# ---- block 1 ----
$ cat src/rtl/rgb_wheel_pwm.sv
// rgb_wheel_pwm: three-channel LED PWM with colour-wheel, static, off and breathe modes.
// Build with RGB_WHEEL_BREATH_EN defined to get the breathe level ramp; otherwise mode 11 acts as OFF.
//
// Colour handshake FSM
//   state    | meaning
//   ST_READY | color_ready high, a new static colour can be accepted
//   ST_APPLY | colour stored, waiting for the frame end that applies it
module rgb_wheel_pwm #(
  parameter int PWM_W   = 8,
  parameter int DIV     = 50000,
  parameter bit ACT_LOW = 1'b1
) (
  input  logic             clk,
  input  logic             rst_n,
  input  logic [1:0]       mode,
  input  logic             color_valid,
  output logic             color_ready,
  input  logic [PWM_W-1:0] color_r,
  input  logic [PWM_W-1:0] color_g,
  input  logic [PWM_W-1:0] color_b,
  output logic             r,
  output logic             g,
  output logic             b
);
  localparam int POS_W = PWM_W + 2;
  localparam int PRE_W = $clog2(DIV);

  localparam logic [1:0] MODE_WHEEL   = 2'b00;
  localparam logic [1:0] MODE_STATIC  = 2'b01;
  localparam logic [1:0] MODE_BREATHE = 2'b11;

  localparam logic [PWM_W-1:0] MAX       = '1;
  localparam logic [POS_W-1:0] MAX_P     = POS_W'((1 << PWM_W) - 1);
  localparam logic [POS_W-1:0] TWO_MAX   = POS_W'(2 * ((1 << PWM_W) - 1));
  localparam logic [POS_W-1:0] THREE_MAX = POS_W'(3 * ((1 << PWM_W) - 1));
  localparam logic [POS_W-1:0] POS_LAST  = POS_W'(3 * ((1 << PWM_W) - 1) - 1);
  localparam logic [PRE_W-1:0] PRE_LAST  = PRE_W'(DIV - 1);

  typedef enum logic {
    ST_READY = 1'b0,
    ST_APPLY = 1'b1
  } hs_state_t;

  hs_state_t        state, state_nxt;
  logic [PRE_W-1:0] presc;
  logic             tick;
  logic [PWM_W-1:0] cnt;
  logic             frame_end;
  logic [POS_W-1:0] pos;
  logic             xfer;
  logic [PWM_W-1:0] col_r, col_g, col_b;
  logic [PWM_W-1:0] duty_r, duty_g, duty_b;
  logic [PWM_W-1:0] whl_r, whl_g, whl_b;
  logic [PWM_W-1:0] tgt_r, tgt_g, tgt_b;

  assign tick      = (presc == PRE_LAST);
  assign frame_end = (cnt == MAX);
  assign xfer      = color_valid && color_ready;

  always_ff @(posedge clk or negedge rst_n) begin
    if (!rst_n) begin
      presc <= '0;
      cnt   <= '0;
    end else begin
      presc <= tick ? '0 : presc + 1'b1;
      cnt   <= cnt + 1'b1;
    end
  end

  // Wheel position only moves in WHEEL mode and is held otherwise.
  always_ff @(posedge clk or negedge rst_n) begin
    if (!rst_n) begin
      pos <= '0;
    end else if (tick && (mode == MODE_WHEEL)) begin
      pos <= (pos == POS_LAST) ? '0 : pos + 1'b1;
    end
  end

  always_comb begin
    whl_r = '0;
    whl_g = '0;
    whl_b = '0;
    if (pos < MAX_P) begin
      whl_r = PWM_W'(MAX_P - pos);
      whl_b = PWM_W'(pos);
    end else if (pos < TWO_MAX) begin
      whl_g = PWM_W'(pos - MAX_P);
      whl_b = PWM_W'(TWO_MAX - pos);
    end else begin
      whl_r = PWM_W'(pos - TWO_MAX);
      whl_g = PWM_W'(THREE_MAX - pos);
    end
  end

`ifdef RGB_WHEEL_BREATH_EN
  logic [PWM_W-1:0] level;
  logic             level_up;

  // Triangle ramp: both end values last exactly one tick before reversing.
  always_ff @(posedge clk or negedge rst_n) begin
    if (!rst_n) begin
      level    <= '0;
      level_up <= 1'b1;
    end else if (tick && (mode == MODE_BREATHE)) begin
      if (level_up && (level == MAX)) begin
        level    <= MAX - 1'b1;
        level_up <= 1'b0;
      end else if (!level_up && (level == '0)) begin
        level    <= PWM_W'(1);
        level_up <= 1'b1;
      end else if (level_up) begin
        level <= level + 1'b1;
      end else begin
        level <= level - 1'b1;
      end
    end
  end
`endif

  always_comb begin
    tgt_r = '0;
    tgt_g = '0;
    tgt_b = '0;
    case (mode)
      MODE_WHEEL: begin
        tgt_r = whl_r;
        tgt_g = whl_g;
        tgt_b = whl_b;
      end
      MODE_STATIC: begin
        tgt_r = col_r;
        tgt_g = col_g;
        tgt_b = col_b;
      end
`ifdef RGB_WHEEL_BREATH_EN
      MODE_BREATHE: begin
        tgt_r = PWM_W'(({{PWM_W{1'b0}}, col_r} * {{PWM_W{1'b0}}, level}) >> PWM_W);
        tgt_g = PWM_W'(({{PWM_W{1'b0}}, col_g} * {{PWM_W{1'b0}}, level}) >> PWM_W);
        tgt_b = PWM_W'(({{PWM_W{1'b0}}, col_b} * {{PWM_W{1'b0}}, level}) >> PWM_W);
      end
`else
      MODE_BREATHE: begin
        tgt_r = '0;
        tgt_g = '0;
        tgt_b = '0;
      end
`endif
      default: begin
        tgt_r = '0;
        tgt_g = '0;
        tgt_b = '0;
      end
    endcase
  end

  always_ff @(posedge clk or negedge rst_n) begin
    if (!rst_n) begin
      col_r <= '0;
      col_g <= '0;
      col_b <= '0;
    end else if (xfer) begin
      col_r <= color_r;
      col_g <= color_g;
      col_b <= color_b;
    end
  end

  // Duties only change on the last count of a frame so a frame is never cut short.
  always_ff @(posedge clk or negedge rst_n) begin
    if (!rst_n) begin
      duty_r <= '0;
      duty_g <= '0;
      duty_b <= '0;
    end else if (frame_end) begin
      duty_r <= tgt_r;
      duty_g <= tgt_g;
      duty_b <= tgt_b;
    end
  end

  always_ff @(posedge clk or negedge rst_n) begin
    if (!rst_n) begin
      state <= ST_READY;
    end else begin
      state <= state_nxt;
    end
  end

  always_comb begin
    state_nxt = state;
    case (state)
      ST_READY: if (color_valid) state_nxt = ST_APPLY;
      ST_APPLY: if (frame_end) state_nxt = ST_READY;
      default:  state_nxt = ST_READY;
    endcase
  end

  always_comb begin
    color_ready = (state == ST_READY);
  end

  assign r = (cnt < duty_r) ^ ACT_LOW;
  assign g = (cnt < duty_g) ^ ACT_LOW;
  assign b = (cnt < duty_b) ^ ACT_LOW;

endmodule

$ cat config.mk
export PLATFORM = sky130hd
export DESIGN_NAME = rgb_wheel_pwm
export DESIGN_NICKNAME = d
export VERILOG_FILES = /design/src/rtl/rgb_wheel_pwm.sv
export SDC_FILE = /design/constraint.sdc
export NUM_CORES = 1
export LEC_CHECK = 0
export CORE_MARGIN = 2
export CORE_UTILIZATION = 32
export CTS_CLUSTER_DIAMETER = 100
export DETAILED_ROUTE_END_ITERATION = 16
export SKIP_CTS_REPAIR_TIMING = 1
export SYNTH_ARGS = -nofsm -noshare
export SYNTH_HDL_FRONTEND = slang
export SYNTH_SLANG_ARGS = --single-unit
$ cat constraint.sdc
create_clock -name clk -period 2.2 [get_ports clk]
set_clock_uncertainty 0.2 [all_clocks]
set_input_delay 0.22 -clock clk [delete_from_list [all_inputs] [get_ports clk]]
set_output_delay 0.22 -clock clk [all_outputs]
set_load 0.005 [all_outputs]
==> out/results.tsv <==
metric	value	unit
multi-input gate area in the final layout	2574	µm²
cell breakdown of the critical path	buf_6 > ha_4 > a2111oi_4 > buf_4 > nand2_2 > o21ai_1 > a31oi_1 > buf_2	
violated checks	negative setup slack	
Worst EP arrival	1940	ps
worst setup path startpoint	cnt[5]	
die area	15640	µm²
vertical die dimension	125.0	µm
result of the run	finished with violations	
overall overflow remaining after global route	0	
wire length on met2	6441	µm
net count reported at finish	634	
DRC violation count after routing	0	
level count of the clock H-tree	3	
count of flip-flops with a built-in enable after synthesis	0	
drt first pass iters	4	
Std-Cell Rows	44	
Setup WS post-layout	-158.7	ps
element type at the critical path start	flip-flop	
DR iter-0 viols	158	
register fraction of the total cell area	32.99	%
final worst hold slack	191.9	ps
number of flip-flops and latches	83	
Setup crit end kind	output pin	
total of clock buffers placed in the layout	9	
starting utilization of the core area	32.50	%
Final GP Congestion	0.8731	
unrepaired setup endpoints after global routing	true	
warning total across the stage logs	30	
multi-input logic portion of the cell area	40.78	%
xor/xnor share	5.044	%
area fraction in compound gates	15.27	%
final setup violation count	9	
count of boundary I/O pins	33	
YS warnings	0	
CTS tree	yes	
number of cells in the yosys synthesis report	483	
CTS root buffer	sky130_fd_sc_hd__clkbuf_16	
yosys-reported design area after synthesis	4688	µm²
number of routed nets with antenna violations	0	
-- Yosys cell counts, drive strengths merged (4+ instances only) --
| cell type | instances | area share (%) |
|---|---|---|
| a2111oi | 4 | 0.75 |
| a21oi | 14 | 1.5 |
| a22oi | 5 | 0.80 |
| a31oi | 6 | 0.80 |
| and3 | 10 | 1.3 |
| and4 | 4 | 0.75 |
| buf | 8 | 0.80 |
| clkbuf | 19 | 1.5 |
| dfrtp | 83 | 44 |
| ha | 27 | 7.2 |
| inv | 36 | 2.9 |
| mux2 | 27 | 6.5 |
| mux2i | 5 | 1.1 |
| nand2 | 38 | 3.0 |
| nand2b | 4 | 0.53 |
| nand3 | 28 | 3.0 |
| nand4 | 9 | 1.2 |
| nor2 | 24 | 1.9 |
| nor2b | 4 | 0.53 |
| nor3 | 7 | 0.75 |
| o211ai | 5 | 0.80 |
| o21a | 6 | 0.96 |
| o21ai | 40 | 4.3 |
| o31ai | 7 | 1.1 |
| xnor2 | 12 | 2.2 |
| xor2 | 15 | 2.8 |
-- flip-flops by register name, indices dropped and copies added, names as in the netlist --
signal,flops
cnt,8
state,1
col_r,8
pos,10
duty_r,8
duty_g,8
col_g,8
col_b,8
presc,16
duty_b,8
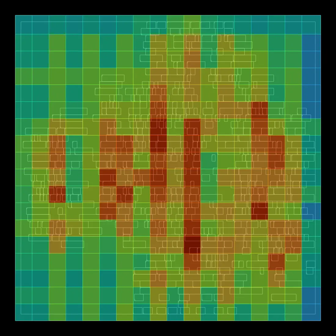
Fig. 1. Congestion heat map (block 1).
global-route total usage across every layer: 16.16%
met2 layer usage reported by global route: 28.13%
most used routing layer in global routing: met2
met1 global-route usage: 19.61%

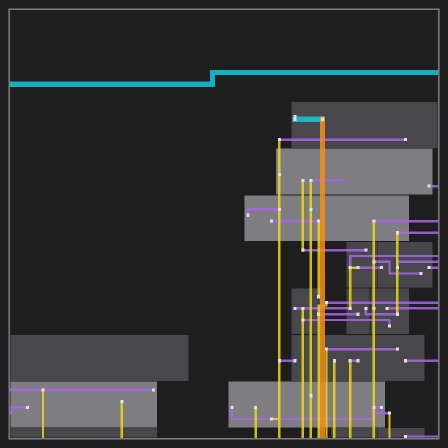
Fig. 2. Close-up of the layout (block 1).
Window x 19 to 44, y 81 to 106 µm. Cells in grey, sequential cells in the stronger grey; small squares are vias.
Key: met3 = cyan; met1 = purple; met2 = yellow; met4 = orange
Netlist names of flops here include pos (3), presc (1). Sequential cells in the window: 4. 13 logic cells have their middle in the window. Most frequent: dfrtp_1 (3), o21ai_1 (2).


# ---- block 2 ----
Fig. 3: block 2, cell classes on the final placement
(3 px per µm)
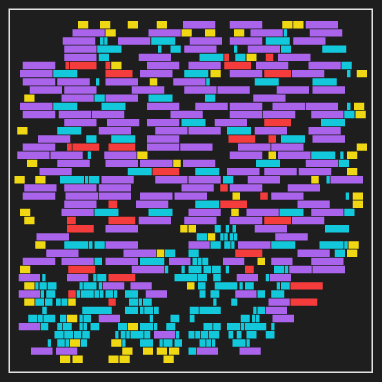
Fig. 4: block 2, signal wires on met1
(4 px per µm)
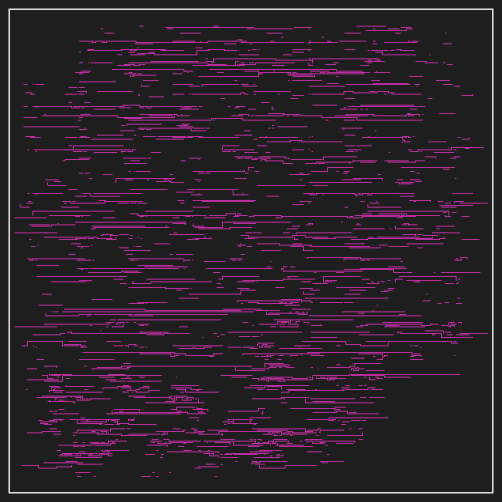
--- src/rtl/sys_pkg.sv ---
// Shared constants and FSM state encoding for the PE result collector.
// Latency: n/a (declarations only).
// Backpressure: n/a.
package sys_pkg;
    localparam int DATA_W    = 16;
    localparam int DEPTH_DEF = 8;

    typedef enum logic [1:0] {
        ST_IDLE    = 2'd0,
        ST_COLLECT = 2'd1,
        ST_DRAIN   = 2'd2,
        ST_FIN     = 2'd3
    } state_t;

    // Occupancy counter width: must represent 0..depth inclusive.
    function automatic int occ_w(input int depth);
        return $clog2(depth) + 1;
    endfunction
endpackage

--- src/rtl/res_fifo.sv ---
// Synchronous circular result buffer with full/empty flags and occupancy count.
// Latency: write at edge t is visible at the head from t+1; head is read combinationally.
// Backpressure: writes to a full buffer are accepted only alongside a same-cycle read.
module res_fifo
    import sys_pkg::*;
#(
    parameter int WIDTH = 16,
    parameter int DEPTH = 8
) (
    input  logic                     clk,
    input  logic                     rst,
    input  logic                     wr_en,
    input  logic [WIDTH-1:0]         wr_data,
    input  logic                     rd_en,
    output logic [WIDTH-1:0]         rd_data,
    output logic                     full,
    output logic                     empty,
    output logic [$clog2(DEPTH):0]   count
);
    localparam int AW = $clog2(DEPTH);
    localparam int CW = occ_w(DEPTH);

    logic [WIDTH-1:0] mem [DEPTH];
    logic [AW-1:0]    wr_ptr;
    logic [AW-1:0]    rd_ptr;
    logic             do_wr;
    logic             do_rd;

    assign empty = (count == '0);
    assign full  = (count == CW'(DEPTH));
    assign do_rd = rd_en && !empty;
    assign do_wr = wr_en && (!full || do_rd);

    always_ff @(posedge clk) begin
        if (rst) begin
            wr_ptr <= '0;
            rd_ptr <= '0;
            count  <= '0;
        end else begin
            // Power-of-two depth lets the pointers wrap by natural overflow.
            if (do_wr) wr_ptr <= wr_ptr + AW'(1);
            if (do_rd) rd_ptr <= rd_ptr + AW'(1);
            case ({do_wr, do_rd})
                2'b10:   count <= count + CW'(1);
                2'b01:   count <= count - CW'(1);
                default: count <= count;
            endcase
        end
    end

    always_ff @(posedge clk) begin
        if (do_wr) mem[wr_ptr] <= wr_data;
    end

    assign rd_data = empty ? '0 : mem[rd_ptr];
endmodule

--- src/rtl/pe_result_collector.sv ---
// Collects a programmed number of PE sum-end results into a FIFO for the host; optional sat tracking via COLLECTOR_SAT_TRACK_EN.
// Latency: se at cycle t shows rd_valid at t+1 on an empty buffer; done pulses the cycle after the buffer drains.
// Backpressure: host pops with rd_valid & rd_ready; a push into a full buffer without a pop is dropped and flags ovf.
module pe_result_collector
    import sys_pkg::*;
#(
    parameter int DEPTH = DEPTH_DEF,
    parameter int CNT_W = 8
) (
    input  logic                clk,
    input  logic                rst,
    input  logic                start,
    input  logic [CNT_W-1:0]    res_num,
    input  logic                se,
    input  logic signed [DATA_W-1:0] s_out,
    input  logic                sat,
    output logic [DATA_W-1:0]   rd_data,
    output logic                rd_valid,
    input  logic                rd_ready,
    output logic                busy,
    output logic                done,
    output logic                ovf
`ifdef COLLECTOR_SAT_TRACK_EN
    ,
    output logic                rd_sat,
    output logic                sat_flag
`endif
);
`ifdef COLLECTOR_SAT_TRACK_EN
    localparam int ENTRY_W = DATA_W + 1;
`else
    localparam int ENTRY_W = DATA_W;
`endif
    localparam int CW = occ_w(DEPTH);

    state_t             state;
    state_t             state_nxt;
    logic [CNT_W-1:0]   remaining;
    logic [CW-1:0]      fifo_count;
    logic               fifo_full;
    logic               fifo_empty;
    logic [ENTRY_W-1:0] wr_entry;
    logic [ENTRY_W-1:0] head;
    logic               push_req;
    logic               accept_start;
    logic               drop;

    assign accept_start = start && (state == ST_IDLE);
    assign push_req     = se && (state == ST_COLLECT);
    // Full implies non-empty, so rd_ready alone means a pop frees a slot this cycle.
    assign drop         = push_req && fifo_full && !rd_ready;

`ifdef COLLECTOR_SAT_TRACK_EN
    assign wr_entry = {sat, s_out};
    assign rd_sat   = head[DATA_W];
`else
    logic unused_sat;
    assign unused_sat = sat;
    assign wr_entry   = s_out;
`endif

    res_fifo #(
        .WIDTH (ENTRY_W),
        .DEPTH (DEPTH)
    ) u_fifo (
        .clk     (clk),
        .rst     (rst),
        .wr_en   (push_req),
        .wr_data (wr_entry),
        .rd_en   (rd_ready),
        .rd_data (head),
        .full    (fifo_full),
        .empty   (fifo_empty),
        .count   (fifo_count)
    );

    assign rd_data  = head[DATA_W-1:0];
    assign rd_valid = !fifo_empty;

    always_ff @(posedge clk) begin
        if (rst) state <= ST_IDLE;
        else     state <= state_nxt;
    end

    always_comb begin
        state_nxt = state;
        case (state)
            ST_IDLE: begin
                if (start) state_nxt = (res_num != '0) ? ST_COLLECT : ST_FIN;
            end
            ST_COLLECT: begin
                if (se && remaining == CNT_W'(1)) state_nxt = ST_DRAIN;
            end
            ST_DRAIN: begin
                if (fifo_count == '0 || (fifo_count == CW'(1) && rd_ready))
                    state_nxt = ST_FIN;
            end
            default: state_nxt = ST_IDLE;
        endcase
    end

    always_comb begin
        busy = 1'b0;
        done = 1'b0;
        busy = (state != ST_IDLE);
        done = (state == ST_FIN);
    end

    always_ff @(posedge clk) begin
        if (rst) begin
            remaining <= '0;
            ovf       <= 1'b0;
        end else begin
            if (accept_start) begin
                remaining <= res_num;
                ovf       <= 1'b0;
            end else if (push_req) begin
                remaining <= remaining - CNT_W'(1);
            end
            if (drop) ovf <= 1'b1;
        end
    end

`ifdef COLLECTOR_SAT_TRACK_EN
    always_ff @(posedge clk) begin
        if (rst)                                  sat_flag <= 1'b0;
        else if (accept_start)                    sat_flag <= 1'b0;
        else if (push_req && !drop && sat)        sat_flag <= 1'b1;
    end
`endif
endmodule

--- config.mk ---
export PLATFORM = sky130hd
export DESIGN_NAME = pe_result_collector
export DESIGN_NICKNAME = d
export VERILOG_FILES = /design/src/rtl/sys_pkg.sv /design/src/rtl/res_fifo.sv /design/src/rtl/pe_result_collector.sv
export SDC_FILE = /design/constraint.sdc
export NUM_CORES = 1
export LEC_CHECK = 0
export CAP_MARGIN = 0
export CORE_UTILIZATION = 45
export CTS_BUF_LIST = sky130_fd_sc_hd__clkbuf_4 sky130_fd_sc_hd__clkbuf_8 sky130_fd_sc_hd__clkbuf_16
export DETAILED_ROUTE_END_ITERATION = 6
export SYNTH_ARGS = -nofsm -noshare
export SYNTH_HDL_FRONTEND = slang
export SYNTH_HIERARCHICAL = 1
export SYNTH_SLANG_ARGS = --single-unit
--- constraint.sdc ---
create_clock -name clk -period 5.7 [get_ports clk]
set_clock_uncertainty 0.05 [all_clocks]
set_input_delay 1.14 -clock clk [delete_from_list [all_inputs] [get_ports clk]]
set_output_delay 1.14 -clock clk [all_outputs]
set_load 0.01 [all_outputs]
==> out/results.tsv <==
metric	value	unit
critical path fanouts, max	20	
number of routed nets with antenna violations	0	
area leader, netlist	sky130_fd_sc_hd__edfxtp_1	
maximum clock rate	244.1	MHz
pin count of the biggest net entering global routing	24	
Crit Reg-Reg Endpoint	u_fifo/mem[2][9]	
cell breakdown of the critical path	buf_4 > mux4_2 > mux2i_1 > nor2_1 > clkdlybuf4s50_1	
data required time at the worst endpoint	4510	ps
worst reg2reg setup slack	2890	ps
end point of the most critical hold path	u_fifo/wr_ptr[0]	
area fraction in compound gates	4.514	%
length of routed met3 wiring	420	µm
Met1 Routed Length	5445	µm
result of the run	complete, no violations	
sequential power share	40.6	%
Synth Net Count	411	
vias per cell	5.394	
half-perimeter wire length of the detailed placement result	7370	µm
Non-Filler Instances	620	
element type at the critical path start	flip-flop	
IO Port Bufs	48	
largest stage delay on the critical path	800	ps
top metal layer carrying routed signals	met4	
overall overflow remaining after global route	0	
clock power share	29.8	%
Crit Path Category	reg -> out	
About Fig. 3:
Key: other buffers and delay cells = yellow [cells 61, share of their area 7.8%]; clock drivers and dummy loads = red [cells 31, share of their area 7.4%]; flip-flops = purple [cells 152, share of their area 59%]; all other logic = cyan [cells 200, share of their area 26%]
total core area: 13450 µm²
register fraction of the total cell area: 56.99%
Std-Cell Rows: 42
final std cell area, no fill: 7590 µm²
Finished Core Util: 56.42%

About Fig. 4:
The longest straight run is 47.8 µm. The layer carries 5450 µm of wire.

[flip-flops by register name, summed over array words and instances, names as in the netlist, named ones only]
register       cells
u_fifo/mem       128
u_fifo/rd_ptr      3
remaining          8
u_fifo/wr_ptr      3
u_fifo/count       4
ovf                1
state              2
[metal layers]
metal | vias to the layer above | GRT usage, %
met3 | 12 | 4.245
met1 | 1708 | 23.91
met2 | 58 | 27.30
met4 | 0 | 6.250
li1 | 1566 | -
met5 | - | 0
[final cells by class]
| cell class | instances | area (µm²) |
|---|---|---|
| Clock buffer | 19 | 440.4 |
| Sequential cell | 152 | 4325 |
| Timing Repair Buffer | 61 | 578.1 |
| Clock inverter | 12 | 105.1 |
| Tap cell | 176 | 220.2 |
| Inverter | 11 | 41.29 |
| Fill cell | 1100 | 5863 |
| Multi-Input combinational cell | 189 | 1879 |
[power by group through the flow]
stage               Sequential, mW  Combinational (mW)  Clock [mW]
global route                  1.42                1.12        1.09
floorplan                     1.35               0.717           0
global placement              1.43                1.02           0
CTS                           1.41                1.04        1.05
detailed placement            1.43                1.03           0
finish                        1.40                1.02        1.03

# ---- block 3 ----
Fig. 5: block 3, cell classes on the final placement
(3 px per µm)
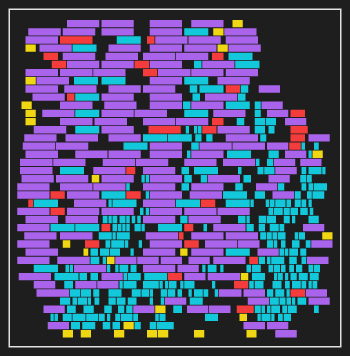
--- src/rtl/uart_pkg.sv ---
// Shared UART definitions for the transmit and receive paths.
package uart_pkg;

  localparam int unsigned UART_DATA_BITS               = 8;
  localparam int unsigned UART_DEFAULT_CLOCKS_PER_BAUD = 868;

  typedef enum logic [2:0] {
    IDLE,
    START,
    DATA,
    PARITY,
    STOP
  } uart_state_e;

endpackage

--- src/rtl/uart_sync_fifo.sv ---
// Synchronous FIFO with a separate occupancy counter.
// Read data is the current head entry, so it is valid whenever the FIFO is not empty.
module uart_sync_fifo #(
  parameter  int unsigned WIDTH = 8,
  parameter  int unsigned DEPTH = 16,
  localparam int unsigned AW    = $clog2(DEPTH)
) (
  input  logic             clk,
  input  logic             i_reset,
  input  logic             push,
  input  logic [WIDTH-1:0] wdata,
  input  logic             pop,
  output logic [WIDTH-1:0] rdata,
  output logic             full,
  output logic             empty,
  output logic [AW:0]      count
);

  localparam logic [AW:0] FULL_COUNT = (AW + 1)'(DEPTH);

  logic [WIDTH-1:0] mem [DEPTH];
  logic [AW-1:0]    wr_ptr;
  logic [AW-1:0]    rd_ptr;
  logic [AW:0]      cnt;
  logic             do_push;
  logic             do_pop;

  assign full    = (cnt == FULL_COUNT);
  assign empty   = (cnt == '0);
  assign count   = cnt;
  assign rdata   = mem[rd_ptr];
  assign do_push = push && !full;
  assign do_pop  = pop && !empty;

  // Storage array; contents need no reset because occupancy gates every read.
  always_ff @(posedge clk) begin
    if (do_push) begin
      mem[wr_ptr] <= wdata;
    end
  end

  // Pointers wrap naturally; occupancy tracks push/pop, unchanged when both occur.
  always_ff @(posedge clk) begin
    if (i_reset) begin
      wr_ptr <= '0;
      rd_ptr <= '0;
      cnt    <= '0;
    end else begin
      if (do_push) begin
        wr_ptr <= wr_ptr + 1'b1;
      end
      if (do_pop) begin
        rd_ptr <= rd_ptr + 1'b1;
      end
      case ({do_push, do_pop})
        2'b10:   cnt <= cnt + 1'b1;
        2'b01:   cnt <= cnt - 1'b1;
        default: cnt <= cnt;
      endcase
    end
  end

endmodule

--- src/rtl/uart_tx_fifo.sv ---
// Buffered UART transmitter: valid/ready byte input into a FIFO, serialised
// LSB first as 8N1 frames. Defining UART_TX_PARITY_EN adds an even-parity
// bit between data and stop (8E1).
module uart_tx_fifo
  import uart_pkg::*;
#(
  parameter int unsigned TIMER_BITS      = 10,
  parameter int unsigned CLOCKS_PER_BAUD = UART_DEFAULT_CLOCKS_PER_BAUD,
  parameter int unsigned FIFO_DEPTH      = 16
) (
  input  logic                          clk,
  input  logic                          i_reset,
  input  logic [7:0]                    i_data,
  input  logic                          i_valid,
  output logic                          o_ready,
  output logic                          o_drop,
  output logic [$clog2(FIFO_DEPTH):0]   o_count,
  output logic                          o_busy,
  output logic                          o_tx
);

  localparam logic [TIMER_BITS-1:0] BAUD_RELOAD = TIMER_BITS'(CLOCKS_PER_BAUD - 1);
  localparam logic [2:0]            LAST_BIT    = 3'(UART_DATA_BITS - 1);

  uart_state_e               state, state_n;
  logic [TIMER_BITS-1:0]     baud_cnt, baud_cnt_n;
  logic [UART_DATA_BITS-1:0] shreg, shreg_n;
  logic [2:0]                bit_idx, bit_idx_n;
  logic                      tx_q, tx_n;
  logic                      baud_tick;

  logic                      fifo_push;
  logic                      fifo_pop;
  logic [UART_DATA_BITS-1:0] fifo_rdata;
  logic                      fifo_full;
  logic                      fifo_empty;

`ifdef UART_TX_PARITY_EN
  logic                      par_q, par_n;
`endif

  assign o_ready   = !fifo_full;
  assign o_drop    = i_valid && fifo_full;
  assign fifo_push = i_valid && !fifo_full;
  assign o_busy    = (state != IDLE) || !fifo_empty;
  assign o_tx      = tx_q;
  assign baud_tick = (baud_cnt == '0);

  uart_sync_fifo #(
    .WIDTH (UART_DATA_BITS),
    .DEPTH (FIFO_DEPTH)
  ) u_fifo (
    .clk     (clk),
    .i_reset (i_reset),
    .push    (fifo_push),
    .wdata   (i_data),
    .pop     (fifo_pop),
    .rdata   (fifo_rdata),
    .full    (fifo_full),
    .empty   (fifo_empty),
    .count   (o_count)
  );

  // Next-state, baud timing, shift register and FIFO pop; the line level is
  // derived from the next state so o_tx comes straight from a flop.
  always_comb begin
    state_n    = state;
    baud_cnt_n = baud_cnt;
    shreg_n    = shreg;
    bit_idx_n  = bit_idx;
    fifo_pop   = 1'b0;
`ifdef UART_TX_PARITY_EN
    par_n      = par_q;
`endif

    if (state != IDLE) begin
      baud_cnt_n = baud_tick ? BAUD_RELOAD : baud_cnt - 1'b1;
    end

    case (state)
      IDLE: begin
        if (!fifo_empty) begin
          fifo_pop   = 1'b1;
          shreg_n    = fifo_rdata;
          baud_cnt_n = BAUD_RELOAD;
          state_n    = START;
`ifdef UART_TX_PARITY_EN
          par_n      = ^fifo_rdata;
`endif
        end
      end
      START: begin
        if (baud_tick) begin
          state_n   = DATA;
          bit_idx_n = '0;
        end
      end
      DATA: begin
        if (baud_tick) begin
          if (bit_idx == LAST_BIT) begin
`ifdef UART_TX_PARITY_EN
            state_n = PARITY;
`else
            state_n = STOP;
`endif
          end else begin
            shreg_n   = shreg >> 1;
            bit_idx_n = bit_idx + 1'b1;
          end
        end
      end
`ifdef UART_TX_PARITY_EN
      PARITY: begin
        if (baud_tick) begin
          state_n = STOP;
        end
      end
`endif
      STOP: begin
        // Chain straight into the next start bit when more data is queued.
        if (baud_tick) begin
          if (!fifo_empty) begin
            fifo_pop = 1'b1;
            shreg_n  = fifo_rdata;
            state_n  = START;
`ifdef UART_TX_PARITY_EN
            par_n    = ^fifo_rdata;
`endif
          end else begin
            state_n = IDLE;
          end
        end
      end
      default: state_n = IDLE;
    endcase

    case (state_n)
      START:   tx_n = 1'b0;
      DATA:    tx_n = shreg_n[0];
`ifdef UART_TX_PARITY_EN
      PARITY:  tx_n = par_n;
`endif
      default: tx_n = 1'b1;
    endcase
  end

  // State, datapath and line registers.
  always_ff @(posedge clk) begin
    if (i_reset) begin
      state    <= IDLE;
      baud_cnt <= '0;
      shreg    <= '0;
      bit_idx  <= '0;
      tx_q     <= 1'b1;
`ifdef UART_TX_PARITY_EN
      par_q    <= 1'b0;
`endif
    end else begin
      state    <= state_n;
      baud_cnt <= baud_cnt_n;
      shreg    <= shreg_n;
      bit_idx  <= bit_idx_n;
      tx_q     <= tx_n;
`ifdef UART_TX_PARITY_EN
      par_q    <= par_n;
`endif
    end
  end

endmodule

--- config.mk ---
export PLATFORM = sky130hd
export DESIGN_NAME = uart_tx_fifo
export DESIGN_NICKNAME = d
export VERILOG_FILES = /design/src/rtl/uart_pkg.sv /design/src/rtl/uart_sync_fifo.sv /design/src/rtl/uart_tx_fifo.sv
export SDC_FILE = /design/constraint.sdc
export NUM_CORES = 1
export LEC_CHECK = 0
export CAP_MARGIN = 15
export CORE_AREA = 2 2 108 110
export CTS_BUF_LIST = sky130_fd_sc_hd__clkbuf_2 sky130_fd_sc_hd__clkbuf_4 sky130_fd_sc_hd__clkbuf_8
export CTS_CLUSTER_SIZE = 10
export DETAILED_ROUTE_END_ITERATION = 7
export DIE_AREA = 0 0 110 112
export PLACE_DENSITY = 0.83
export RECOVER_POWER = 25
export SETUP_SLACK_MARGIN = 0.2
export SLEW_MARGIN = 5
export SYNTH_ARGS = -nofsm -noshare
export SYNTH_HDL_FRONTEND = slang
export SYNTH_HIERARCHICAL = 1
export SYNTH_SLANG_ARGS = --single-unit
--- constraint.sdc ---
create_clock -name clk -period 6.15 [get_ports clk]
set_input_delay 0.9225 -clock clk [delete_from_list [all_inputs] [get_ports clk]]
set_output_delay 0.9225 -clock clk [all_outputs]
set_load 0.1 [all_outputs]
==> out/results.tsv <==
metric	value	unit
multi-input logic portion of the cell area	29.35	%
Crit Path Category	reg -> out	
pin count of the biggest net entering global routing	33	
Met1 Routed Length	5681	µm
most used flip-flop cell	sky130_fd_sc_hd__edfxtp_1	
Slew headroom	33.84	%
Setup crit end kind	output pin	
combined flip-flop and latch cell area	4686	µm²
result of the run	complete, no violations	
Data buffer area share	3.051	%
area fraction in compound gates	7.840	%
top cells by area	sky130_fd_sc_hd__edfxtp_1, sky130_fd_sc_hd__dfxtp_1, sky130_fd_sc_hd__mux4_2	
unrepaired setup endpoints after global routing	false	
cell with the most instances after synthesis	sky130_fd_sc_hd__edfxtp_1	
length of routed met3 wiring	899	µm
IO Port Bufs	19	
met1 global-route usage	32.68	%
post-route clock skew	15.06	ps
multi-input combinational cell count	270	
Synth Net Count	502	
vias per cell	6.485	
number of CTS-inserted buffers	17	
combinational power share	31.2	%
most frequent cells in the layout	sky130_fd_sc_hd__edfxtp_1, sky130_fd_sc_hd__dfxtp_1, sky130_fd_sc_hd__nor2_1, sky130_fd_sc_hd__mux4_2, sky130_fd_sc_hd__nand2_1	
mapped cell area	7166	µm²
area leader, netlist	sky130_fd_sc_hd__edfxtp_1	
final worst path period share	65.34	%
share of synthesized area spent on multiplexers	10.76	%
Post-CTS Setup Repair Bufs	0	
slowest cell on the critical path	sky130_fd_sc_hd__clkdlybuf4s50_1	
multi-input gate area in the final layout	2311	µm²
P per Cell Area	414.8	nW/µm²
number of routed nets with antenna violations	0	
wire length on met2	7203	µm
Notes on Fig. 5 above:
Key: clock drivers and dummy loads = red [cells 32, share of their area 5.5%]; other buffers and delay cells = yellow [cells 26, share of their area 3.1%]; flip-flops = purple [cells 170, share of their area 61%]; all other logic = cyan [cells 280, share of their area 31%]
register fraction of the total cell area: 59.51%
Std-Cell Rows: 39
total core area: 11170 µm²
Finished Core Util: 70.46%

==> state kept, by name, summed over array words and instances (netlist names), named ones only <==
| register | count |
|---|---|
| state | 3 |
| o_tx | 1 |
| bit_idx | 3 |
| u_fifo/mem | 128 |
| u_fifo/rd_ptr | 4 |
| u_fifo/wr_ptr | 4 |
| u_fifo/count | 5 |
| baud_cnt | 10 |
| shreg | 8 |
==> power groups by stage <==
stage | clock network (mW) | logic (mW) | registers, mW
4_1_cts | 0.822 | 1.01 | 1.44
5_1_grt | 0.863 | 1.10 | 1.45
6_report | 0.809 | 1.02 | 1.44
3_5_place_dp | 0 | 1.00 | 1.46
3_3_place_gp | 0 | 0.964 | 1.45
2_1_floorplan | 0 | 0.733 | 1.51
==> metrics by stage <==
step / std cells / instance area [µm²] / hold slack [ps] / util [%] / worst slack (ps)
4_1_cts: 648 / 7854 / 487.5 / 70.28 / 2121
3_5_place_dp: 616 / 7433 / 473.0 / 66.52 / 2536
3_3_place_gp: 615 / 7426 / 443.6 / 66.45 / 2594
6_report: 651 / 7874 / 478.3 / 70.46 / 2132
2_1_floorplan: 479 / 7166 / 435.6 / - / 2382
5_1_grt: 651 / 7874 / 503.1 / 70.46 / 1956

# ---- block 4 ----
Fig. 6: block 4, signal wires on met1
(4 px per µm)
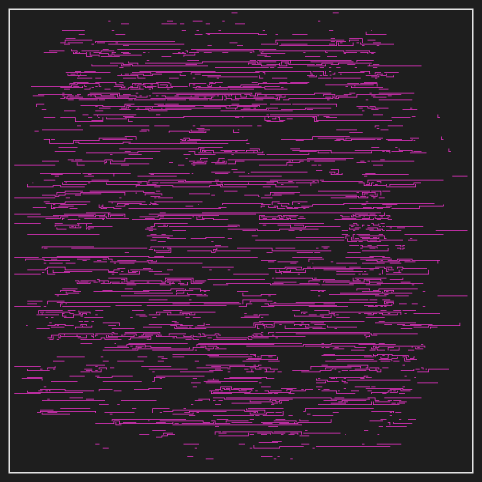
Fig. 7: block 4, close-up of the layout
Window x 16 to 41, y 74 to 99 µm. Cells in grey, sequential cells in the stronger grey; small squares are vias.
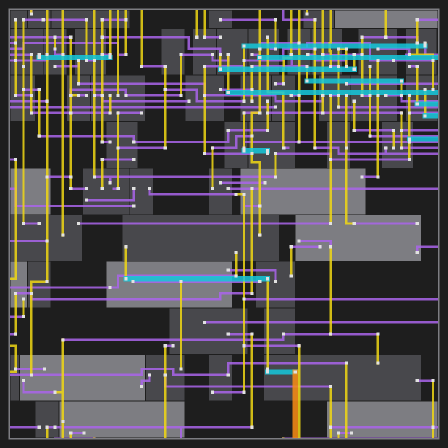
Fig. 8: block 4, cell classes on the final placement
(3 px per µm)
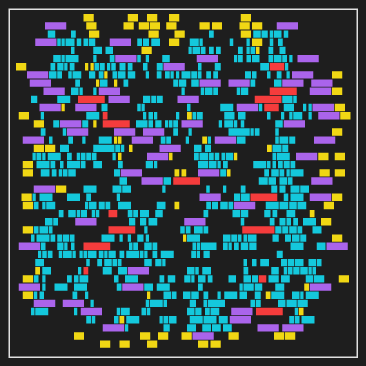
[config.mk]
export PLATFORM = sky130hd
export DESIGN_NAME = stepper_seq
export DESIGN_NICKNAME = d
export VERILOG_FILES = /design/src/rtl/stepper_seq.sv
export SDC_FILE = /design/constraint.sdc
export NUM_CORES = 1
export LEC_CHECK = 0
export ABC_CLOCK_PERIOD_IN_PS = 3760
export CORE_UTILIZATION = 35
export CTS_CLUSTER_DIAMETER = 60
export DETAILED_ROUTE_END_ITERATION = 7
export GPL_TIMING_DRIVEN = 0
export PLACE_DENSITY_LB_ADDON = 0.05
export SYNTH_ARGS = -nofsm -noshare
export SYNTH_HDL_FRONTEND = slang
export SYNTH_SLANG_ARGS = --single-unit
[constraint.sdc]
create_clock -name clk_i -period 3.76 [get_ports clk_i]
set_input_delay 0.564 -clock clk_i [delete_from_list [all_inputs] [get_ports clk_i]]
set_output_delay 0.564 -clock clk_i [all_outputs]
set_load 0.01 [all_outputs]
[src/rtl/stepper_seq.sv]
// Stepper-motor phase sequencer: turns synchronised step_clk rising edges into
// unipolar coil phases and tracks absolute position. Optional macro: COIL_RELEASE_EN.
module stepper_seq #(
    parameter int STEP_W      = 16,
    parameter int POS_W       = 32,
    parameter int SYNC_STAGES = 2
) (
    input  logic                    clk_i,
    input  logic                    rst_i,
    input  logic                    step_clk_i,
    input  logic                    start_i,
    input  logic                    dir_i,
    input  logic                    half_i,
    input  logic [STEP_W-1:0]       steps_i,
    input  logic                    abort_i,
    output logic [3:0]              coils_o,
    output logic                    busy_o,
    output logic                    done_o,
    output logic signed [POS_W-1:0] pos_o
);

    typedef enum logic [1:0] {
        IDLE = 2'd0,
        RUN  = 2'd1,
        DONE = 2'd2
    } state_t;

    state_t              state_q, state_d;
    logic [SYNC_STAGES-1:0] sync_q;
    logic                hist_q;
    logic                step_ev_q;
    logic [2:0]          idx_q, idx_d;
    logic [POS_W-1:0]    pos_q, pos_d;
    logic [STEP_W-1:0]   remaining_q, remaining_d;
    logic                dir_q, dir_d;
    logic                half_q, half_d;
    logic [3:0]          coils_q, coils_d;

    function automatic logic [3:0] phase(input logic [2:0] i);
        case (i)
            3'd0:    phase = 4'b1000;
            3'd1:    phase = 4'b1100;
            3'd2:    phase = 4'b0100;
            3'd3:    phase = 4'b0110;
            3'd4:    phase = 4'b0010;
            3'd5:    phase = 4'b0011;
            3'd6:    phase = 4'b0001;
            default: phase = 4'b1001;
        endcase
    endfunction

    // Synchroniser plus registered rising-edge detect; step_ev_q is a one-cycle pulse.
    always_ff @(posedge clk_i) begin
        if (rst_i) begin
            sync_q    <= '0;
            hist_q    <= 1'b0;
            step_ev_q <= 1'b0;
        end else begin
            sync_q    <= {sync_q[SYNC_STAGES-2:0], step_clk_i};
            hist_q    <= sync_q[SYNC_STAGES-1];
            step_ev_q <= sync_q[SYNC_STAGES-1] & ~hist_q;
        end
    end

    // State register
    always_ff @(posedge clk_i) begin
        if (rst_i) begin
            state_q     <= IDLE;
            idx_q       <= 3'd0;
            pos_q       <= '0;
            remaining_q <= '0;
            dir_q       <= 1'b0;
            half_q      <= 1'b0;
            coils_q     <= 4'b0000;
        end else begin
            state_q     <= state_d;
            idx_q       <= idx_d;
            pos_q       <= pos_d;
            remaining_q <= remaining_d;
            dir_q       <= dir_d;
            half_q      <= half_d;
            coils_q     <= coils_d;
        end
    end

    // Next-state logic; full step moves two indices so idx parity is preserved.
    always_comb begin
        state_d     = state_q;
        idx_d       = idx_q;
        pos_d       = pos_q;
        remaining_d = remaining_q;
        dir_d       = dir_q;
        half_d      = half_q;
        case (state_q)
            IDLE: begin
                if (start_i) begin
                    dir_d       = dir_i;
                    half_d      = half_i;
                    remaining_d = steps_i;
                    state_d     = (steps_i != '0) ? RUN : DONE;
                end
            end
            RUN: begin
                if (abort_i) begin
                    state_d = DONE;
                end else if (step_ev_q) begin
                    if (dir_q) begin
                        idx_d = idx_q + (half_q ? 3'd1 : 3'd2);
                        pos_d = pos_q + (half_q ? POS_W'(1) : POS_W'(2));
                    end else begin
                        idx_d = idx_q - (half_q ? 3'd1 : 3'd2);
                        pos_d = pos_q - (half_q ? POS_W'(1) : POS_W'(2));
                    end
                    remaining_d = remaining_q - STEP_W'(1);
                    if (remaining_q == STEP_W'(1)) state_d = DONE;
                end
            end
            DONE:    state_d = IDLE;
            default: state_d = IDLE;
        endcase
    end

    // Output logic; coils are registered from next-state so they move with idx.
    always_comb begin
`ifdef COIL_RELEASE_EN
        coils_d = (state_d == RUN) ? phase(idx_d) : 4'b0000;
`else
        coils_d = phase(idx_d);
`endif
        busy_o = (state_q == RUN);
        done_o = (state_q == DONE);
    end

    assign coils_o = coils_q;
    assign pos_o   = $signed(pos_q);

endmodule

==> out/results.tsv <==
metric	value	unit
met1 global-route usage	30.34	%
power attributed to sequential cells	0.716	mW
result of the run	complete, no violations	
number of cells in the yosys synthesis report	588	
post-synthesis sequential area ratio	27.98	%
Worst Hold Class	reg -> reg	
Met1 Routed Length	6964	µm
warning total across the stage logs	27	
combined flip-flop and latch cell area	1261	µm²
n_taps	172	
DR iter-0 viols	321	
clock sinks	63	
half-perimeter wire length of the detailed placement result	10330	µm
CTS tree	yes	
Total Neg Setup Slack	0	ps
## Picture notes: Fig. 6
The layer carries 6960 µm of wire. The longest straight run is 45.5 µm. 674 nets have wire on it. The wires run mostly horizontal.

## Picture notes: Fig. 7
Key: met1 = purple; met3 = cyan; met2 = yellow; met4 = orange
Sequential cells in the window: 6. Most frequent: clkbuf_1 (7), dfxtp_1 (6), o21ai_0 (5). Netlist names of flops here include pos_o (2). 44 logic cells have their middle in the window.

## Picture notes: Fig. 8
Key: flip-flops = purple [cells 63, share of their area 23%]; clock drivers and dummy loads = red [cells 16, share of their area 5.7%]; other buffers and delay cells = yellow [cells 89, share of their area 13%]; all other logic = cyan [cells 497, share of their area 58%]

[path summary, 6_finish.rpt]
| kind | endpoint | depth (start not counted) | slack [ps] |
|---|---|---|---|
| setup / recovery | pos_o[29] | 10 | 350 |
| hold / removal | step_ev_q | 1 | 390 |
| setup reg to reg | pos_o[29] | 10 | 350 |
| hold reg to reg | step_ev_q | 1 | 390 |
[sequential cells by signal, indices dropped and copies added, names as in the netlist]
register / cells
pos_o: 32
remaining_q: 16
coils_o: 4
idx_q: 3
state_q: 2
sync_q: 2
dir_q: 1
half_q: 1
hist_q: 1
step_ev_q: 1
[worst reg2reg max path, stage by stage (launching register included)]
cell,delay [ps]
sky130_fd_sc_hd__dfxtp_1,550
sky130_fd_sc_hd__clkinvlp_4,480
sky130_fd_sc_hd__ha_1,440
sky130_fd_sc_hd__buf_2,160
sky130_fd_sc_hd__nand4_1,140
sky130_fd_sc_hd__a211oi_2,230
sky130_fd_sc_hd__o311ai_1,200
sky130_fd_sc_hd__o211ai_2,320
sky130_fd_sc_hd__a31oi_1,200
sky130_fd_sc_hd__or4_1,430
sky130_fd_sc_hd__a31oi_1,170

# ---- block 5 ----
Fig. 9: block 5, cell classes on the final placement
(4 px per µm)
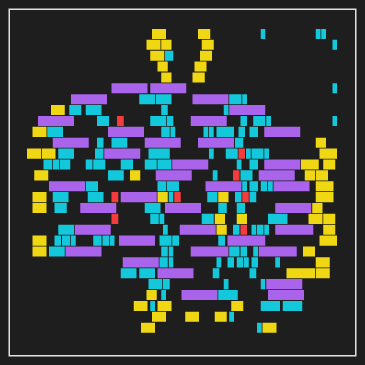
Fig. 10: block 5, congestion heat map
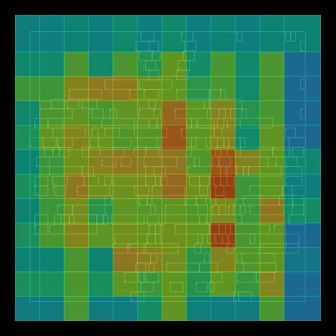
Fig. 11: block 5, cell sizes after repair
(4 px per µm)
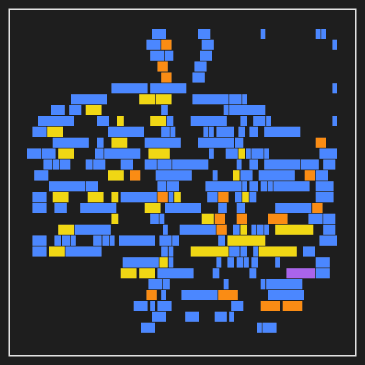
**config.mk**
```make
export PLATFORM = sky130hd
export DESIGN_NAME = slot_game_fsm
export DESIGN_NICKNAME = d
export VERILOG_FILES = /design/src/rtl/slot_game_fsm_pkg.sv /design/src/rtl/slot_game_fsm_key_edge_detect.sv /design/src/rtl/slot_game_fsm.sv
export SDC_FILE = /design/constraint.sdc
export NUM_CORES = 1
export LEC_CHECK = 0
export CORE_MARGIN = 4
export CORE_UTILIZATION = 30
export CTS_BUF_LIST = sky130_fd_sc_hd__clkbuf_2
export CTS_CLUSTER_SIZE = 28
export DETAILED_ROUTE_END_ITERATION = 10
export GPL_ROUTABILITY_DRIVEN = 0
export SLEW_MARGIN = 20
export SYNTH_ARGS = -nofsm -noshare
export SYNTH_HDL_FRONTEND = slang
export SYNTH_HIERARCHICAL = 1
export SYNTH_SLANG_ARGS = --single-unit
```
**constraint.sdc**
```tcl
create_clock -name clk -period 1.7 [get_ports clk]
set_input_delay 0.34 -clock clk [delete_from_list [all_inputs] [get_ports clk]]
set_output_delay 0.34 -clock clk [all_outputs]
set_load 0.01 [all_outputs]
```
**src/rtl/slot_game_fsm_pkg.sv**
```systemverilog
// slot_game_fsm_pkg: shared state enumeration, display letter codes and result decoder.
package slot_game_fsm_pkg;

    typedef enum logic [1:0] {SPIN, JUDGE, RESULT} state_e;

    localparam logic [4:0] LTR_G = 5'h10;
    localparam logic [4:0] LTR_O = 5'h11;
    localparam logic [4:0] LTR_D = 5'h12;
    localparam logic [4:0] LTR_L = 5'h13;
    localparam logic [4:0] LTR_S = 5'h14;
    localparam logic [4:0] LTR_E = 5'h15;

    // Packed as {message3, message2, message1, message0}.
    function automatic logic [19:0] result_msg(input logic win);
        return win ? {LTR_D, LTR_O, LTR_O, LTR_G} : {LTR_E, LTR_S, LTR_O, LTR_L};
    endfunction

endpackage

```
**src/rtl/slot_game_fsm_key_edge_detect.sv**
```systemverilog
// key_edge_detect: per-bit rising-edge detector against a registered previous sample.
module key_edge_detect #(
    parameter int WIDTH = 4
) (
    input  logic             clk,
    input  logic             reset_n,
    input  logic [WIDTH-1:0] in,
    output logic [WIDTH-1:0] rise
);

    logic [WIDTH-1:0] prev_q;

    always_ff @(posedge clk or negedge reset_n) begin
        if (!reset_n) prev_q <= '0;
        else          prev_q <= in;
    end

    assign rise = in & ~prev_q;

endmodule

```
**src/rtl/slot_game_fsm.sv**
```systemverilog
// slot_game_fsm: four-reel slot round controller -- freeze reels on key edges,
// judge latched letters, then hold a GOOD/LOSE display for 2^en_width cycles.
module slot_game_fsm
    import slot_game_fsm_pkg::*;
#(
    parameter int en_width = 8
) (
    input  logic       clk,
    input  logic       reset_n,
    input  logic [3:0] key,
    input  logic [3:0] letter0,
    input  logic [3:0] letter1,
    input  logic [3:0] letter2,
    input  logic [3:0] letter3,
    output logic [3:0] stop_flag,
    output logic [4:0] message0,
    output logic [4:0] message1,
    output logic [4:0] message2,
    output logic [4:0] message3,
    output logic       end_flag
);

    state_e              state_q, state_d;
    logic [3:0]          stop_q, stop_d;
    logic [15:0]         letters_q, letters_d;
    logic [en_width-1:0] cnt_q, cnt_d;
    logic [19:0]         msg_q, msg_d;
    logic                end_q, end_d;
    logic [3:0]          rise;
    logic                win;

    key_edge_detect #(.WIDTH(4)) u_edge (
        .clk     (clk),
        .reset_n (reset_n),
        .in      (key),
        .rise    (rise)
    );

    always_comb begin
        state_d   = state_q;
        stop_d    = stop_q;
        letters_d = letters_q;
        cnt_d     = '0;
        case (state_q)
            SPIN: begin
                stop_d = stop_q & ~rise;
                if (stop_q == 4'h0) state_d = JUDGE;
            end
            JUDGE: begin
                letters_d = {letter3, letter2, letter1, letter0};
                state_d   = RESULT;
            end
            RESULT: begin
                cnt_d = cnt_q + 1'b1;
                if (&cnt_q) begin
                    state_d = SPIN;
                    stop_d  = 4'hF;
                end
            end
            default: state_d = SPIN;
        endcase
        end_d = (state_d == RESULT);
        // Judged from letters_d so the display is valid on the first RESULT cycle.
        win   = (letters_d[3:0] == letters_d[7:4]) && (letters_d[3:0] == letters_d[11:8]) &&
                (letters_d[3:0] == letters_d[15:12]);
        msg_d = end_d ? result_msg(win) : '0;
    end

    always_ff @(posedge clk or negedge reset_n) begin
        if (!reset_n) begin
            state_q   <= SPIN;
            stop_q    <= 4'hF;
            letters_q <= '0;
            cnt_q     <= '0;
            msg_q     <= '0;
            end_q     <= 1'b0;
        end else begin
            state_q   <= state_d;
            stop_q    <= stop_d;
            letters_q <= letters_d;
            cnt_q     <= cnt_d;
            msg_q     <= msg_d;
            end_q     <= end_d;
        end
    end

    assign stop_flag = stop_q;
    assign end_flag  = end_q;
    assign message0  = msg_q[4:0];
    assign message1  = msg_q[9:5];
    assign message2  = msg_q[14:10];
    assign message3  = msg_q[19:15];

endmodule

```
==> out/results.tsv <==
metric	value	unit
met1 global-route usage	10.76	%
mapped cell area	1836	µm²
YS warnings	6	
top cells by area	sky130_fd_sc_hd__dfrtp_1, sky130_fd_sc_hd__mux2_2, sky130_fd_sc_hd__buf_4	
Max Buffers Root-to-Sink	2	
multi-input gate area in the final layout	748.2	µm²
detailed-route wire length	3276	µm
share of post-route cells with drive strength above 1	22.33	%
clock power share	12.8	%
average cell area after synthesis	10.86	µm²
Met1 Routed Length	1397	µm
top area contributor share	44.99	%
vias per cell	4.403	
result of the run	complete, no violations	
critical path fanouts, max	5	
Setup crit end kind	output pin	
sw power	1.043	mW
most used flip-flop cell	sky130_fd_sc_hd__dfrtp_1	
post-synthesis sequential area ratio	50.72	%
Clock net power	0.394	mW
data required time at the worst endpoint	1360	ps
unrepaired setup endpoints after global routing	false	
synth-to-layout area growth	27.61	%
wire length of the first global-routing pass	5547	µm
combined flip-flop and latch cell area	930.9	µm²
Cell Int Power	2.043	mW
Post-Place Worst Slack	-239.0	ps
Worst Hold Class	in -> async	
count of state elements after synthesis	37	
yosys-reported design area after synthesis	1836	µm²
element type at the critical path start	flip-flop	
sw frac	33.79	%
most instantiated logic cell after routing	sky130_fd_sc_hd__dfrtp_1	
half-perimeter wire length of the detailed placement result	2458	µm
Period minus WS final	1555	ps
About Fig. 9:
Key: other buffers and delay cells = yellow [cells 52, share of their area 22%]; flip-flops = purple [cells 37, share of their area 41%]; all other logic = cyan [cells 118, share of their area 35%]; clock drivers and dummy loads = red [cells 8, share of their area 1.8%]

About Fig. 10:
routing usage on met3: 3.232%
global-route total usage across every layer: 9.535%
most used routing layer in global routing: met2

About Fig. 11:
Key: drive 2 = yellow [cells 30, share 14%]; drive 3 to 4 = orange [cells 17, share 7.9%]; drive 1 or less = blue [cells 167, share 78%]; drive 6 and up = purple [cells 1, share 0.47%]

-- kinds of logic (layout without fill, tap and decap cells) --
family,Yosys count,after routing
fa+ha+maj,1,1
mux,15,15
simple gates,52,52
compound gates,22,22
flops,37,37
xor+xnor,11,11
buf+inv,30,69
other cells,1,8
-- registers in the layout (all words and copies together) (netlist names) --
register / count
cnt_q: 8
letters_q: 16
msg_q: 3
state_q: 2
stop_flag: 4
u_edge/prev_q: 4
-- critical path, cell delays in order, from the launching register on --
cell	delay (ps)
sky130_fd_sc_hd__dfrtp_1	450
sky130_fd_sc_hd__buf_4	140
sky130_fd_sc_hd__dlygate4sd2_1	270
-- area by class of cell --
class,instances,area share (%)
timing repair buffer,52,21.15
tap,75,4.006
inverter,9,1.442
sequential,37,39.74
multi-input combinational,109,31.94
clock buffer,8,1.709
-- worst max-delay path by stage --
stage                   to  slack (ps)  cells after the start
2_1_floorplan    msg_q[16]         270                      4
3_3_place_gp     msg_q[16]        -220                      5
3_5_place_dp     msg_q[16]        -240                      5
4_1_cts        message2[4]           4                      1
5_1_grt          msg_q[16]          40                      6
6_report       message1[0]         140                      2
-- timing repair --
action | in CTS | in global routing
setup endpoints to repair | 15 | 5
gates resized | 12 | 5
setup buffers | 2 | 1

# ---- block 6 ----
Fig. 12: block 6, congestion heat map
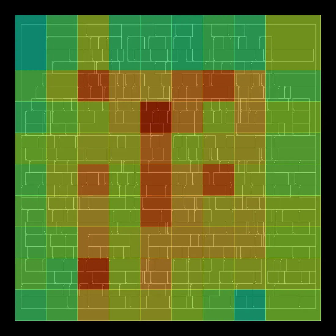
Fig. 13: block 6, cell sizes after repair
(6 px per µm)
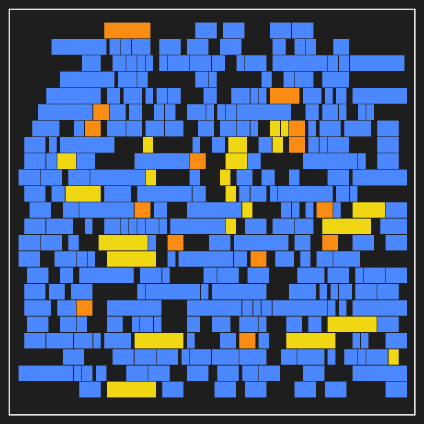
Fig. 14: block 6, signal wires on met1
(8 px per µm)
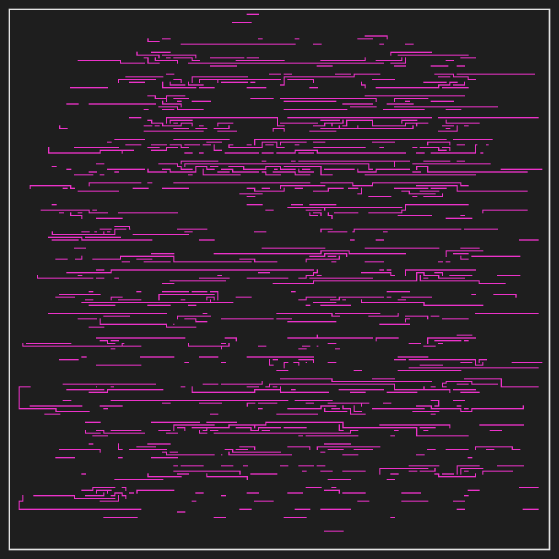
--- src/rtl/addr_step_counter.sv ---
// Registered address accumulator: each RUN cycle adds STEP to ADDR via a chain of 4-bit
// ripple-carry slices while an inner-loop count runs down. Optional feature macro: ADDR_DEC_EN (adds DIR / subtract).
module addr_step_counter #(
    parameter int WIDTH     = 16,
    parameter int CNT_WIDTH = 10
) (
    input  logic                 CLK,
    input  logic                 RESETL,
    input  logic                 LOAD,
    input  logic [WIDTH-1:0]     LDATA,
    input  logic [WIDTH-1:0]     STEP,
    input  logic [CNT_WIDTH-1:0] CNT,
    input  logic                 START,
    input  logic                 HOLD,
`ifdef ADDR_DEC_EN
    input  logic                 DIR,
`endif
    output logic [WIDTH-1:0]     ADDR,
    output logic                 BUSY,
    output logic                 DONE,
    output logic                 CARRY
);

    localparam int NSLICE = WIDTH / 4;

    typedef enum logic [1:0] {
        S_IDLE = 2'd0,
        S_RUN  = 2'd1,
        S_DONE = 2'd2
    } state_t;

    state_t                 state_q, state_d;
    logic [WIDTH-1:0]       addr_q, addr_d;
    logic [CNT_WIDTH-1:0]   cnt_q, cnt_d;
    logic                   carry_q, carry_d;

    logic [WIDTH-1:0]       y_op;
    logic [WIDTH-1:0]       sum;
    logic [NSLICE:0]        slice_c;

`ifdef ADDR_DEC_EN
    // Subtraction reuses the adder as ADDR + ~STEP + 1; CARRY then reads as "no borrow".
    assign y_op       = DIR ? ~STEP : STEP;
    assign slice_c[0] = DIR;
`else
    assign y_op       = STEP;
    assign slice_c[0] = 1'b0;
`endif

    genvar gi;
    generate
        for (gi = 0; gi < NSLICE; gi = gi + 1) begin : g_slice
            logic [4:0] slice_sum;
            assign slice_sum = {1'b0, addr_q[gi*4 +: 4]} + {1'b0, y_op[gi*4 +: 4]}
                             + {4'b0000, slice_c[gi]};
            assign sum[gi*4 +: 4] = slice_sum[3:0];
            assign slice_c[gi+1]  = slice_sum[4];
        end
    endgenerate

    always_comb begin
        state_d = state_q;
        addr_d  = addr_q;
        cnt_d   = cnt_q;
        carry_d = carry_q;
        case (state_q)
            S_IDLE: begin
                if (LOAD) begin
                    addr_d = LDATA;
                end
                if (START) begin
                    cnt_d   = CNT;
                    state_d = (CNT == '0) ? S_DONE : S_RUN;
                end
            end
            S_RUN: begin
                if (!HOLD) begin
                    addr_d  = sum;
                    carry_d = slice_c[NSLICE];
                    cnt_d   = cnt_q - 1'b1;
                    if (cnt_q == CNT_WIDTH'(1)) begin
                        state_d = S_DONE;
                    end
                end
            end
            S_DONE: begin
                state_d = S_IDLE;
            end
            default: begin
                state_d = S_IDLE;
            end
        endcase
    end

    always_ff @(posedge CLK or negedge RESETL) begin
        if (!RESETL) begin
            state_q <= S_IDLE;
            addr_q  <= '0;
            cnt_q   <= '0;
            carry_q <= 1'b0;
        end else begin
            state_q <= state_d;
            addr_q  <= addr_d;
            cnt_q   <= cnt_d;
            carry_q <= carry_d;
        end
    end

    assign ADDR  = addr_q;
    assign CARRY = carry_q;
    assign BUSY  = (state_q == S_RUN);
    assign DONE  = (state_q == S_DONE);

endmodule

--- config.mk ---
export PLATFORM = sky130hd
export DESIGN_NAME = addr_step_counter
export DESIGN_NICKNAME = d
export VERILOG_FILES = /design/src/rtl/addr_step_counter.sv
export SDC_FILE = /design/constraint.sdc
export NUM_CORES = 1
export LEC_CHECK = 0
export CORE_UTILIZATION = 48
export CTS_BUF_LIST = sky130_fd_sc_hd__clkbuf_4
export DETAILED_ROUTE_END_ITERATION = 7
export GPL_ROUTABILITY_DRIVEN = 0
export GPL_TIMING_DRIVEN = 0
export PLACE_DENSITY_LB_ADDON = 0.08
export SKIP_CTS_REPAIR_TIMING = 1
export SLEW_MARGIN = 10
export SYNTH_ARGS = -nofsm -noshare
export SYNTH_HDL_FRONTEND = slang
export SYNTH_SLANG_ARGS = --single-unit
--- constraint.sdc ---
create_clock -name CLK -period 5.4 [get_ports CLK]
set_input_delay 0.81 -clock CLK [delete_from_list [all_inputs] [get_ports CLK]]
set_output_delay 0.81 -clock CLK [all_outputs]
set_load 0.05 [all_outputs]
==> out/results.tsv <==
metric	value	unit
result of the run	complete, no violations	
post-route clock skew	17.21	ps
CTS root buffer	sky130_fd_sc_hd__clkbuf_4	
slowest cell on the critical path	sky130_fd_sc_hd__clkdlybuf4s50_1	
top cells by area	sky130_fd_sc_hd__dfrtp_1, sky130_fd_sc_hd__ha_1, sky130_fd_sc_hd__fa_1	
Std-Cell Rows	23	
Max Buffers Root-to-Sink	2	
YS warnings	0	
max-cap violations	0	
average cell area after synthesis	9.316	µm²
average wire per cell in the routed design	14.94	µm
count of state elements after synthesis	29	
cell breakdown of the critical path	clkdlybuf4s50_1 > fa_2 > a21o_1 > a21o_1 > fa_2 > fa_2 > a21o_1 > a21o_1 > fa_2 > fa_2 > a21o_1 > a21o_1 > fa_2 > fa_2 > a21o_1 > a21oi_2 > a21oi_1	
count of boundary I/O pins	66	
Worst Hold Class	in -> async	
Setup crit end kind	flip-flop	
## Picture notes: Fig. 12
routing usage on met3: 5.574%
global-route total usage across every layer: 24.93%
met1 global-route usage: 34.15%

## Picture notes: Fig. 13
Key: drive 3 to 4 = orange [cells 14, share 4.7%]; drive 2 = yellow [cells 22, share 7.4%]; drive 1 or less = blue [cells 260, share 88%]

## Picture notes: Fig. 14
The wires run mostly horizontal. The layer holds 45% of the routed length. The longest straight run is 25.3 µm. The layer carries 2330 µm of wire. 307 nets have wire on it.

cells by family (layout without fill, tap and decap cells):
family / after synthesis / count (layout) / synth area share (%)
compound gates: 71 / 71 / 23.20
simple gates: 74 / 74 / 17.89
flops: 29 / 29 / 35.41
xor+xnor: 8 / 8 / 3.419
buf+inv: 15 / 91 / 3.602
fa+ha+maj: 22 / 22 / 15.99
mux: 1 / 1 / 0.4884
worst max-delay path by stage:
| stage | from | endpoint | cells past startpoint |
|---|---|---|---|
| finish | STEP[1] | CARRY | 17 |
| global route | STEP[1] | CARRY | 17 |
| CTS | STEP[0] | CARRY | 18 |
| detailed placement | STEP[0] | CARRY | 18 |
| global placement | STEP[0] | CARRY | 18 |
| floorplan | STEP[0] | CARRY | 17 |
worst max-delay path, delay by kind of cell:
family	cells	cell delay, ps
fa+ha+maj	7	2640
compound gates	9	1370
buf+inv	1	450
layout make-up:
| cell class | instances | area (µm²) |
|---|---|---|
| multi-input combinational | 176 | 1281 |
| fill | 324 | 1187 |
| sequential | 29 | 725.7 |
| timing repair buffer | 69 | 678.2 |
| buffer | 12 | 62.56 |
| tap | 50 | 62.56 |
| clock buffer | 6 | 45.04 |
| inverter | 3 | 11.26 |
| clock inverter | 1 | 3.754 |

# ---- block 7 ----
Fig. 15: block 7, congestion heat map
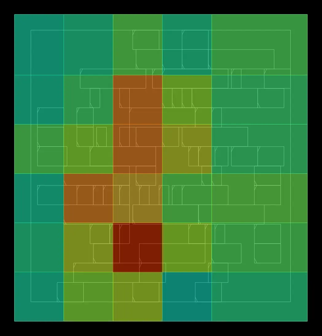
Fig. 16: block 7, cell classes on the final placement
(8 px per µm)
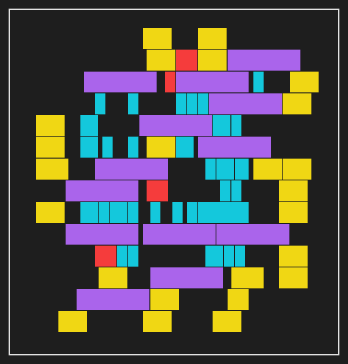
Fig. 17: block 7, cell sizes after repair
(8 px per µm)
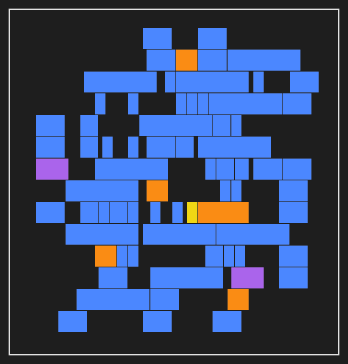
==> src/rtl/cm0_dap_jt_cdc_mask_bus.sv <==
// Four-phase CDC receiver: synchronises a level request into SWCLKTCK, captures a
// multi-bit payload through a per-bit AND mask gated by the synchronised request.
module cm0_dap_jt_cdc_mask_bus #(
    parameter int unsigned PRESENT     = 1,
    parameter int unsigned WIDTH       = 8,
    parameter int unsigned SYNC_STAGES = 2
) (
    input  logic             SWCLKTCK,
    input  logic             DPRESETn,
    input  logic             REQ_ASYNC,
    input  logic [WIDTH-1:0] DATA_ASYNC,
    input  logic             MASKEN,
    output logic             ACK,
    output logic [WIDTH-1:0] DATAOUT,
    output logic             VALID,
    output logic             BUSY
);

    if (PRESENT != 0) begin : g_present
        typedef enum logic [0:0] {StIdle, StAckHi} state_e;

        state_e                 state_q;
        logic [SYNC_STAGES-1:0] sync_q;
        logic                   req_sync;
        logic [WIDTH-1:0]       masked_data;
        logic                   ack_q;
        logic                   valid_q;
        logic [WIDTH-1:0]       dataout_q;

        always_ff @(posedge SWCLKTCK or negedge DPRESETn) begin
            if (!DPRESETn) begin
                sync_q <= '0;
            end else begin
                sync_q <= {sync_q[SYNC_STAGES-2:0], REQ_ASYNC};
            end
        end

        assign req_sync = sync_q[SYNC_STAGES-1];

        // One AND per bit; each maps onto a dedicated glitch-free gate so the payload
        // is held at zero while the request is not yet synchronised.
        for (genvar i = 0; i < int'(WIDTH); i++) begin : g_mask
            assign masked_data[i] = DATA_ASYNC[i] & req_sync;
        end

        always_ff @(posedge SWCLKTCK or negedge DPRESETn) begin
            if (!DPRESETn) begin
                state_q   <= StIdle;
                ack_q     <= 1'b0;
                valid_q   <= 1'b0;
                dataout_q <= '0;
            end else begin
                unique case (state_q)
                    StIdle: begin
                        valid_q <= 1'b0;
                        // A pending request with MASKEN low simply waits here.
                        if (req_sync && MASKEN) begin
                            dataout_q <= masked_data;
                            valid_q   <= 1'b1;
                            ack_q     <= 1'b1;
                            state_q   <= StAckHi;
                        end
                    end
                    StAckHi: begin
                        valid_q <= 1'b0;
                        if (!req_sync) begin
                            ack_q   <= 1'b0;
                            state_q <= StIdle;
                        end
                    end
                    default: begin
                        state_q <= StIdle;
                        ack_q   <= 1'b0;
                        valid_q <= 1'b0;
                    end
                endcase
            end
        end

        assign ACK     = ack_q;
        assign VALID   = valid_q;
        assign DATAOUT = dataout_q;
        assign BUSY    = (state_q == StAckHi);
    end else begin : g_absent
        logic unused_inputs;
        assign unused_inputs = ^{SWCLKTCK, DPRESETn, REQ_ASYNC, DATA_ASYNC, MASKEN};

        assign ACK     = 1'b0;
        assign VALID   = 1'b0;
        assign DATAOUT = '0;
        assign BUSY    = 1'b0;
    end

endmodule

==> config.mk <==
export PLATFORM = sky130hd
export DESIGN_NAME = cm0_dap_jt_cdc_mask_bus
export DESIGN_NICKNAME = d
export VERILOG_FILES = /design/src/rtl/cm0_dap_jt_cdc_mask_bus.sv
export SDC_FILE = /design/constraint.sdc
export NUM_CORES = 1
export LEC_CHECK = 0
export ABC_AREA = 1
export CORE_AREA = 2 2 39 41
export CTS_CLUSTER_SIZE = 20
export DETAILED_ROUTE_END_ITERATION = 7
export DIE_AREA = 0 0 41 43
export GPL_ROUTABILITY_DRIVEN = 0
export GPL_TIMING_DRIVEN = 0
export PLACE_DENSITY = 0.75
export SYNTH_ARGS = -nofsm -noshare
export SYNTH_HDL_FRONTEND = slang
export SYNTH_SLANG_ARGS = --single-unit
==> constraint.sdc <==
create_clock -name SWCLKTCK -period 2.98 [get_ports SWCLKTCK]
set_clock_uncertainty 0.15 [all_clocks]
set_input_delay 0.596 -clock SWCLKTCK [delete_from_list [all_inputs] [get_ports SWCLKTCK]]
set_output_delay 0.596 -clock SWCLKTCK [all_outputs]
set_load 0.05 [all_outputs]
==> out/results.tsv <==
metric	value	unit
result of the run	complete, no violations	
number of cells in the yosys synthesis report	47	
Clock net power	0.109	mW
area fraction in compound gates	0.9877	%
Slew headroom	61.64	%
Post-CTS Setup Repair Bufs	0	
top area contributor share	64.20	%
starting utilization of the core area	36.62	%
half-perimeter wire length of the detailed placement result	736.2	µm
warning total across the stage logs	26	
gate count of the mapped netlist	47	
net count reported at finish	85	
clock power share	20.7	%
buffer-and-inverter tally for the worst setup path	1	
cell class contributing the biggest share of worst-path delay	buffers and inverters	
Setup crit end kind	output pin	
n_taps	16	
number of logic inverters in the finished layout	2	
data required time at the worst endpoint	2230	ps
About Fig. 15:
met2 layer usage reported by global route: 21.56%
routing usage on met3: 4.712%
global-route total usage across every layer: 14.96%
met1 global-route usage: 17.18%

About Fig. 16:
Key: clock drivers and dummy loads = red [cells 4, share of their area 3.5%]; other buffers and delay cells = yellow [cells 24, share of their area 32%]; all other logic = cyan [cells 31, share of their area 20%]; flip-flops = purple [cells 13, share of their area 44%]

About Fig. 17:
Key: drive 2 = yellow [cells 1, share 1.4%]; drive 6 and up = purple [cells 2, share 2.8%]; drive 3 to 4 = orange [cells 5, share 6.9%]; drive 1 or less = blue [cells 64, share 89%]

## flip-flops by register name, summed over array words and instances, names as in the netlist
| name | cells |
|---|---|
| DATAOUT | 8 |
| BUSY | 1 |
| VALID | 1 |
| g_present.sync_q | 2 |
| ACK | 1 |
## worst max-delay path by stage
stage | slack (ps) | end | start
final | 760 | BUSY | BUSY
after global routing | 700 | BUSY | BUSY
after CTS | 750 | BUSY | BUSY
after detailed placement | 1060 | BUSY | BUSY
after global placement | 1060 | BUSY | BUSY
after floorplan | 1610 | BUSY | BUSY
## stage by stage
step	instances	total power, mW	hold WS, ps	util, %
2_1_floorplan	47	0.3475	150.4	-
3_3_place_gp	84	0.4225	184.1	53.25
3_5_place_dp	84	0.4254	202.9	53.25
4_1_cts	88	0.5310	220.1	55.15
5_1_grt	88	0.5551	221.7	55.15
6_report	88	0.5285	224.1	55.15
## Yosys cell counts (all sizes together)
master / n
dfrtp: 13
buf: 3
nand4: 8
nand3: 1
inv: 2
nand2: 19
o21ai: 1
## metal layers
metal / track usage [%] / vias to the layer above
met5: 0 / -
met1: 17.18 / 185
met2: 21.56 / 22
met4: 12.00 / 0
li1: - / 203
met3: 4.712 / 5

# ---- block 8 ----
### config.mk
export PLATFORM = sky130hd
export DESIGN_NAME = cpu_controller
export DESIGN_NICKNAME = d
export VERILOG_FILES = /design/src/rtl/cpu_controller.sv
export SDC_FILE = /design/constraint.sdc
export NUM_CORES = 1
export LEC_CHECK = 0
export CAP_MARGIN = 15
export CELL_PAD_IN_SITES_DETAIL_PLACEMENT = 2
export CELL_PAD_IN_SITES_GLOBAL_PLACEMENT = 2
export CORE_ASPECT_RATIO = 0.5
export CORE_MARGIN = 3
export CORE_UTILIZATION = 21
export CTS_BUF_LIST = sky130_fd_sc_hd__clkbuf_8
export CTS_CLUSTER_SIZE = 14
export DETAILED_ROUTE_END_ITERATION = 8
export HOLD_SLACK_MARGIN = 0.1
export PLACE_DENSITY = 0.77
export SYNTH_ARGS = -nofsm -noshare
export SYNTH_HDL_FRONTEND = slang
export SYNTH_SLANG_ARGS = --single-unit
### constraint.sdc
create_clock -name clk -period 1.9 [get_ports clk]
set_input_delay 0.19 -clock clk [delete_from_list [all_inputs] [get_ports clk]]
set_output_delay 0.19 -clock clk [all_outputs]
set_load 0.005 [all_outputs]
### src/rtl/cpu_controller.sv
// ============================================================================
// Module      : cpu_controller
// Description : Multi-cycle control unit for the 16-bit processor. Owns PC and
//               IR, fetches from a registered instruction ROM and sequences
//               Datapath controls. Optional macro: CPU_CTRL_STEP_EN (step gate).
// Revision    : 1.0 - initial release
// ============================================================================
`default_nettype none

module cpu_controller #(
  parameter int PC_W     = 7,
  parameter int RESET_PC = 0
) (
  input  logic            clk,
  input  logic            reset,
`ifdef CPU_CTRL_STEP_EN
  input  logic            step,
`endif
  input  logic [15:0]     instr_in,
  output logic [PC_W-1:0] pc_out,
  output logic [15:0]     ir_out,
  output logic [3:0]      state_out,
  output logic            halted,
  output logic [7:0]      D_Addr,
  output logic            D_wr,
  output logic            RF_s,
  output logic [3:0]      RF_W_addr,
  output logic            RF_W_en,
  output logic [3:0]      RF_Ra_addr,
  output logic [3:0]      RF_Rb_addr,
  output logic [2:0]      Alu_s0
);

  localparam logic [3:0] S_INIT    = 4'd0;
  localparam logic [3:0] S_FETCH   = 4'd1;
  localparam logic [3:0] S_LOAD_IR = 4'd2;
  localparam logic [3:0] S_DECODE  = 4'd3;
  localparam logic [3:0] S_NOOP    = 4'd4;
  localparam logic [3:0] S_STORE   = 4'd5;
  localparam logic [3:0] S_LOAD_A  = 4'd6;
  localparam logic [3:0] S_LOAD_B  = 4'd7;
  localparam logic [3:0] S_ADD     = 4'd8;
  localparam logic [3:0] S_SUB     = 4'd9;
  localparam logic [3:0] S_HALT    = 4'd10;

  localparam logic [3:0] OP_STORE = 4'b0001;
  localparam logic [3:0] OP_LOAD  = 4'b0010;
  localparam logic [3:0] OP_ADD   = 4'b0011;
  localparam logic [3:0] OP_SUB   = 4'b0100;
  localparam logic [3:0] OP_HALT  = 4'b0101;

  localparam logic [2:0] ALU_ADD = 3'b001;
  localparam logic [2:0] ALU_SUB = 3'b010;

  logic [3:0]      state;
  logic [3:0]      state_next;
  logic [PC_W-1:0] pc;
  logic [15:0]     ir;
  logic            fetch_go;

`ifdef CPU_CTRL_STEP_EN
  assign fetch_go = step;
`else
  assign fetch_go = 1'b1;
`endif

  // State, PC and IR registers; IR capture and PC increment share LOAD_IR.
  always_ff @(posedge clk) begin
    if (reset) begin
      state <= S_INIT;
      pc    <= PC_W'(RESET_PC);
      ir    <= 16'h0000;
    end else begin
      state <= state_next;
      if (state == S_LOAD_IR) begin
        ir <= instr_in;
        pc <= pc + 1'b1;
      end
    end
  end

  always_comb begin
    state_next = state;
    case (state)
      S_INIT:    state_next = S_FETCH;
      S_FETCH:   state_next = fetch_go ? S_LOAD_IR : S_FETCH;
      S_LOAD_IR: state_next = S_DECODE;
      S_DECODE: begin
        case (ir[15:12])
          OP_STORE: state_next = S_STORE;
          OP_LOAD:  state_next = S_LOAD_A;
          OP_ADD:   state_next = S_ADD;
          OP_SUB:   state_next = S_SUB;
          OP_HALT:  state_next = S_HALT;
          default:  state_next = S_NOOP;
        endcase
      end
      S_NOOP:    state_next = S_FETCH;
      S_STORE:   state_next = S_FETCH;
      S_LOAD_A:  state_next = S_LOAD_B;
      S_LOAD_B:  state_next = S_FETCH;
      S_ADD:     state_next = S_FETCH;
      S_SUB:     state_next = S_FETCH;
      S_HALT:    state_next = S_HALT;
      default:   state_next = S_INIT;
    endcase
  end

  // Moore outputs decoded from state and IR only.
  always_comb begin
    D_Addr     = 8'h00;
    D_wr       = 1'b0;
    RF_s       = 1'b0;
    RF_W_addr  = 4'h0;
    RF_W_en    = 1'b0;
    RF_Ra_addr = 4'h0;
    RF_Rb_addr = 4'h0;
    Alu_s0     = 3'b000;
    case (state)
      S_STORE: begin
        D_Addr     = ir[7:0];
        RF_Ra_addr = ir[11:8];
        D_wr       = 1'b1;
      end
      S_LOAD_A: begin
        D_Addr = ir[11:4];
        RF_s   = 1'b1;
      end
      S_LOAD_B: begin
        D_Addr    = ir[11:4];
        RF_s      = 1'b1;
        RF_W_addr = ir[3:0];
        RF_W_en   = 1'b1;
      end
      S_ADD, S_SUB: begin
        RF_Ra_addr = ir[11:8];
        RF_Rb_addr = ir[7:4];
        RF_W_addr  = ir[3:0];
        RF_W_en    = 1'b1;
        Alu_s0     = (state == S_ADD) ? ALU_ADD : ALU_SUB;
      end
      default: begin
      end
    endcase
  end

  assign pc_out    = pc;
  assign ir_out    = ir;
  assign state_out = state;
  assign halted    = (state == S_HALT);

endmodule

`default_nettype wire
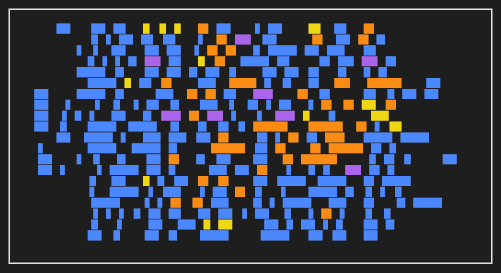
Fig. 18. Cell sizes after repair (block 8).
(4 px per µm)
Key: drive 2 = yellow [cells 13, share 4.8%]; drive 6 and up = purple [cells 8, share 3.0%]; drive 1 or less = blue [cells 209, share 78%]; drive 3 to 4 = orange [cells 39, share 14%]

==> out/results.tsv <==
metric	value	unit
result of the run	finished with violations	
violated checks	negative setup slack	
met1 global-route usage	20.46	%
antenna violations before repair	0	
maximum clock rate	519.5	MHz
commonest cells in the synthesized netlist	sky130_fd_sc_hd__nand2_1, sky130_fd_sc_hd__dfxtp_1, sky130_fd_sc_hd__a21oi_1	
Setup WS post-layout	-24.77	ps
Met1 Routed Length	3246	µm
Largest area class, layout	buffers	
group drawing the most power	sequential cells	
Std-Cell Rows	20	
post-route clock skew	7.279	ps
Total Neg Setup Slack	-31.94	ps
mapped cell area	1371	µm²
count of boundary I/O pins	72	
register fraction of the total cell area	22.19	%
worst reg2reg setup slack	50	ps
detailed-route wire length	7455	µm
static leakage power	1.142	nW
count of flip-flops with a built-in enable after synthesis	0	
worst reg2reg startpoint	state_out[2]	
critical path fanouts, max	7	
final setup violation count	2	
cell breakdown of the critical path	nor4bb_4 > buf_4 > buf_6 > buf_4 > a22o_1 > buf_2	
cell area after placement	2243	µm²
number of vias after detailed routing	1681	
final std cell area, no fill	2504	µm²
Synth Net Count	192	
Post-Place Worst Slack	-86.17	ps
quantity of hold-fixing buffers added after cts	0	
Comb. pwr	0.339	mW
Gates resized, CTS repair	38	
vias in the first global route	1822	
warning total across the stage logs	28	
clock-pin slew reported for the worst setup and hold paths after clock tree synthesis	100	ps
number of fill cells	700	
net count reported at finish	289	
Clock buffers and inverters, area share	1.799	%
area leader, netlist	sky130_fd_sc_hd__dfxtp_1	
average wire per cell in the routed design	20.88	µm
Cell Int Power	0.9278	mW
multi-input combinational cell count	131	
number of routed nets with antenna violations	0	
## sequential cells by signal, indices dropped and copies added (netlist names)
register	count
state_out	4
ir_out	16
pc_out	7
## path summary, 6_finish.rpt
path,endpoint,cells after the start
setup / recovery,D_Addr[3],6
hold / removal,ir_out[2],3
setup reg to reg,pc_out[3],5
hold reg to reg,pc_out[6],2
## through the flow
| stage | total power, mW | std cells |
|---|---|---|
| 2_1_floorplan | 0.7787 | 173 |
| 3_3_place_gp | 0.9401 | 333 |
| 3_5_place_dp | 0.9559 | 333 |
| 4_1_cts | 1.304 | 350 |
| 5_1_grt | 1.403 | 357 |
| 6_report | 1.343 | 357 |
## kinds of logic (layout without fill, tap and decap cells)
| family | Yosys count | count (layout) | share of synthesized area (%) |
|---|---|---|---|
| AND/OR/NAND/NOR | 80 | 80 | 32.39 |
| AND-OR/OR-AND | 47 | 47 | 21.17 |
| flip-flops | 27 | 27 | 39.42 |
| buffers and inverters | 15 | 111 | 4.562 |
| XOR/XNOR | 2 | 2 | 1.278 |
| adder cells (fa/ha/maj) | 1 | 1 | 0.9123 |
| other | 1 | 1 | 0.2735 |

# ---- block 9 ----
### config.mk
export PLATFORM = sky130hd
export DESIGN_NAME = fifo_wr_cntrl
export DESIGN_NICKNAME = d
export VERILOG_FILES = /design/src/rtl/fifo_wr_cntrl_pkg.sv /design/src/rtl/fifo_wr_cntrl_sync.sv /design/src/rtl/fifo_wr_cntrl.sv
export SDC_FILE = /design/constraint.sdc
export NUM_CORES = 1
export LEC_CHECK = 0
export CAP_MARGIN = 20
export CORE_MARGIN = 10
export CORE_UTILIZATION = 30
export DETAILED_ROUTE_END_ITERATION = 8
export PLACE_DENSITY = 0.66
export SLEW_MARGIN = 20
export SYNTH_ARGS = -nofsm -noshare
export SYNTH_HDL_FRONTEND = slang
export SYNTH_SLANG_ARGS = --single-unit
### constraint.sdc
create_clock -name wclk -period 2.66 [get_ports wclk]
set_input_delay 0.798 -clock wclk [delete_from_list [all_inputs] [get_ports wclk]]
set_output_delay 0.798 -clock wclk [all_outputs]
set_load 0.01 [all_outputs]
### src/rtl/fifo_wr_cntrl_pkg.sv
// Shared FIFO definitions: default address width and Gray/binary pointer conversions.
// Conversions work on 32-bit vectors; callers zero-extend and keep the low pointer bits.
package fifo_wr_cntrl_pkg;

  localparam int FIFO_ADDRESS_WIDTH = 3;
  localparam int FIFO_CONV_W        = 32;

  function automatic logic [FIFO_CONV_W-1:0] bin2gray(input logic [FIFO_CONV_W-1:0] bin);
    return bin ^ (bin >> 1);
  endfunction

  function automatic logic [FIFO_CONV_W-1:0] gray2bin(input logic [FIFO_CONV_W-1:0] gray);
    logic [FIFO_CONV_W-1:0] bin;
    bin[FIFO_CONV_W-1] = gray[FIFO_CONV_W-1];
    for (int i = FIFO_CONV_W-2; i >= 0; i--) begin
      bin[i] = bin[i+1] ^ gray[i];
    end
    return bin;
  endfunction

endpackage

### src/rtl/fifo_wr_cntrl_sync.sv
// Two-stage synchronizer bringing a Gray pointer into the wclk domain.
module fifo_ptr_sync #(
  parameter int WIDTH = 4
) (
  input  logic             wclk,
  input  logic             wrst,
  input  logic [WIDTH-1:0] i_async,
  output logic [WIDTH-1:0] o_sync
);

  logic [WIDTH-1:0] r_stage1;
  logic [WIDTH-1:0] r_stage2;

  always_ff @(posedge wclk or negedge wrst) begin
    if (!wrst) begin
      r_stage1 <= '0;
      r_stage2 <= '0;
    end else begin
      r_stage1 <= i_async;
      r_stage2 <= r_stage1;
    end
  end

  assign o_sync = r_stage2;

endmodule

### src/rtl/fifo_wr_cntrl.sv
// Write-side FIFO controller: binary/Gray write pointer, full, level, almost-full
// and sticky overflow, all computed against the synchronized read pointer.
module fifo_wr_cntrl
  import fifo_wr_cntrl_pkg::*;
#(
  parameter int ADDRESS_WIDTH = FIFO_ADDRESS_WIDTH,
  parameter int AFULL_THRESH  = 6
) (
  input  logic                     wclk,
  input  logic                     wrst,
  input  logic                     winc,
  input  logic [ADDRESS_WIDTH:0]   rptr_gray,
  input  logic                     woverflow_clr,
  output logic                     wclken,
  output logic [ADDRESS_WIDTH-1:0] waddr,
  output logic [ADDRESS_WIDTH:0]   wptr_gray,
  output logic                     wfull,
  output logic                     walmost_full,
  output logic [ADDRESS_WIDTH:0]   wlevel,
  output logic                     woverflow
);

  localparam int PW = ADDRESS_WIDTH + 1;
  localparam logic [ADDRESS_WIDTH:0] AFULL_L = PW'(AFULL_THRESH);

  logic [ADDRESS_WIDTH:0]   r_wbin;
  logic [ADDRESS_WIDTH:0]   r_wgray;
  logic                     r_wfull;
  logic                     r_walmost_full;
  logic [ADDRESS_WIDTH:0]   r_wlevel;
  logic                     r_woverflow;

  logic [ADDRESS_WIDTH:0]   w_rq2;
  logic [ADDRESS_WIDTH:0]   w_wbin_next;
  logic [ADDRESS_WIDTH:0]   w_wgray_next;
  logic [ADDRESS_WIDTH:0]   w_rbin;
  logic [ADDRESS_WIDTH:0]   w_level_next;
  logic [ADDRESS_WIDTH:0]   w_full_cmp;
  logic                     w_full_next;
  logic                     w_wclken;
  logic                     w_ovf_set;
  logic [FIFO_CONV_W-1:0]   w_gray32;
  logic [FIFO_CONV_W-1:0]   w_rbin32;
  logic                     w_unused;

  fifo_ptr_sync #(.WIDTH(PW)) u_rptr_sync (
    .wclk    (wclk),
    .wrst    (wrst),
    .i_async (rptr_gray),
    .o_sync  (w_rq2)
  );

  // Gating with wrst keeps the memory write strobe quiet while reset is held.
  assign w_wclken     = winc & ~r_wfull & wrst;
  assign w_wbin_next  = r_wbin + {{ADDRESS_WIDTH{1'b0}}, w_wclken};
  assign w_gray32     = bin2gray(FIFO_CONV_W'(w_wbin_next));
  assign w_wgray_next = w_gray32[ADDRESS_WIDTH:0];
  assign w_rbin32     = gray2bin(FIFO_CONV_W'(w_rq2));
  assign w_rbin       = w_rbin32[ADDRESS_WIDTH:0];
  assign w_level_next = w_wbin_next - w_rbin;
  // Full when the write pointer has lapped the read pointer: top two Gray bits inverted.
  assign w_full_cmp   = {~w_rq2[ADDRESS_WIDTH:ADDRESS_WIDTH-1], w_rq2[ADDRESS_WIDTH-2:0]};
  assign w_full_next  = (w_wgray_next == w_full_cmp);
  assign w_ovf_set    = winc & r_wfull;
  assign w_unused     = ^{w_gray32[FIFO_CONV_W-1:PW], w_rbin32[FIFO_CONV_W-1:PW]};

  always_ff @(posedge wclk or negedge wrst) begin
    if (!wrst) begin
      r_wbin         <= '0;
      r_wgray        <= '0;
      r_wfull        <= 1'b0;
      r_walmost_full <= 1'b0;
      r_wlevel       <= '0;
    end else begin
      r_wbin         <= w_wbin_next;
      r_wgray        <= w_wgray_next;
      r_wfull        <= w_full_next;
      r_walmost_full <= (w_level_next >= AFULL_L);
      r_wlevel       <= w_level_next;
    end
  end

  // Set has priority over clear so a same-edge overflow is never lost.
  always_ff @(posedge wclk or negedge wrst) begin
    if (!wrst) begin
      r_woverflow <= 1'b0;
    end else if (w_ovf_set) begin
      r_woverflow <= 1'b1;
    end else if (woverflow_clr) begin
      r_woverflow <= 1'b0;
    end
  end

  assign wclken       = w_wclken;
  assign waddr        = r_wbin[ADDRESS_WIDTH-1:0];
  assign wptr_gray    = r_wgray;
  assign wfull        = r_wfull;
  assign walmost_full = r_walmost_full;
  assign wlevel       = r_wlevel;
  assign woverflow    = r_woverflow;

endmodule
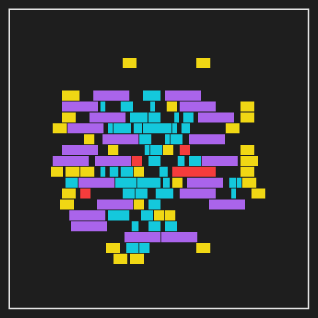
Fig. 19. Cell classes on the final placement (block 9).
(4 px per µm)
Key: flip-flops = purple [cells 22, share of their area 44%]; other buffers and delay cells = yellow [cells 31, share of their area 23%]; all other logic = cyan [cells 44, share of their area 28%]; clock drivers and dummy loads = red [cells 4, share of their area 4.2%]

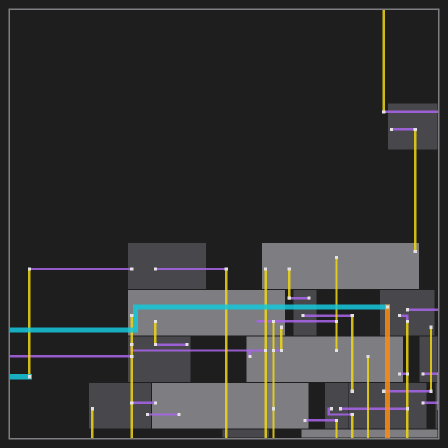
Fig. 20. Close-up of the layout (block 9).
Window x 6 to 31, y 43 to 68 µm. Cells in grey, sequential cells in the stronger grey; small squares are vias.
Key: met2 = yellow; met3 = cyan; met1 = purple; met4 = orange
12 logic cells have their middle in the window. Netlist names of flops here include u_rptr_sync.r_stage1 (2). Most frequent: dfrtp_1 (4), clkdlybuf4s50_1 (3), inv_1 (2). Sequential cells in the window: 4.

-- power by group through the flow --
stage / Sequential, mW / Clock, mW / Combinational (mW)
after floorplan: 0.577 / 0 / 0.379
after global placement: 0.530 / 0 / 0.847
after detailed placement: 0.533 / 0 / 0.864
after CTS: 0.528 / 0.259 / 0.869
after global routing: 0.542 / 0.274 / 0.960
final: 0.527 / 0.246 / 0.875
-- cell families after synthesis --
group | count (synthesis) | share of synthesized area [%]
AOI/OAI and AO/OA | 5 | 3.938
xor gates and xnor gates | 15 | 15.61
adders and majority gates | 6 | 9.283
buffers and inverters | 7 | 2.954
DFF | 22 | 61.88
and+or+nand+nor | 11 | 6.330
-- flip-flops by register name (all words and copies together), names as in the netlist --
name / flops
walmost_full: 1
u_rptr_sync.o_sync: 4
r_wbin: 4
wlevel: 4
wfull: 1
u_rptr_sync.r_stage1: 4
wptr_gray: 3
woverflow: 1
-- stage by stage --
step / TNS, ps / instance area [µm²] / power, mW
floorplan: 0 / 889.6 / 0.9567
global placement: -1360 / 1216 / 1.377
detailed placement: -1629 / 1216 / 1.398
CTS: 0 / 1270 / 1.656
global route: 0 / 1287 / 1.777
finish: 0 / 1287 / 1.649
==> out/results.tsv <==
metric	value	unit
result of the run	complete, no violations	
clock sinks	22	
number of cells on the worst reg-to-reg path	8	
vias in the first global route	646	
end point of the most critical hold path	u_rptr_sync.o_sync[0]	
number of placed cells counting well taps	128	
Worst Hold Class	reg -> reg	
vias per cell	4.447	
Max Buffers Root-to-Sink	2	
Inserted Diodes	0	
maximum clock rate	438.0	MHz
most frequent CP cell	sky130_fd_sc_hd__ha_2	
count of state elements after synthesis	22	
worst vdd rail ir drop	568.3	µV
Clock buffers and inverters, area share	4.082	%
buffer-and-inverter tally for the worst setup path	1	
die area	5544	µm²
CTS tree	yes	
average cell area after synthesis	13.48	µm²
Final GP Congestion	0.7826	
Setup crit end kind	flip-flop	
commonest cells in the synthesized netlist	sky130_fd_sc_hd__dfrtp_1, sky130_fd_sc_hd__xnor2_1, sky130_fd_sc_hd__inv_1	
quantity of hold-fixing buffers added after cts	0	
average wire per cell in the routed design	12.68	µm

# ---- block 10 ----
Fig. 21: block 10, cell sizes after repair
(4 px per µm)
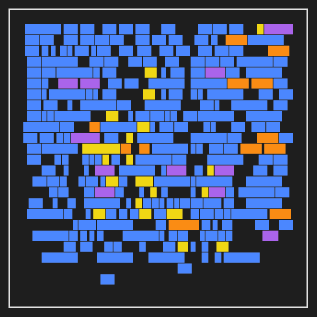
Fig. 22: block 10, signal wires on met1
(6 px per µm)
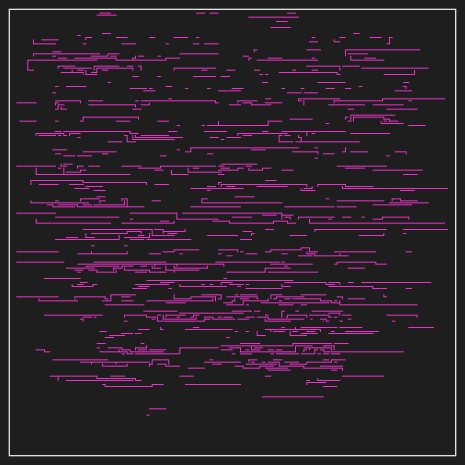
`src/rtl/i2c_txn_sequencer.sv`:
```
// i2c_txn_sequencer: round-robin arbiter and transaction sequencer that shares
// one single-byte I2C master engine between NREQ on-chip requesters.
module i2c_txn_sequencer #(
    parameter int NREQ      = 2,
    parameter int TIMEOUT   = 64,
    parameter int DRAIN_CYC = 4
) (
    input  logic                clk,
    input  logic                reset,
    input  logic [NREQ-1:0]     req,
    input  logic [NREQ-1:0]     req_mode,
    input  logic [7*NREQ-1:0]   req_addr,
    input  logic [8*NREQ-1:0]   req_wdata,
    output logic [NREQ-1:0]     gnt,
    output logic                done,
    output logic                err,
    output logic [7:0]          rdata,
    output logic                m_reset,
    output logic                m_en,
    output logic                m_start,
    output logic                m_stop,
    output logic                m_mode,
    output logic [6:0]          m_address,
    output logic [7:0]          m_register,
    input  logic                m_ack,
    input  logic [7:0]          m_out
);

    localparam int PW = (NREQ > 1) ? $clog2(NREQ) : 1;
    localparam int TW = $clog2(TIMEOUT) + 1;
    localparam logic [TW-1:0] TMO_LAST   = TW'(TIMEOUT - 1);
    localparam logic [TW-1:0] DRAIN_LAST = TW'(DRAIN_CYC - 1);

    typedef enum logic [2:0] {
        IDLE,
        ARM,
        START,
        WAIT_ACK,
        DRAIN,
        FINISH
    } state_t;

    state_t          state_q, state_d;
    logic [NREQ-1:0] gnt_q, gnt_d;
    logic [PW-1:0]   ptr_q, ptr_d;
    logic            mode_q, mode_d;
    logic [6:0]      addr_q, addr_d;
    logic [7:0]      wdata_q, wdata_d;
    logic [7:0]      rdata_q, rdata_d;
    logic            err_q, err_d;
    logic [TW-1:0]   timer_q, timer_d;
    logic [1:0]      ack_cnt_q, ack_cnt_d;
    logic            m_ack_q;

    logic            any_req;
    logic [PW-1:0]   pick;
    logic [PW-1:0]   cand;
    logic            ack_edge;
    logic [TW-1:0]   timer_inc;

    logic [6:0]      addr_arr  [NREQ];
    logic [7:0]      wdata_arr [NREQ];

    for (genvar g = 0; g < NREQ; g++) begin : g_unpack
        assign addr_arr[g]  = req_addr[7*g +: 7];
        assign wdata_arr[g] = req_wdata[8*g +: 8];
    end

    assign ack_edge  = m_ack & ~m_ack_q;
    // The timer saturates so a stuck count can never wrap back into range.
    assign timer_inc = (timer_q == '1) ? timer_q : timer_q + 1'b1;

    // Round-robin search: first requesting index after the last granted one.
    always_comb begin
        any_req = 1'b0;
        pick    = ptr_q;
        cand    = ptr_q;
        for (int i = 1; i <= NREQ; i++) begin
            cand = PW'((int'(ptr_q) + i) % NREQ);
            if (!any_req && req[cand]) begin
                any_req = 1'b1;
                pick    = cand;
            end
        end
    end

    // State and datapath registers; reset mid-transaction simply abandons it.
    always_ff @(posedge clk or negedge reset) begin
        if (!reset) begin
            state_q   <= IDLE;
            gnt_q     <= '0;
            ptr_q     <= PW'(NREQ - 1);
            mode_q    <= 1'b0;
            addr_q    <= '0;
            wdata_q   <= '0;
            rdata_q   <= '0;
            err_q     <= 1'b0;
            timer_q   <= '0;
            ack_cnt_q <= '0;
            m_ack_q   <= 1'b0;
        end else begin
            state_q   <= state_d;
            gnt_q     <= gnt_d;
            ptr_q     <= ptr_d;
            mode_q    <= mode_d;
            addr_q    <= addr_d;
            wdata_q   <= wdata_d;
            rdata_q   <= rdata_d;
            err_q     <= err_d;
            timer_q   <= timer_d;
            ack_cnt_q <= ack_cnt_d;
            m_ack_q   <= m_ack;
        end
    end

    // Next-state logic: grant, arm, start, count ack edges, drain, finish.
    always_comb begin
        state_d   = state_q;
        gnt_d     = gnt_q;
        ptr_d     = ptr_q;
        mode_d    = mode_q;
        addr_d    = addr_q;
        wdata_d   = wdata_q;
        rdata_d   = rdata_q;
        err_d     = err_q;
        timer_d   = timer_q;
        ack_cnt_d = ack_cnt_q;
        case (state_q)
            IDLE: begin
                if (any_req) begin
                    gnt_d       = '0;
                    gnt_d[pick] = 1'b1;
                    ptr_d       = pick;
                    mode_d      = req_mode[pick];
                    addr_d      = addr_arr[pick];
                    wdata_d     = wdata_arr[pick];
                    err_d       = 1'b0;
                    state_d     = ARM;
                end
            end
            ARM: begin
                state_d = START;
            end
            START: begin
                timer_d   = '0;
                ack_cnt_d = '0;
                err_d     = 1'b0;
                state_d   = WAIT_ACK;
            end
            WAIT_ACK: begin
                // An ack edge wins over a timeout landing in the same cycle.
                if (ack_edge) begin
                    timer_d   = '0;
                    ack_cnt_d = ack_cnt_q + 2'd1;
                    if (ack_cnt_q == 2'd1) begin
                        state_d = DRAIN;
                    end
                end else begin
                    timer_d = timer_inc;
                    if (timer_inc == TMO_LAST) begin
                        err_d   = 1'b1;
                        state_d = FINISH;
                    end
                end
            end
            DRAIN: begin
                // The timer is reused to count the drain cycles after the last ack.
                timer_d = timer_inc;
                if (timer_q == DRAIN_LAST) begin
                    if (mode_q) begin
                        rdata_d = m_out;
                    end
                    err_d   = 1'b0;
                    state_d = FINISH;
                end
            end
            FINISH: begin
                gnt_d   = '0;
                state_d = IDLE;
            end
            default: begin
                state_d = IDLE;
            end
        endcase
    end

    // Engine control pins and handshake outputs decoded from the current state.
    always_comb begin
        m_reset    = (state_q != IDLE);
        m_en       = (state_q == START) || (state_q == WAIT_ACK) || (state_q == DRAIN);
        m_start    = (state_q == START);
        m_stop     = mode_q && m_en;
        done       = (state_q == FINISH);
        err        = (state_q == FINISH) && err_q;
        gnt        = gnt_q;
        rdata      = rdata_q;
        m_mode     = mode_q;
        m_address  = addr_q;
        m_register = wdata_q;
    end

endmodule

```
`config.mk`:
```
export PLATFORM = sky130hd
export DESIGN_NAME = i2c_txn_sequencer
export DESIGN_NICKNAME = d
export VERILOG_FILES = /design/src/rtl/i2c_txn_sequencer.sv
export SDC_FILE = /design/constraint.sdc
export NUM_CORES = 1
export LEC_CHECK = 0
export CAP_MARGIN = 5
export CORE_MARGIN = 3
export CORE_UTILIZATION = 45
export CTS_CLUSTER_DIAMETER = 30
export DETAILED_ROUTE_END_ITERATION = 8
export GPL_TIMING_DRIVEN = 0
export PLACE_DENSITY = 0.81
export SETUP_SLACK_MARGIN = 0.02
export SYNTH_ARGS = -nofsm -noshare
export SYNTH_HDL_FRONTEND = slang
export SYNTH_SLANG_ARGS = --single-unit
```
`constraint.sdc`:
```
create_clock -name clk -period 3.25 [get_ports clk]
set_input_delay 0.65 -clock clk [delete_from_list [all_inputs] [get_ports clk]]
set_output_delay 0.65 -clock clk [all_outputs]
set_load 0.01 [all_outputs]
```
==> out/results.tsv <==
metric	value	unit
result of the run	complete, no violations	
total core area	4414	µm²
post-route clock skew	5.635	ps
final worst hold slack	139.3	ps
wire length of the first global-routing pass	7458	µm
most used flip-flop cell	sky130_fd_sc_hd__dfrtp_1	
Final GP Congestion	0.8442	
final setup violation count	0	
Inserted Diodes	0	
mapped cell area	2090	µm²
vertical die dimension	74.14	µm
commonest cells in the synthesized netlist	sky130_fd_sc_hd__dfrtp_1, sky130_fd_sc_hd__nor2_1, sky130_fd_sc_hd__a21oi_1	
yosys-reported design area after synthesis	2090	µm²
met1 global-route usage	23.34	%
half-perimeter wire length of the detailed placement result	3692	µm
quantity of hold-fixing buffers added after cts	0	
Post-CTS Setup Repair Bufs	0	
overall overflow remaining after global route	0	
CTS tree	yes	
area leader, netlist	sky130_fd_sc_hd__dfrtp_1	
Comb. pwr	0.985	mW
level count of the clock H-tree	2	
P per Cell Area	701.3	nW/µm²
pin count of the biggest net entering global routing	41	
Slew headroom	65.67	%
worst reg2reg startpoint	ptr_q	
Setup crit end kind	output pin	
IO Port Bufs	76	
Max Buffers Root-to-Sink	2	
antenna violations before repair	0	
static leakage power	1.319	nW
unique cell type count in the Yosys netlist	47	
Period minus WS final	2805	ps
group drawing the most power	combinational cells	
drt first pass iters	4	
number of cells on the worst reg-to-reg path	6	
YS warnings	0	
Die Span X	74.14	µm
data required time at the worst endpoint	2600	ps
number of placed cells counting well taps	321	
Design Power	2.126	mW
top metal layer carrying routed signals	met4	
element type at the critical path start	flip-flop	
## Picture notes: Fig. 21
Key: drive 1 or less = blue [cells 234, share 84%]; drive 3 to 4 = orange [cells 12, share 4.3%]; drive 6 and up = purple [cells 11, share 4.0%]; drive 2 = yellow [cells 20, share 7.2%]
nonclk buf count: 89
final std cell area, no fill: 3032 µm²
synth-to-layout area growth: 45.09%
Setup WS post-layout: 445.0 ps

## Picture notes: Fig. 22
The wires run mostly horizontal. The layer carries 2100 µm of wire.

[kinds of logic (layout without fill, tap and decap cells)]
| logic type | after synthesis | in the layout | share of synthesized area (%) |
|---|---|---|---|
| flops | 41 | 41 | 49.16 |
| simple gates | 61 | 61 | 16.35 |
| fa+ha+maj | 2 | 2 | 1.197 |
| xor+xnor | 1 | 1 | 0.4192 |
| buf+inv | 14 | 99 | 4.132 |
| compound gates | 49 | 49 | 15.33 |
| mux | 24 | 24 | 13.41 |
[final cells by class]
| type | count | area (µm²) |
|---|---|---|
| Tap cell | 52 | 65.06 |
| Inverter | 2 | 7.507 |
| Fill cell | 359 | 1383 |
| Buffer | 12 | 78.83 |
| Clock inverter | 1 | 5.005 |
| Timing Repair Buffer | 77 | 775.7 |
| Sequential cell | 41 | 1027 |
| Multi-Input combinational cell | 137 | 975.9 |
| Clock buffer | 7 | 96.34 |
[registers in the layout (all words and copies together) (netlist names)]
| signal | count |
|---|---|
| state_q | 3 |
| m_ack_q | 1 |
| err_q | 1 |
| ack_cnt_q | 2 |
| m_register | 8 |
| gnt | 2 |
| ptr_q | 1 |
| m_mode | 1 |
| m_address | 7 |
| rdata | 8 |
| timer_q | 7 |

# ---- block 11 ----
$ cat src/rtl/hard_demapper.sv
// Hard-decision demapper: slices one signed I/Q symbol per handshake for the
// selected modulation scheme and packs the recovered bits into output words.
module hard_demapper #(
  parameter int unsigned             SYMBOL_WIDTH    = 16,
  parameter int unsigned             DATA_WIDTH      = 12,
  parameter int unsigned             SCHEME_WIDTH    = 4,
  parameter logic [SYMBOL_WIDTH-1:0] QAM16_AMPLITUDE = 16'b0010100001111010,
  parameter logic [SYMBOL_WIDTH-1:0] QAM64_AMPLITUDE = 16'b0001001111000000
) (
  input  logic                           clk,
  input  logic                           rst,
  input  logic                           flush,
  input  logic                           s_valid,
  output logic                           s_ready,
  input  logic signed [SYMBOL_WIDTH-1:0] sym_i,
  input  logic signed [SYMBOL_WIDTH-1:0] sym_q,
  input  logic        [SCHEME_WIDTH-1:0] scheme,
  output logic                           m_valid,
  input  logic                           m_ready,
  output logic        [DATA_WIDTH-1:0]   data_out,
  output logic        [SCHEME_WIDTH-1:0] data_scheme,
  output logic                           err_scheme
);

  localparam int unsigned MW = SYMBOL_WIDTH + 2;
  localparam int unsigned CW = $clog2(DATA_WIDTH + 1);

  localparam logic [SCHEME_WIDTH-1:0] SCH_PB2   = SCHEME_WIDTH'(1);
  localparam logic [SCHEME_WIDTH-1:0] SCH_BPSK  = SCHEME_WIDTH'(2);
  localparam logic [SCHEME_WIDTH-1:0] SCH_QPSK  = SCHEME_WIDTH'(3);
  localparam logic [SCHEME_WIDTH-1:0] SCH_QAM16 = SCHEME_WIDTH'(4);
  localparam logic [SCHEME_WIDTH-1:0] SCH_QAM64 = SCHEME_WIDTH'(5);

  // Decision thresholds, held at the widened magnitude width
  localparam logic [MW-1:0] A16_X2 = MW'({2'b00, QAM16_AMPLITUDE} << 1);
  localparam logic [MW-1:0] A64_X2 = MW'({2'b00, QAM64_AMPLITUDE} << 1);
  localparam logic [MW-1:0] A64_X4 = MW'({2'b00, QAM64_AMPLITUDE} << 2);

  typedef enum logic {COLLECT, HOLD} state_t;

  state_t                  state;
  logic [CW-1:0]           count;
  logic [SCHEME_WIDTH-1:0] cur_scheme;
  logic [DATA_WIDTH-1:0]   acc;

  logic                    i_sign, q_sign;
  logic [MW-1:0]           i_ext, q_ext, i_mag, q_mag;
  logic [MW-1:0]           i_dif, q_dif, i_dmag, q_dmag;
  logic                    i_gt16, q_gt16, i_gt64, q_gt64, i_in64, q_in64;
  logic [SCHEME_WIDTH-1:0] eff_scheme;
  logic                    supported;
  logic [CW-1:0]           spw;
  logic [DATA_WIDTH-1:0]   acc_next;

  assign s_ready = (state == COLLECT) && !flush;

  // Magnitudes at SYMBOL_WIDTH+2 bits so the most negative input negates cleanly
  always_comb begin
    i_sign = sym_i[SYMBOL_WIDTH-1];
    q_sign = sym_q[SYMBOL_WIDTH-1];
    i_ext  = {{2{i_sign}}, sym_i};
    q_ext  = {{2{q_sign}}, sym_q};
    i_mag  = i_sign ? (~i_ext + MW'(1)) : i_ext;
    q_mag  = q_sign ? (~q_ext + MW'(1)) : q_ext;
    i_dif  = i_mag - A64_X4;
    q_dif  = q_mag - A64_X4;
    i_dmag = i_dif[MW-1] ? (~i_dif + MW'(1)) : i_dif;
    q_dmag = q_dif[MW-1] ? (~q_dif + MW'(1)) : q_dif;
    i_gt16 = i_mag > A16_X2;
    q_gt16 = q_mag > A16_X2;
    i_gt64 = i_mag > A64_X4;
    q_gt64 = q_mag > A64_X4;
    i_in64 = i_dmag > A64_X2;
    q_in64 = q_dmag > A64_X2;
  end

  // Scheme is taken from the port only on the first symbol of a word
  always_comb begin
    eff_scheme = (count == '0) ? scheme : cur_scheme;
    supported  = 1'b1;
    spw        = CW'(DATA_WIDTH);
    acc_next   = acc;
    case (eff_scheme)
      SCH_PB2:  acc_next = {acc[DATA_WIDTH-2:0], (count[0] ? q_sign : i_sign)};
      SCH_BPSK: acc_next = {acc[DATA_WIDTH-2:0], i_sign};
      SCH_QPSK: begin
        spw      = CW'(DATA_WIDTH / 2);
        acc_next = {acc[DATA_WIDTH-3:0], i_sign, q_sign};
      end
      SCH_QAM16: begin
        spw      = CW'(DATA_WIDTH / 4);
        acc_next = {acc[DATA_WIDTH-5:0], i_sign, q_sign, i_gt16, q_gt16};
      end
      SCH_QAM64: begin
        spw      = CW'(DATA_WIDTH / 6);
        acc_next = {acc[DATA_WIDTH-7:0], i_sign, q_sign, i_gt64, q_gt64,
                    i_in64, q_in64};
      end
      default: supported = 1'b0;
    endcase
  end

  always_ff @(posedge clk or posedge rst) begin
    if (rst) begin
      state       <= COLLECT;
      count       <= '0;
      cur_scheme  <= '0;
      acc         <= '0;
      m_valid     <= 1'b0;
      data_out    <= '0;
      data_scheme <= '0;
      err_scheme  <= 1'b0;
    end else begin
      err_scheme <= 1'b0;
      case (state)
        COLLECT: begin
          if (flush) begin
            count <= '0;
            acc   <= '0;
          end else if (s_valid) begin
            if (!supported) begin
              err_scheme <= 1'b1;
            end else begin
              if (count == '0) cur_scheme <= scheme;
              count <= count + CW'(1);
              if (count == spw - CW'(1)) begin
                data_out    <= acc_next;
                data_scheme <= eff_scheme;
                m_valid     <= 1'b1;
                acc         <= '0;
                state       <= HOLD;
              end else begin
                acc <= acc_next;
              end
            end
          end
        end
        HOLD: begin
          // flush has no effect here; the pending word must drain
          if (m_ready) begin
            m_valid <= 1'b0;
            count   <= '0;
            state   <= COLLECT;
          end
        end
        default: state <= COLLECT;
      endcase
    end
  end

endmodule

$ cat config.mk
export PLATFORM = sky130hd
export DESIGN_NAME = hard_demapper
export DESIGN_NICKNAME = d
export VERILOG_FILES = /design/src/rtl/hard_demapper.sv
export SDC_FILE = /design/constraint.sdc
export NUM_CORES = 1
export LEC_CHECK = 0
export ABC_AREA = 1
export CORE_UTILIZATION = 54
export CTS_CLUSTER_SIZE = 24
export DETAILED_ROUTE_END_ITERATION = 10
export MAX_ROUTING_LAYER = met4
export PLACE_DENSITY = 0.79
export SYNTH_ARGS = -nofsm -noshare
export SYNTH_HDL_FRONTEND = slang
export SYNTH_SLANG_ARGS = --single-unit
$ cat constraint.sdc
create_clock -name clk -period 7.7 [get_ports clk]
set_input_delay 1.54 -clock clk [delete_from_list [all_inputs] [get_ports clk]]
set_output_delay 1.54 -clock clk [all_outputs]
set_load 0.1 [all_outputs]
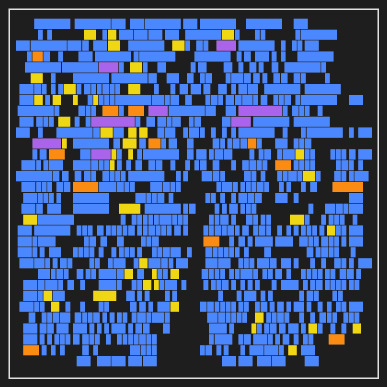
Fig. 23. Cell sizes after repair (block 11).
(4 px per µm)
Key: drive 6 and up = purple [cells 8, share 1.0%]; drive 1 or less = blue [cells 723, share 92%]; drive 2 = yellow [cells 43, share 5.5%]; drive 3 to 4 = orange [cells 12, share 1.5%]
final std cell area, no fill: 5146 µm²
Setup WS post-layout: 2726 ps
nonclk buf count: 60
synth-to-layout area growth: 18.02%

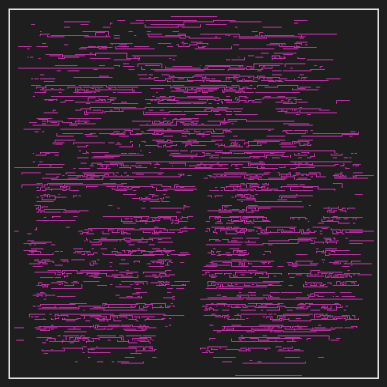
Fig. 24. Signal wires on met1 (block 11).
(4 px per µm)
764 nets have wire on it. The longest straight run is 36.3 µm.
detailed-route wire length: 10950 µm
number of vias after detailed routing: 4761
met1 global-route usage: 34.04%

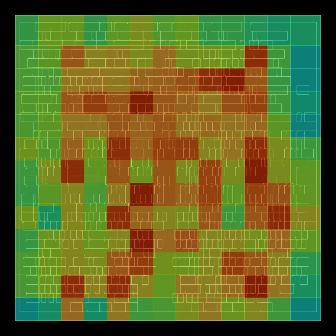
Fig. 25. Congestion heat map (block 11).
met2 layer usage reported by global route: 48.32%
most used routing layer in global routing: met2

==> out/results.tsv <==
metric	value	unit
most frequent cells in the layout	sky130_fd_sc_hd__nand2_1, sky130_fd_sc_hd__inv_1, sky130_fd_sc_hd__nor2_1, sky130_fd_sc_hd__nand3_1, sky130_fd_sc_hd__clkdlybuf4s50_1	
Setup crit end kind	output pin	
most frequent CP cell	sky130_fd_sc_hd__clkdlybuf4s50_1	
Design Power	1.365	mW
Std-Cell Rows	32	
number of endpoints with negative hold slack in the final report	0	
final setup violation count	0	
xor/xnor share	3.989	%
YS warnings	0	
cell area after placement	5014	µm²
quantity of hold-fixing buffers added after cts	0	
clock power share	15.0	%
drt first pass iters	5	
cell breakdown of the critical path	clkdlybuf4s50_1 > nor2_1 > clkdlybuf4s50_1	
Slew Viols, Final	0	
Gates resized, CTS repair	0	
average wire per cell in the routed design	12.34	µm
mapped cell area	4360	µm²
Post-Synth Simple-Gate Area	42.21	%
critical path fanouts, max	5	
static leakage power	2.587	nW
multi-input gate area in the final layout	2846	µm²
number of fill cells	761	
Worst EP arrival	3430	ps
number of placed cells counting well taps	880	
buffer-and-inverter tally for the worst setup path	2	
Crit Path Category	in -> out	
antenna violations before repair	0	
Cell Int Power	0.6450	mW
global-route total usage across every layer	27.72	%
unique cell type count in the Yosys netlist	45	
Max Buffers Root-to-Sink	2	
area leader, netlist	sky130_fd_sc_hd__dfrtp_1	
CTS tree	yes	
number of cells in the yosys synthesis report	729	
result of the run	complete, no violations	
## worst paths after layout
check	from	to	slack, ps	cells after the start
max reg2reg	count[0]	acc[4]	4470	14
max in group asynchronous	rst	data_out[1]	5690	3
min	data_scheme[3]	data_scheme[3]	470	2
min in group asynchronous	rst	data_scheme[2]	1670	3
min reg2reg	data_scheme[3]	data_scheme[3]	470	2
max	flush	s_ready	2730	3
## flip-flops by register name (all words and copies together), names as in the netlist
name,count
acc,12
count,4
cur_scheme,4
data_out,12
data_scheme,4
err_scheme,1
m_valid,1
state,1
## per-layer routing
| layer | vias up | track usage, % | wire length (µm) |
|---|---|---|---|
| met5 | - | - | 0 |
| met1 | 2140 | 34.04 | 4922 |
| met4 | 0 | 7.292 | 183 |
| met2 | 149 | 48.32 | 5278 |
| met3 | 26 | 3.151 | 570 |
| li1 | 2446 | - | - |
## final cells by class
class                      count  share of cell area (%)
sequential                    39                   18.96
multi-input combinational    557                   55.31
tap                          102                   2.480
timing repair buffer          60                   11.62
clock inverter                 2                   1.167
inverter                     122                   9.044
clock buffer                   6                   1.410

# ---- block 12 ----
Fig. 26: block 12, close-up of the layout
Window x 25 to 50, y 101 to 126 µm. Cells in grey, sequential cells in the stronger grey; small squares are vias.
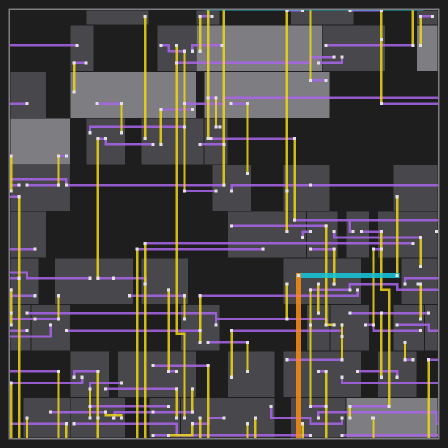
===== src/rtl/spi_window_sequencer.sv =====
// SPI clock-count sequencer: counts SPI_Clk falling edges during a chip-select session and
// derives an active-low RO counter reset pulse plus N_CH independently gated enable windows.
module spi_window_sequencer #(
  parameter int CNT_W = 8,
  parameter int N_CH  = 4
) (
  input  logic                  SPI_Clk,
  input  logic                  RSTLOW,
  input  logic                  SPI_CS,
  input  logic [CNT_W-1:0]      Rst_Start,
  input  logic [CNT_W-1:0]      Rst_Len,
  input  logic [N_CH*CNT_W-1:0] En_Start,
  input  logic [N_CH*CNT_W-1:0] En_End,
  input  logic [N_CH-1:0]       Ch_Mask,
  output logic [N_CH-1:0]       ENOUT,
  output logic                  ROCNT_Rst,
  output logic                  Busy,
  output logic                  Overflow,
  output logic [N_CH-1:0]       Cfg_Err
);

  typedef enum logic [1:0] {
    S_IDLE = 2'd0,
    S_RUN  = 2'd1,
    S_SAT  = 2'd2
  } state_t;

  localparam logic [CNT_W-1:0] CNT_MAX = {CNT_W{1'b1}};
  localparam logic [CNT_W-1:0] CNT_ONE = CNT_W'(1);

  state_t                r_state;
  logic [CNT_W-1:0]      r_cnt;
  logic [CNT_W-1:0]      r_rst_start;
  logic [CNT_W-1:0]      r_rst_len;
  logic [N_CH*CNT_W-1:0] r_en_start;
  logic [N_CH*CNT_W-1:0] r_en_end;
  logic [N_CH-1:0]       r_ch_mask;
  logic [N_CH-1:0]       r_enout;
  logic                  r_rocnt_rst;
  logic                  r_overflow;
  logic [N_CH-1:0]       r_cfg_err;

  state_t                w_state_next;
  logic [CNT_W-1:0]      w_cnt_next;
  logic [N_CH-1:0]       w_enout_next;
  logic                  w_rocnt_next;
  logic                  w_overflow_next;
  logic [N_CH-1:0]       w_cfg_err_next;
  logic                  w_advance;

  logic                  w_start;
  logic [CNT_W-1:0]      w_rst_start;
  logic [CNT_W-1:0]      w_rst_len;
  logic [N_CH*CNT_W-1:0] w_en_start;
  logic [N_CH*CNT_W-1:0] w_en_end;
  logic [N_CH-1:0]       w_ch_mask;
  logic [CNT_W-1:0]      w_nxt;
  logic [CNT_W:0]        w_rst_end;
  logic                  w_rst_win;
  logic [N_CH-1:0]       w_cfg_bad;
  logic [N_CH-1:0]       w_en_win;

  // On the session-start edge the shadows are still loading, so windows use the live inputs.
  assign w_start     = (r_state == S_IDLE) && !SPI_CS;
  assign w_rst_start = w_start ? Rst_Start : r_rst_start;
  assign w_rst_len   = w_start ? Rst_Len   : r_rst_len;
  assign w_en_start  = w_start ? En_Start  : r_en_start;
  assign w_en_end    = w_start ? En_End    : r_en_end;
  assign w_ch_mask   = w_start ? Ch_Mask   : r_ch_mask;
  assign w_nxt       = w_start ? CNT_ONE   : r_cnt + CNT_ONE;

  assign w_rst_end = {1'b0, w_rst_start} + {1'b0, w_rst_len};
  assign w_rst_win = (w_rst_len != '0) && (w_nxt >= w_rst_start) &&
                     ({1'b0, w_nxt} < w_rst_end);

  for (genvar gi = 0; gi < N_CH; gi++) begin : g_ch
    logic [CNT_W-1:0] w_es;
    logic [CNT_W-1:0] w_ee;
    assign w_es          = w_en_start[gi*CNT_W +: CNT_W];
    assign w_ee          = w_en_end[gi*CNT_W +: CNT_W];
    assign w_cfg_bad[gi] = (w_ee <= w_es);
    assign w_en_win[gi]  = w_ch_mask[gi] && !w_cfg_bad[gi] &&
                           (w_nxt >= w_es) && (w_nxt < w_ee);
  end

  always_comb begin
    w_state_next    = r_state;
    w_cnt_next      = r_cnt;
    w_enout_next    = '0;
    w_rocnt_next    = 1'b1;
    w_overflow_next = r_overflow;
    w_cfg_err_next  = r_cfg_err;
    w_advance       = 1'b0;
    case (r_state)
      S_IDLE: begin
        w_cnt_next = '0;
        if (!SPI_CS) begin
          w_advance       = 1'b1;
          w_overflow_next = 1'b0;
          w_cfg_err_next  = w_cfg_bad;
        end
      end
      S_RUN: begin
        if (SPI_CS) begin
          w_state_next = S_IDLE;
          w_cnt_next   = '0;
        end else begin
          w_advance = 1'b1;
        end
      end
      S_SAT: begin
        if (SPI_CS) begin
          w_state_next = S_IDLE;
          w_cnt_next   = '0;
        end
      end
      default: begin
        w_state_next = S_IDLE;
        w_cnt_next   = '0;
      end
    endcase
    // Reaching full scale ends window generation for the rest of the session.
    if (w_advance) begin
      w_cnt_next = w_nxt;
      if (w_nxt == CNT_MAX) begin
        w_state_next    = S_SAT;
        w_overflow_next = 1'b1;
      end else begin
        w_state_next = S_RUN;
        w_rocnt_next = ~w_rst_win;
        w_enout_next = w_rst_win ? '0 : w_en_win;
      end
    end
  end

  always_ff @(negedge SPI_Clk) begin
    if (!RSTLOW) begin
      r_state     <= S_IDLE;
      r_cnt       <= '0;
      r_rst_start <= '0;
      r_rst_len   <= '0;
      r_en_start  <= '0;
      r_en_end    <= '0;
      r_ch_mask   <= '0;
      r_enout     <= '0;
      r_rocnt_rst <= 1'b1;
      r_overflow  <= 1'b0;
      r_cfg_err   <= '0;
    end else begin
      r_state     <= w_state_next;
      r_cnt       <= w_cnt_next;
      r_enout     <= w_enout_next;
      r_rocnt_rst <= w_rocnt_next;
      r_overflow  <= w_overflow_next;
      r_cfg_err   <= w_cfg_err_next;
      if (w_start) begin
        r_rst_start <= Rst_Start;
        r_rst_len   <= Rst_Len;
        r_en_start  <= En_Start;
        r_en_end    <= En_End;
        r_ch_mask   <= Ch_Mask;
      end
    end
  end

  assign ENOUT     = r_enout;
  assign ROCNT_Rst = r_rocnt_rst;
  assign Busy      = (r_state == S_RUN);
  assign Overflow  = r_overflow;
  assign Cfg_Err   = r_cfg_err;

endmodule


===== config.mk =====
export PLATFORM = sky130hd
export DESIGN_NAME = spi_window_sequencer
export DESIGN_NICKNAME = d
export VERILOG_FILES = /design/src/rtl/spi_window_sequencer.sv
export SDC_FILE = /design/constraint.sdc
export NUM_CORES = 1
export LEC_CHECK = 0
export ABC_AREA = 0
export CELL_PAD_IN_SITES_DETAIL_PLACEMENT = 0
export CELL_PAD_IN_SITES_GLOBAL_PLACEMENT = 2
export CORE_MARGIN = 4
export CORE_UTILIZATION = 34
export DETAILED_ROUTE_END_ITERATION = 8
export MAX_ROUTING_LAYER = met4
export PLACE_DENSITY = 0.87
export RECOVER_POWER = 100
export SYNTH_ARGS = -nofsm -noshare
export SYNTH_HDL_FRONTEND = slang
export SYNTH_SLANG_ARGS = --single-unit

===== constraint.sdc =====
create_clock -name SPI_Clk -period 4.05 [get_ports SPI_Clk]
set_input_delay 0.6075 -clock SPI_Clk [delete_from_list [all_inputs] [get_ports SPI_Clk]]
set_output_delay 0.6075 -clock SPI_Clk [all_outputs]
set_load 0.02 [all_outputs]

==> out/results.tsv <==
metric	value	unit
result of the run	finished with violations	
violated checks	negative setup slack	
Crit Reg-Reg Endpoint	ENOUT[2]	
synth-to-layout area growth	51.86	%
async set-or-reset flop fraction in the synthesized netlist	0	%
DR iter-0 viols	265	
average wire per cell in the routed design	14.80	µm
combined flip-flop and latch cell area	2082	µm²
unique cell type count in the Yosys netlist	51	
final worst hold slack	469.5	ps
antenna violations before repair	0	
cell breakdown of the critical path	buf_8 > nand2b_4 > mux2i_2 > inv_2 > ha_4 > a21oi_4 > a21oi_2 > nor2_2 > xor2_1 > ha_1 > a22o_1 > nor4_1 > o21ai_1 > a31oi_4 > nor4_1	
share of synthesized area spent on multiplexers	10.71	%
number of fill cells	1940	
Post-Synth Simple-Gate Area	19.84	%
average cell area after synthesis	9.071	µm²
number of cells in the yosys synthesis report	773	
cell class contributing the biggest share of worst-path delay	AND-OR/OR-AND gates	
most frequent cells in the layout	sky130_fd_sc_hd__buf_4, sky130_fd_sc_hd__inv_1, sky130_fd_sc_hd__ha_1, sky130_fd_sc_hd__dfxtp_1, sky130_fd_sc_hd__nor2b_1	
final setup violation count	9	
critical path fanouts, max	6	
number of placed cells counting well taps	1251	
number of cells on the worst reg-to-reg path	17	
Setup WS post-layout	-879.4	ps
Post-Place Worst Slack	-1845	ps
CTS tree	yes	
wire length of the first global-routing pass	33760	µm
Design Power	3.600	mW
Latency at later pin	420	ps
## Picture notes: Fig. 26
Key: met1 = purple; met2 = yellow; met3 = cyan; met4 = orange
38 logic cells have their middle in the window. Sequential cells in the window: 4. Netlist names of flops here include r_en_start (2). Most frequent: nor2b_1 (5), ha_1 (5), buf_4 (5).

## area by class of cell
class                           count  share of cell area (%)
Timing Repair Buffer              260                   22.26
Sequential cell                   104                   19.55
Multi-Input combinational cell    602                   47.04
Tap cell                          270                   3.173
Inverter                           39                   1.375
Clock inverter                    110                   4.489
Clock buffer                        9                   2.115
## where the power goes
| part | switching (mW) | internal (mW) | leakage (nW) |
|---|---|---|---|
| logic | 0.494 | 0.605 | 3.89 |
| registers | 0.0327 | 1.09 | 0.854 |
| clock network | 0.695 | 0.679 | 0.711 |
## per-layer routing
layer | track usage, % | vias to the layer above | part of all wire [%]
met4 | 8.221 | 0 | 1.4
met5 | - | - | 0
li1 | - | 3419 | -
met1 | 22.93 | 3025 | 47
met2 | 30.03 | 135 | 48
met3 | 4.848 | 21 | 4.3
## registers in the layout (all words and copies together) (netlist names)
register	count
r_ch_mask	4
r_en_start	32
Overflow	1
r_cnt	8
r_en_end	32
r_state	2
ROCNT_Rst	1
r_rst_start	8
r_rst_len	8
ENOUT	4
Cfg_Err	4


## Gallery

Signal wires on met1.
panel A
(4 px per µm)
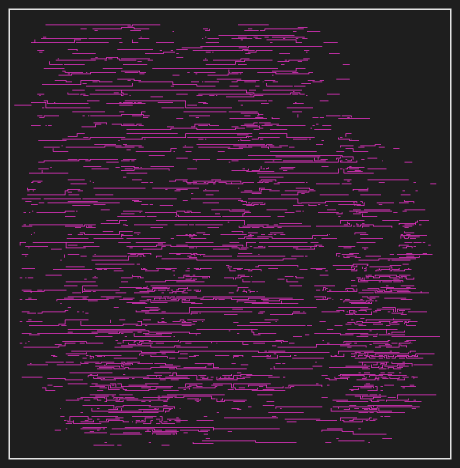
panel B
(4 px per µm)
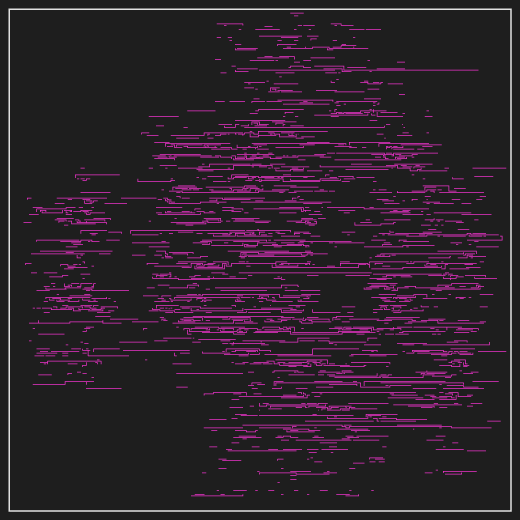
panel C
(12 px per µm)
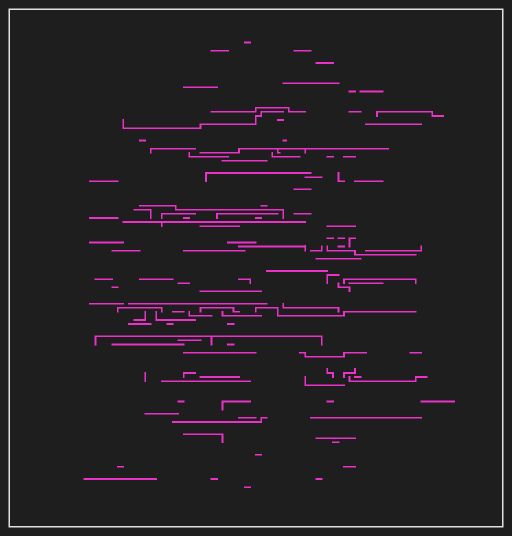
panel D
(6 px per µm)
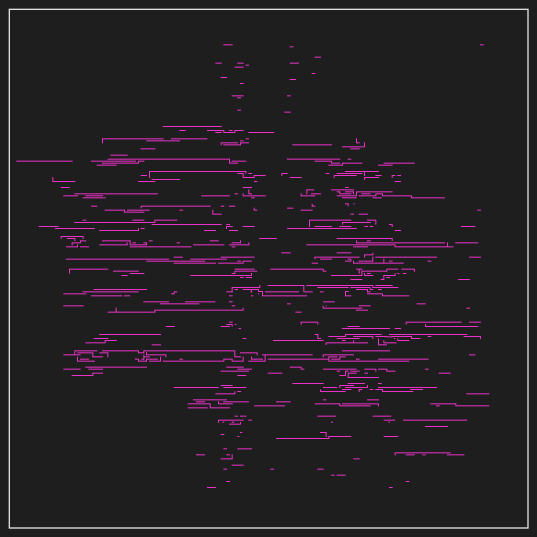
panel E
(6 px per µm)
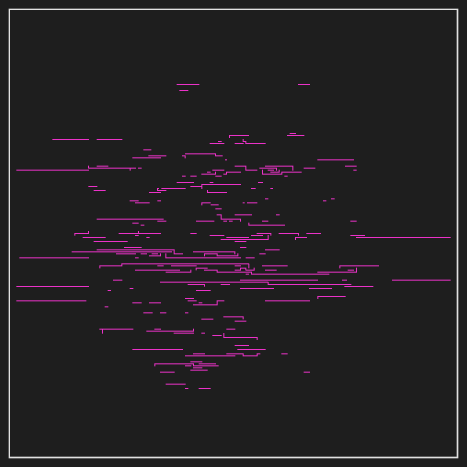
panel F
(4 px per µm)
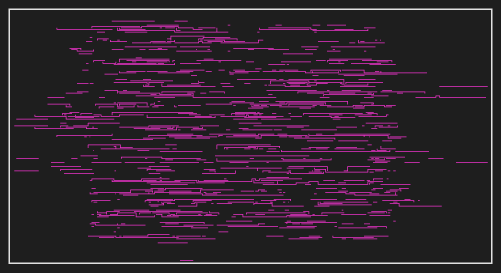
Of these, smallest die: panel C
Block 9 is panel E.
Block 7 is panel C.
Block 3 is panel A.
Block 5 is panel D.
Block 1 is panel B.
Block 8 is panel F.


==> notes/layouts.md <==
Pictures saved along the way, in no particular order.

Cell sizes after repair.
(a)
(3 px per µm)
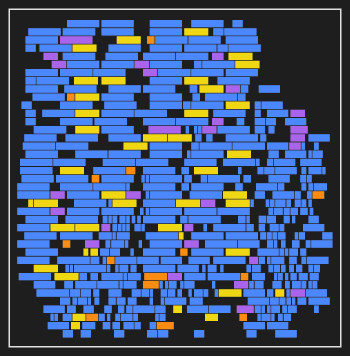
(b)
(3 px per µm)
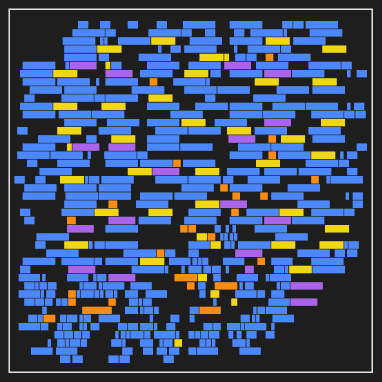
(c)
(3 px per µm)
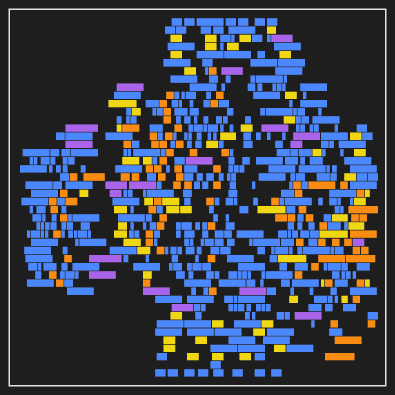
(d)
(3 px per µm)
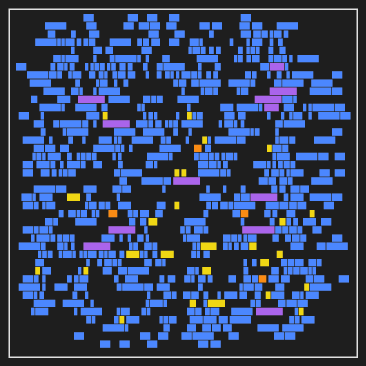
(e)
(2 px per µm)
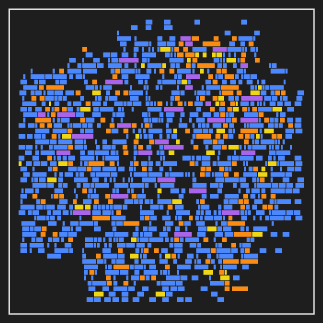
(f)
(4 px per µm)
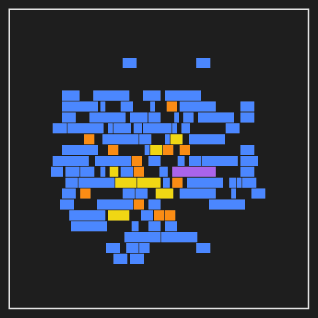
Block 12 is (e).
Block 2 is (b).
Block 9 is (f).
Block 3 is (a).
Block 1 is (c).
Block 4 is (d).

Power figures rest on the tool's default switching activity, not on a simulated workload.
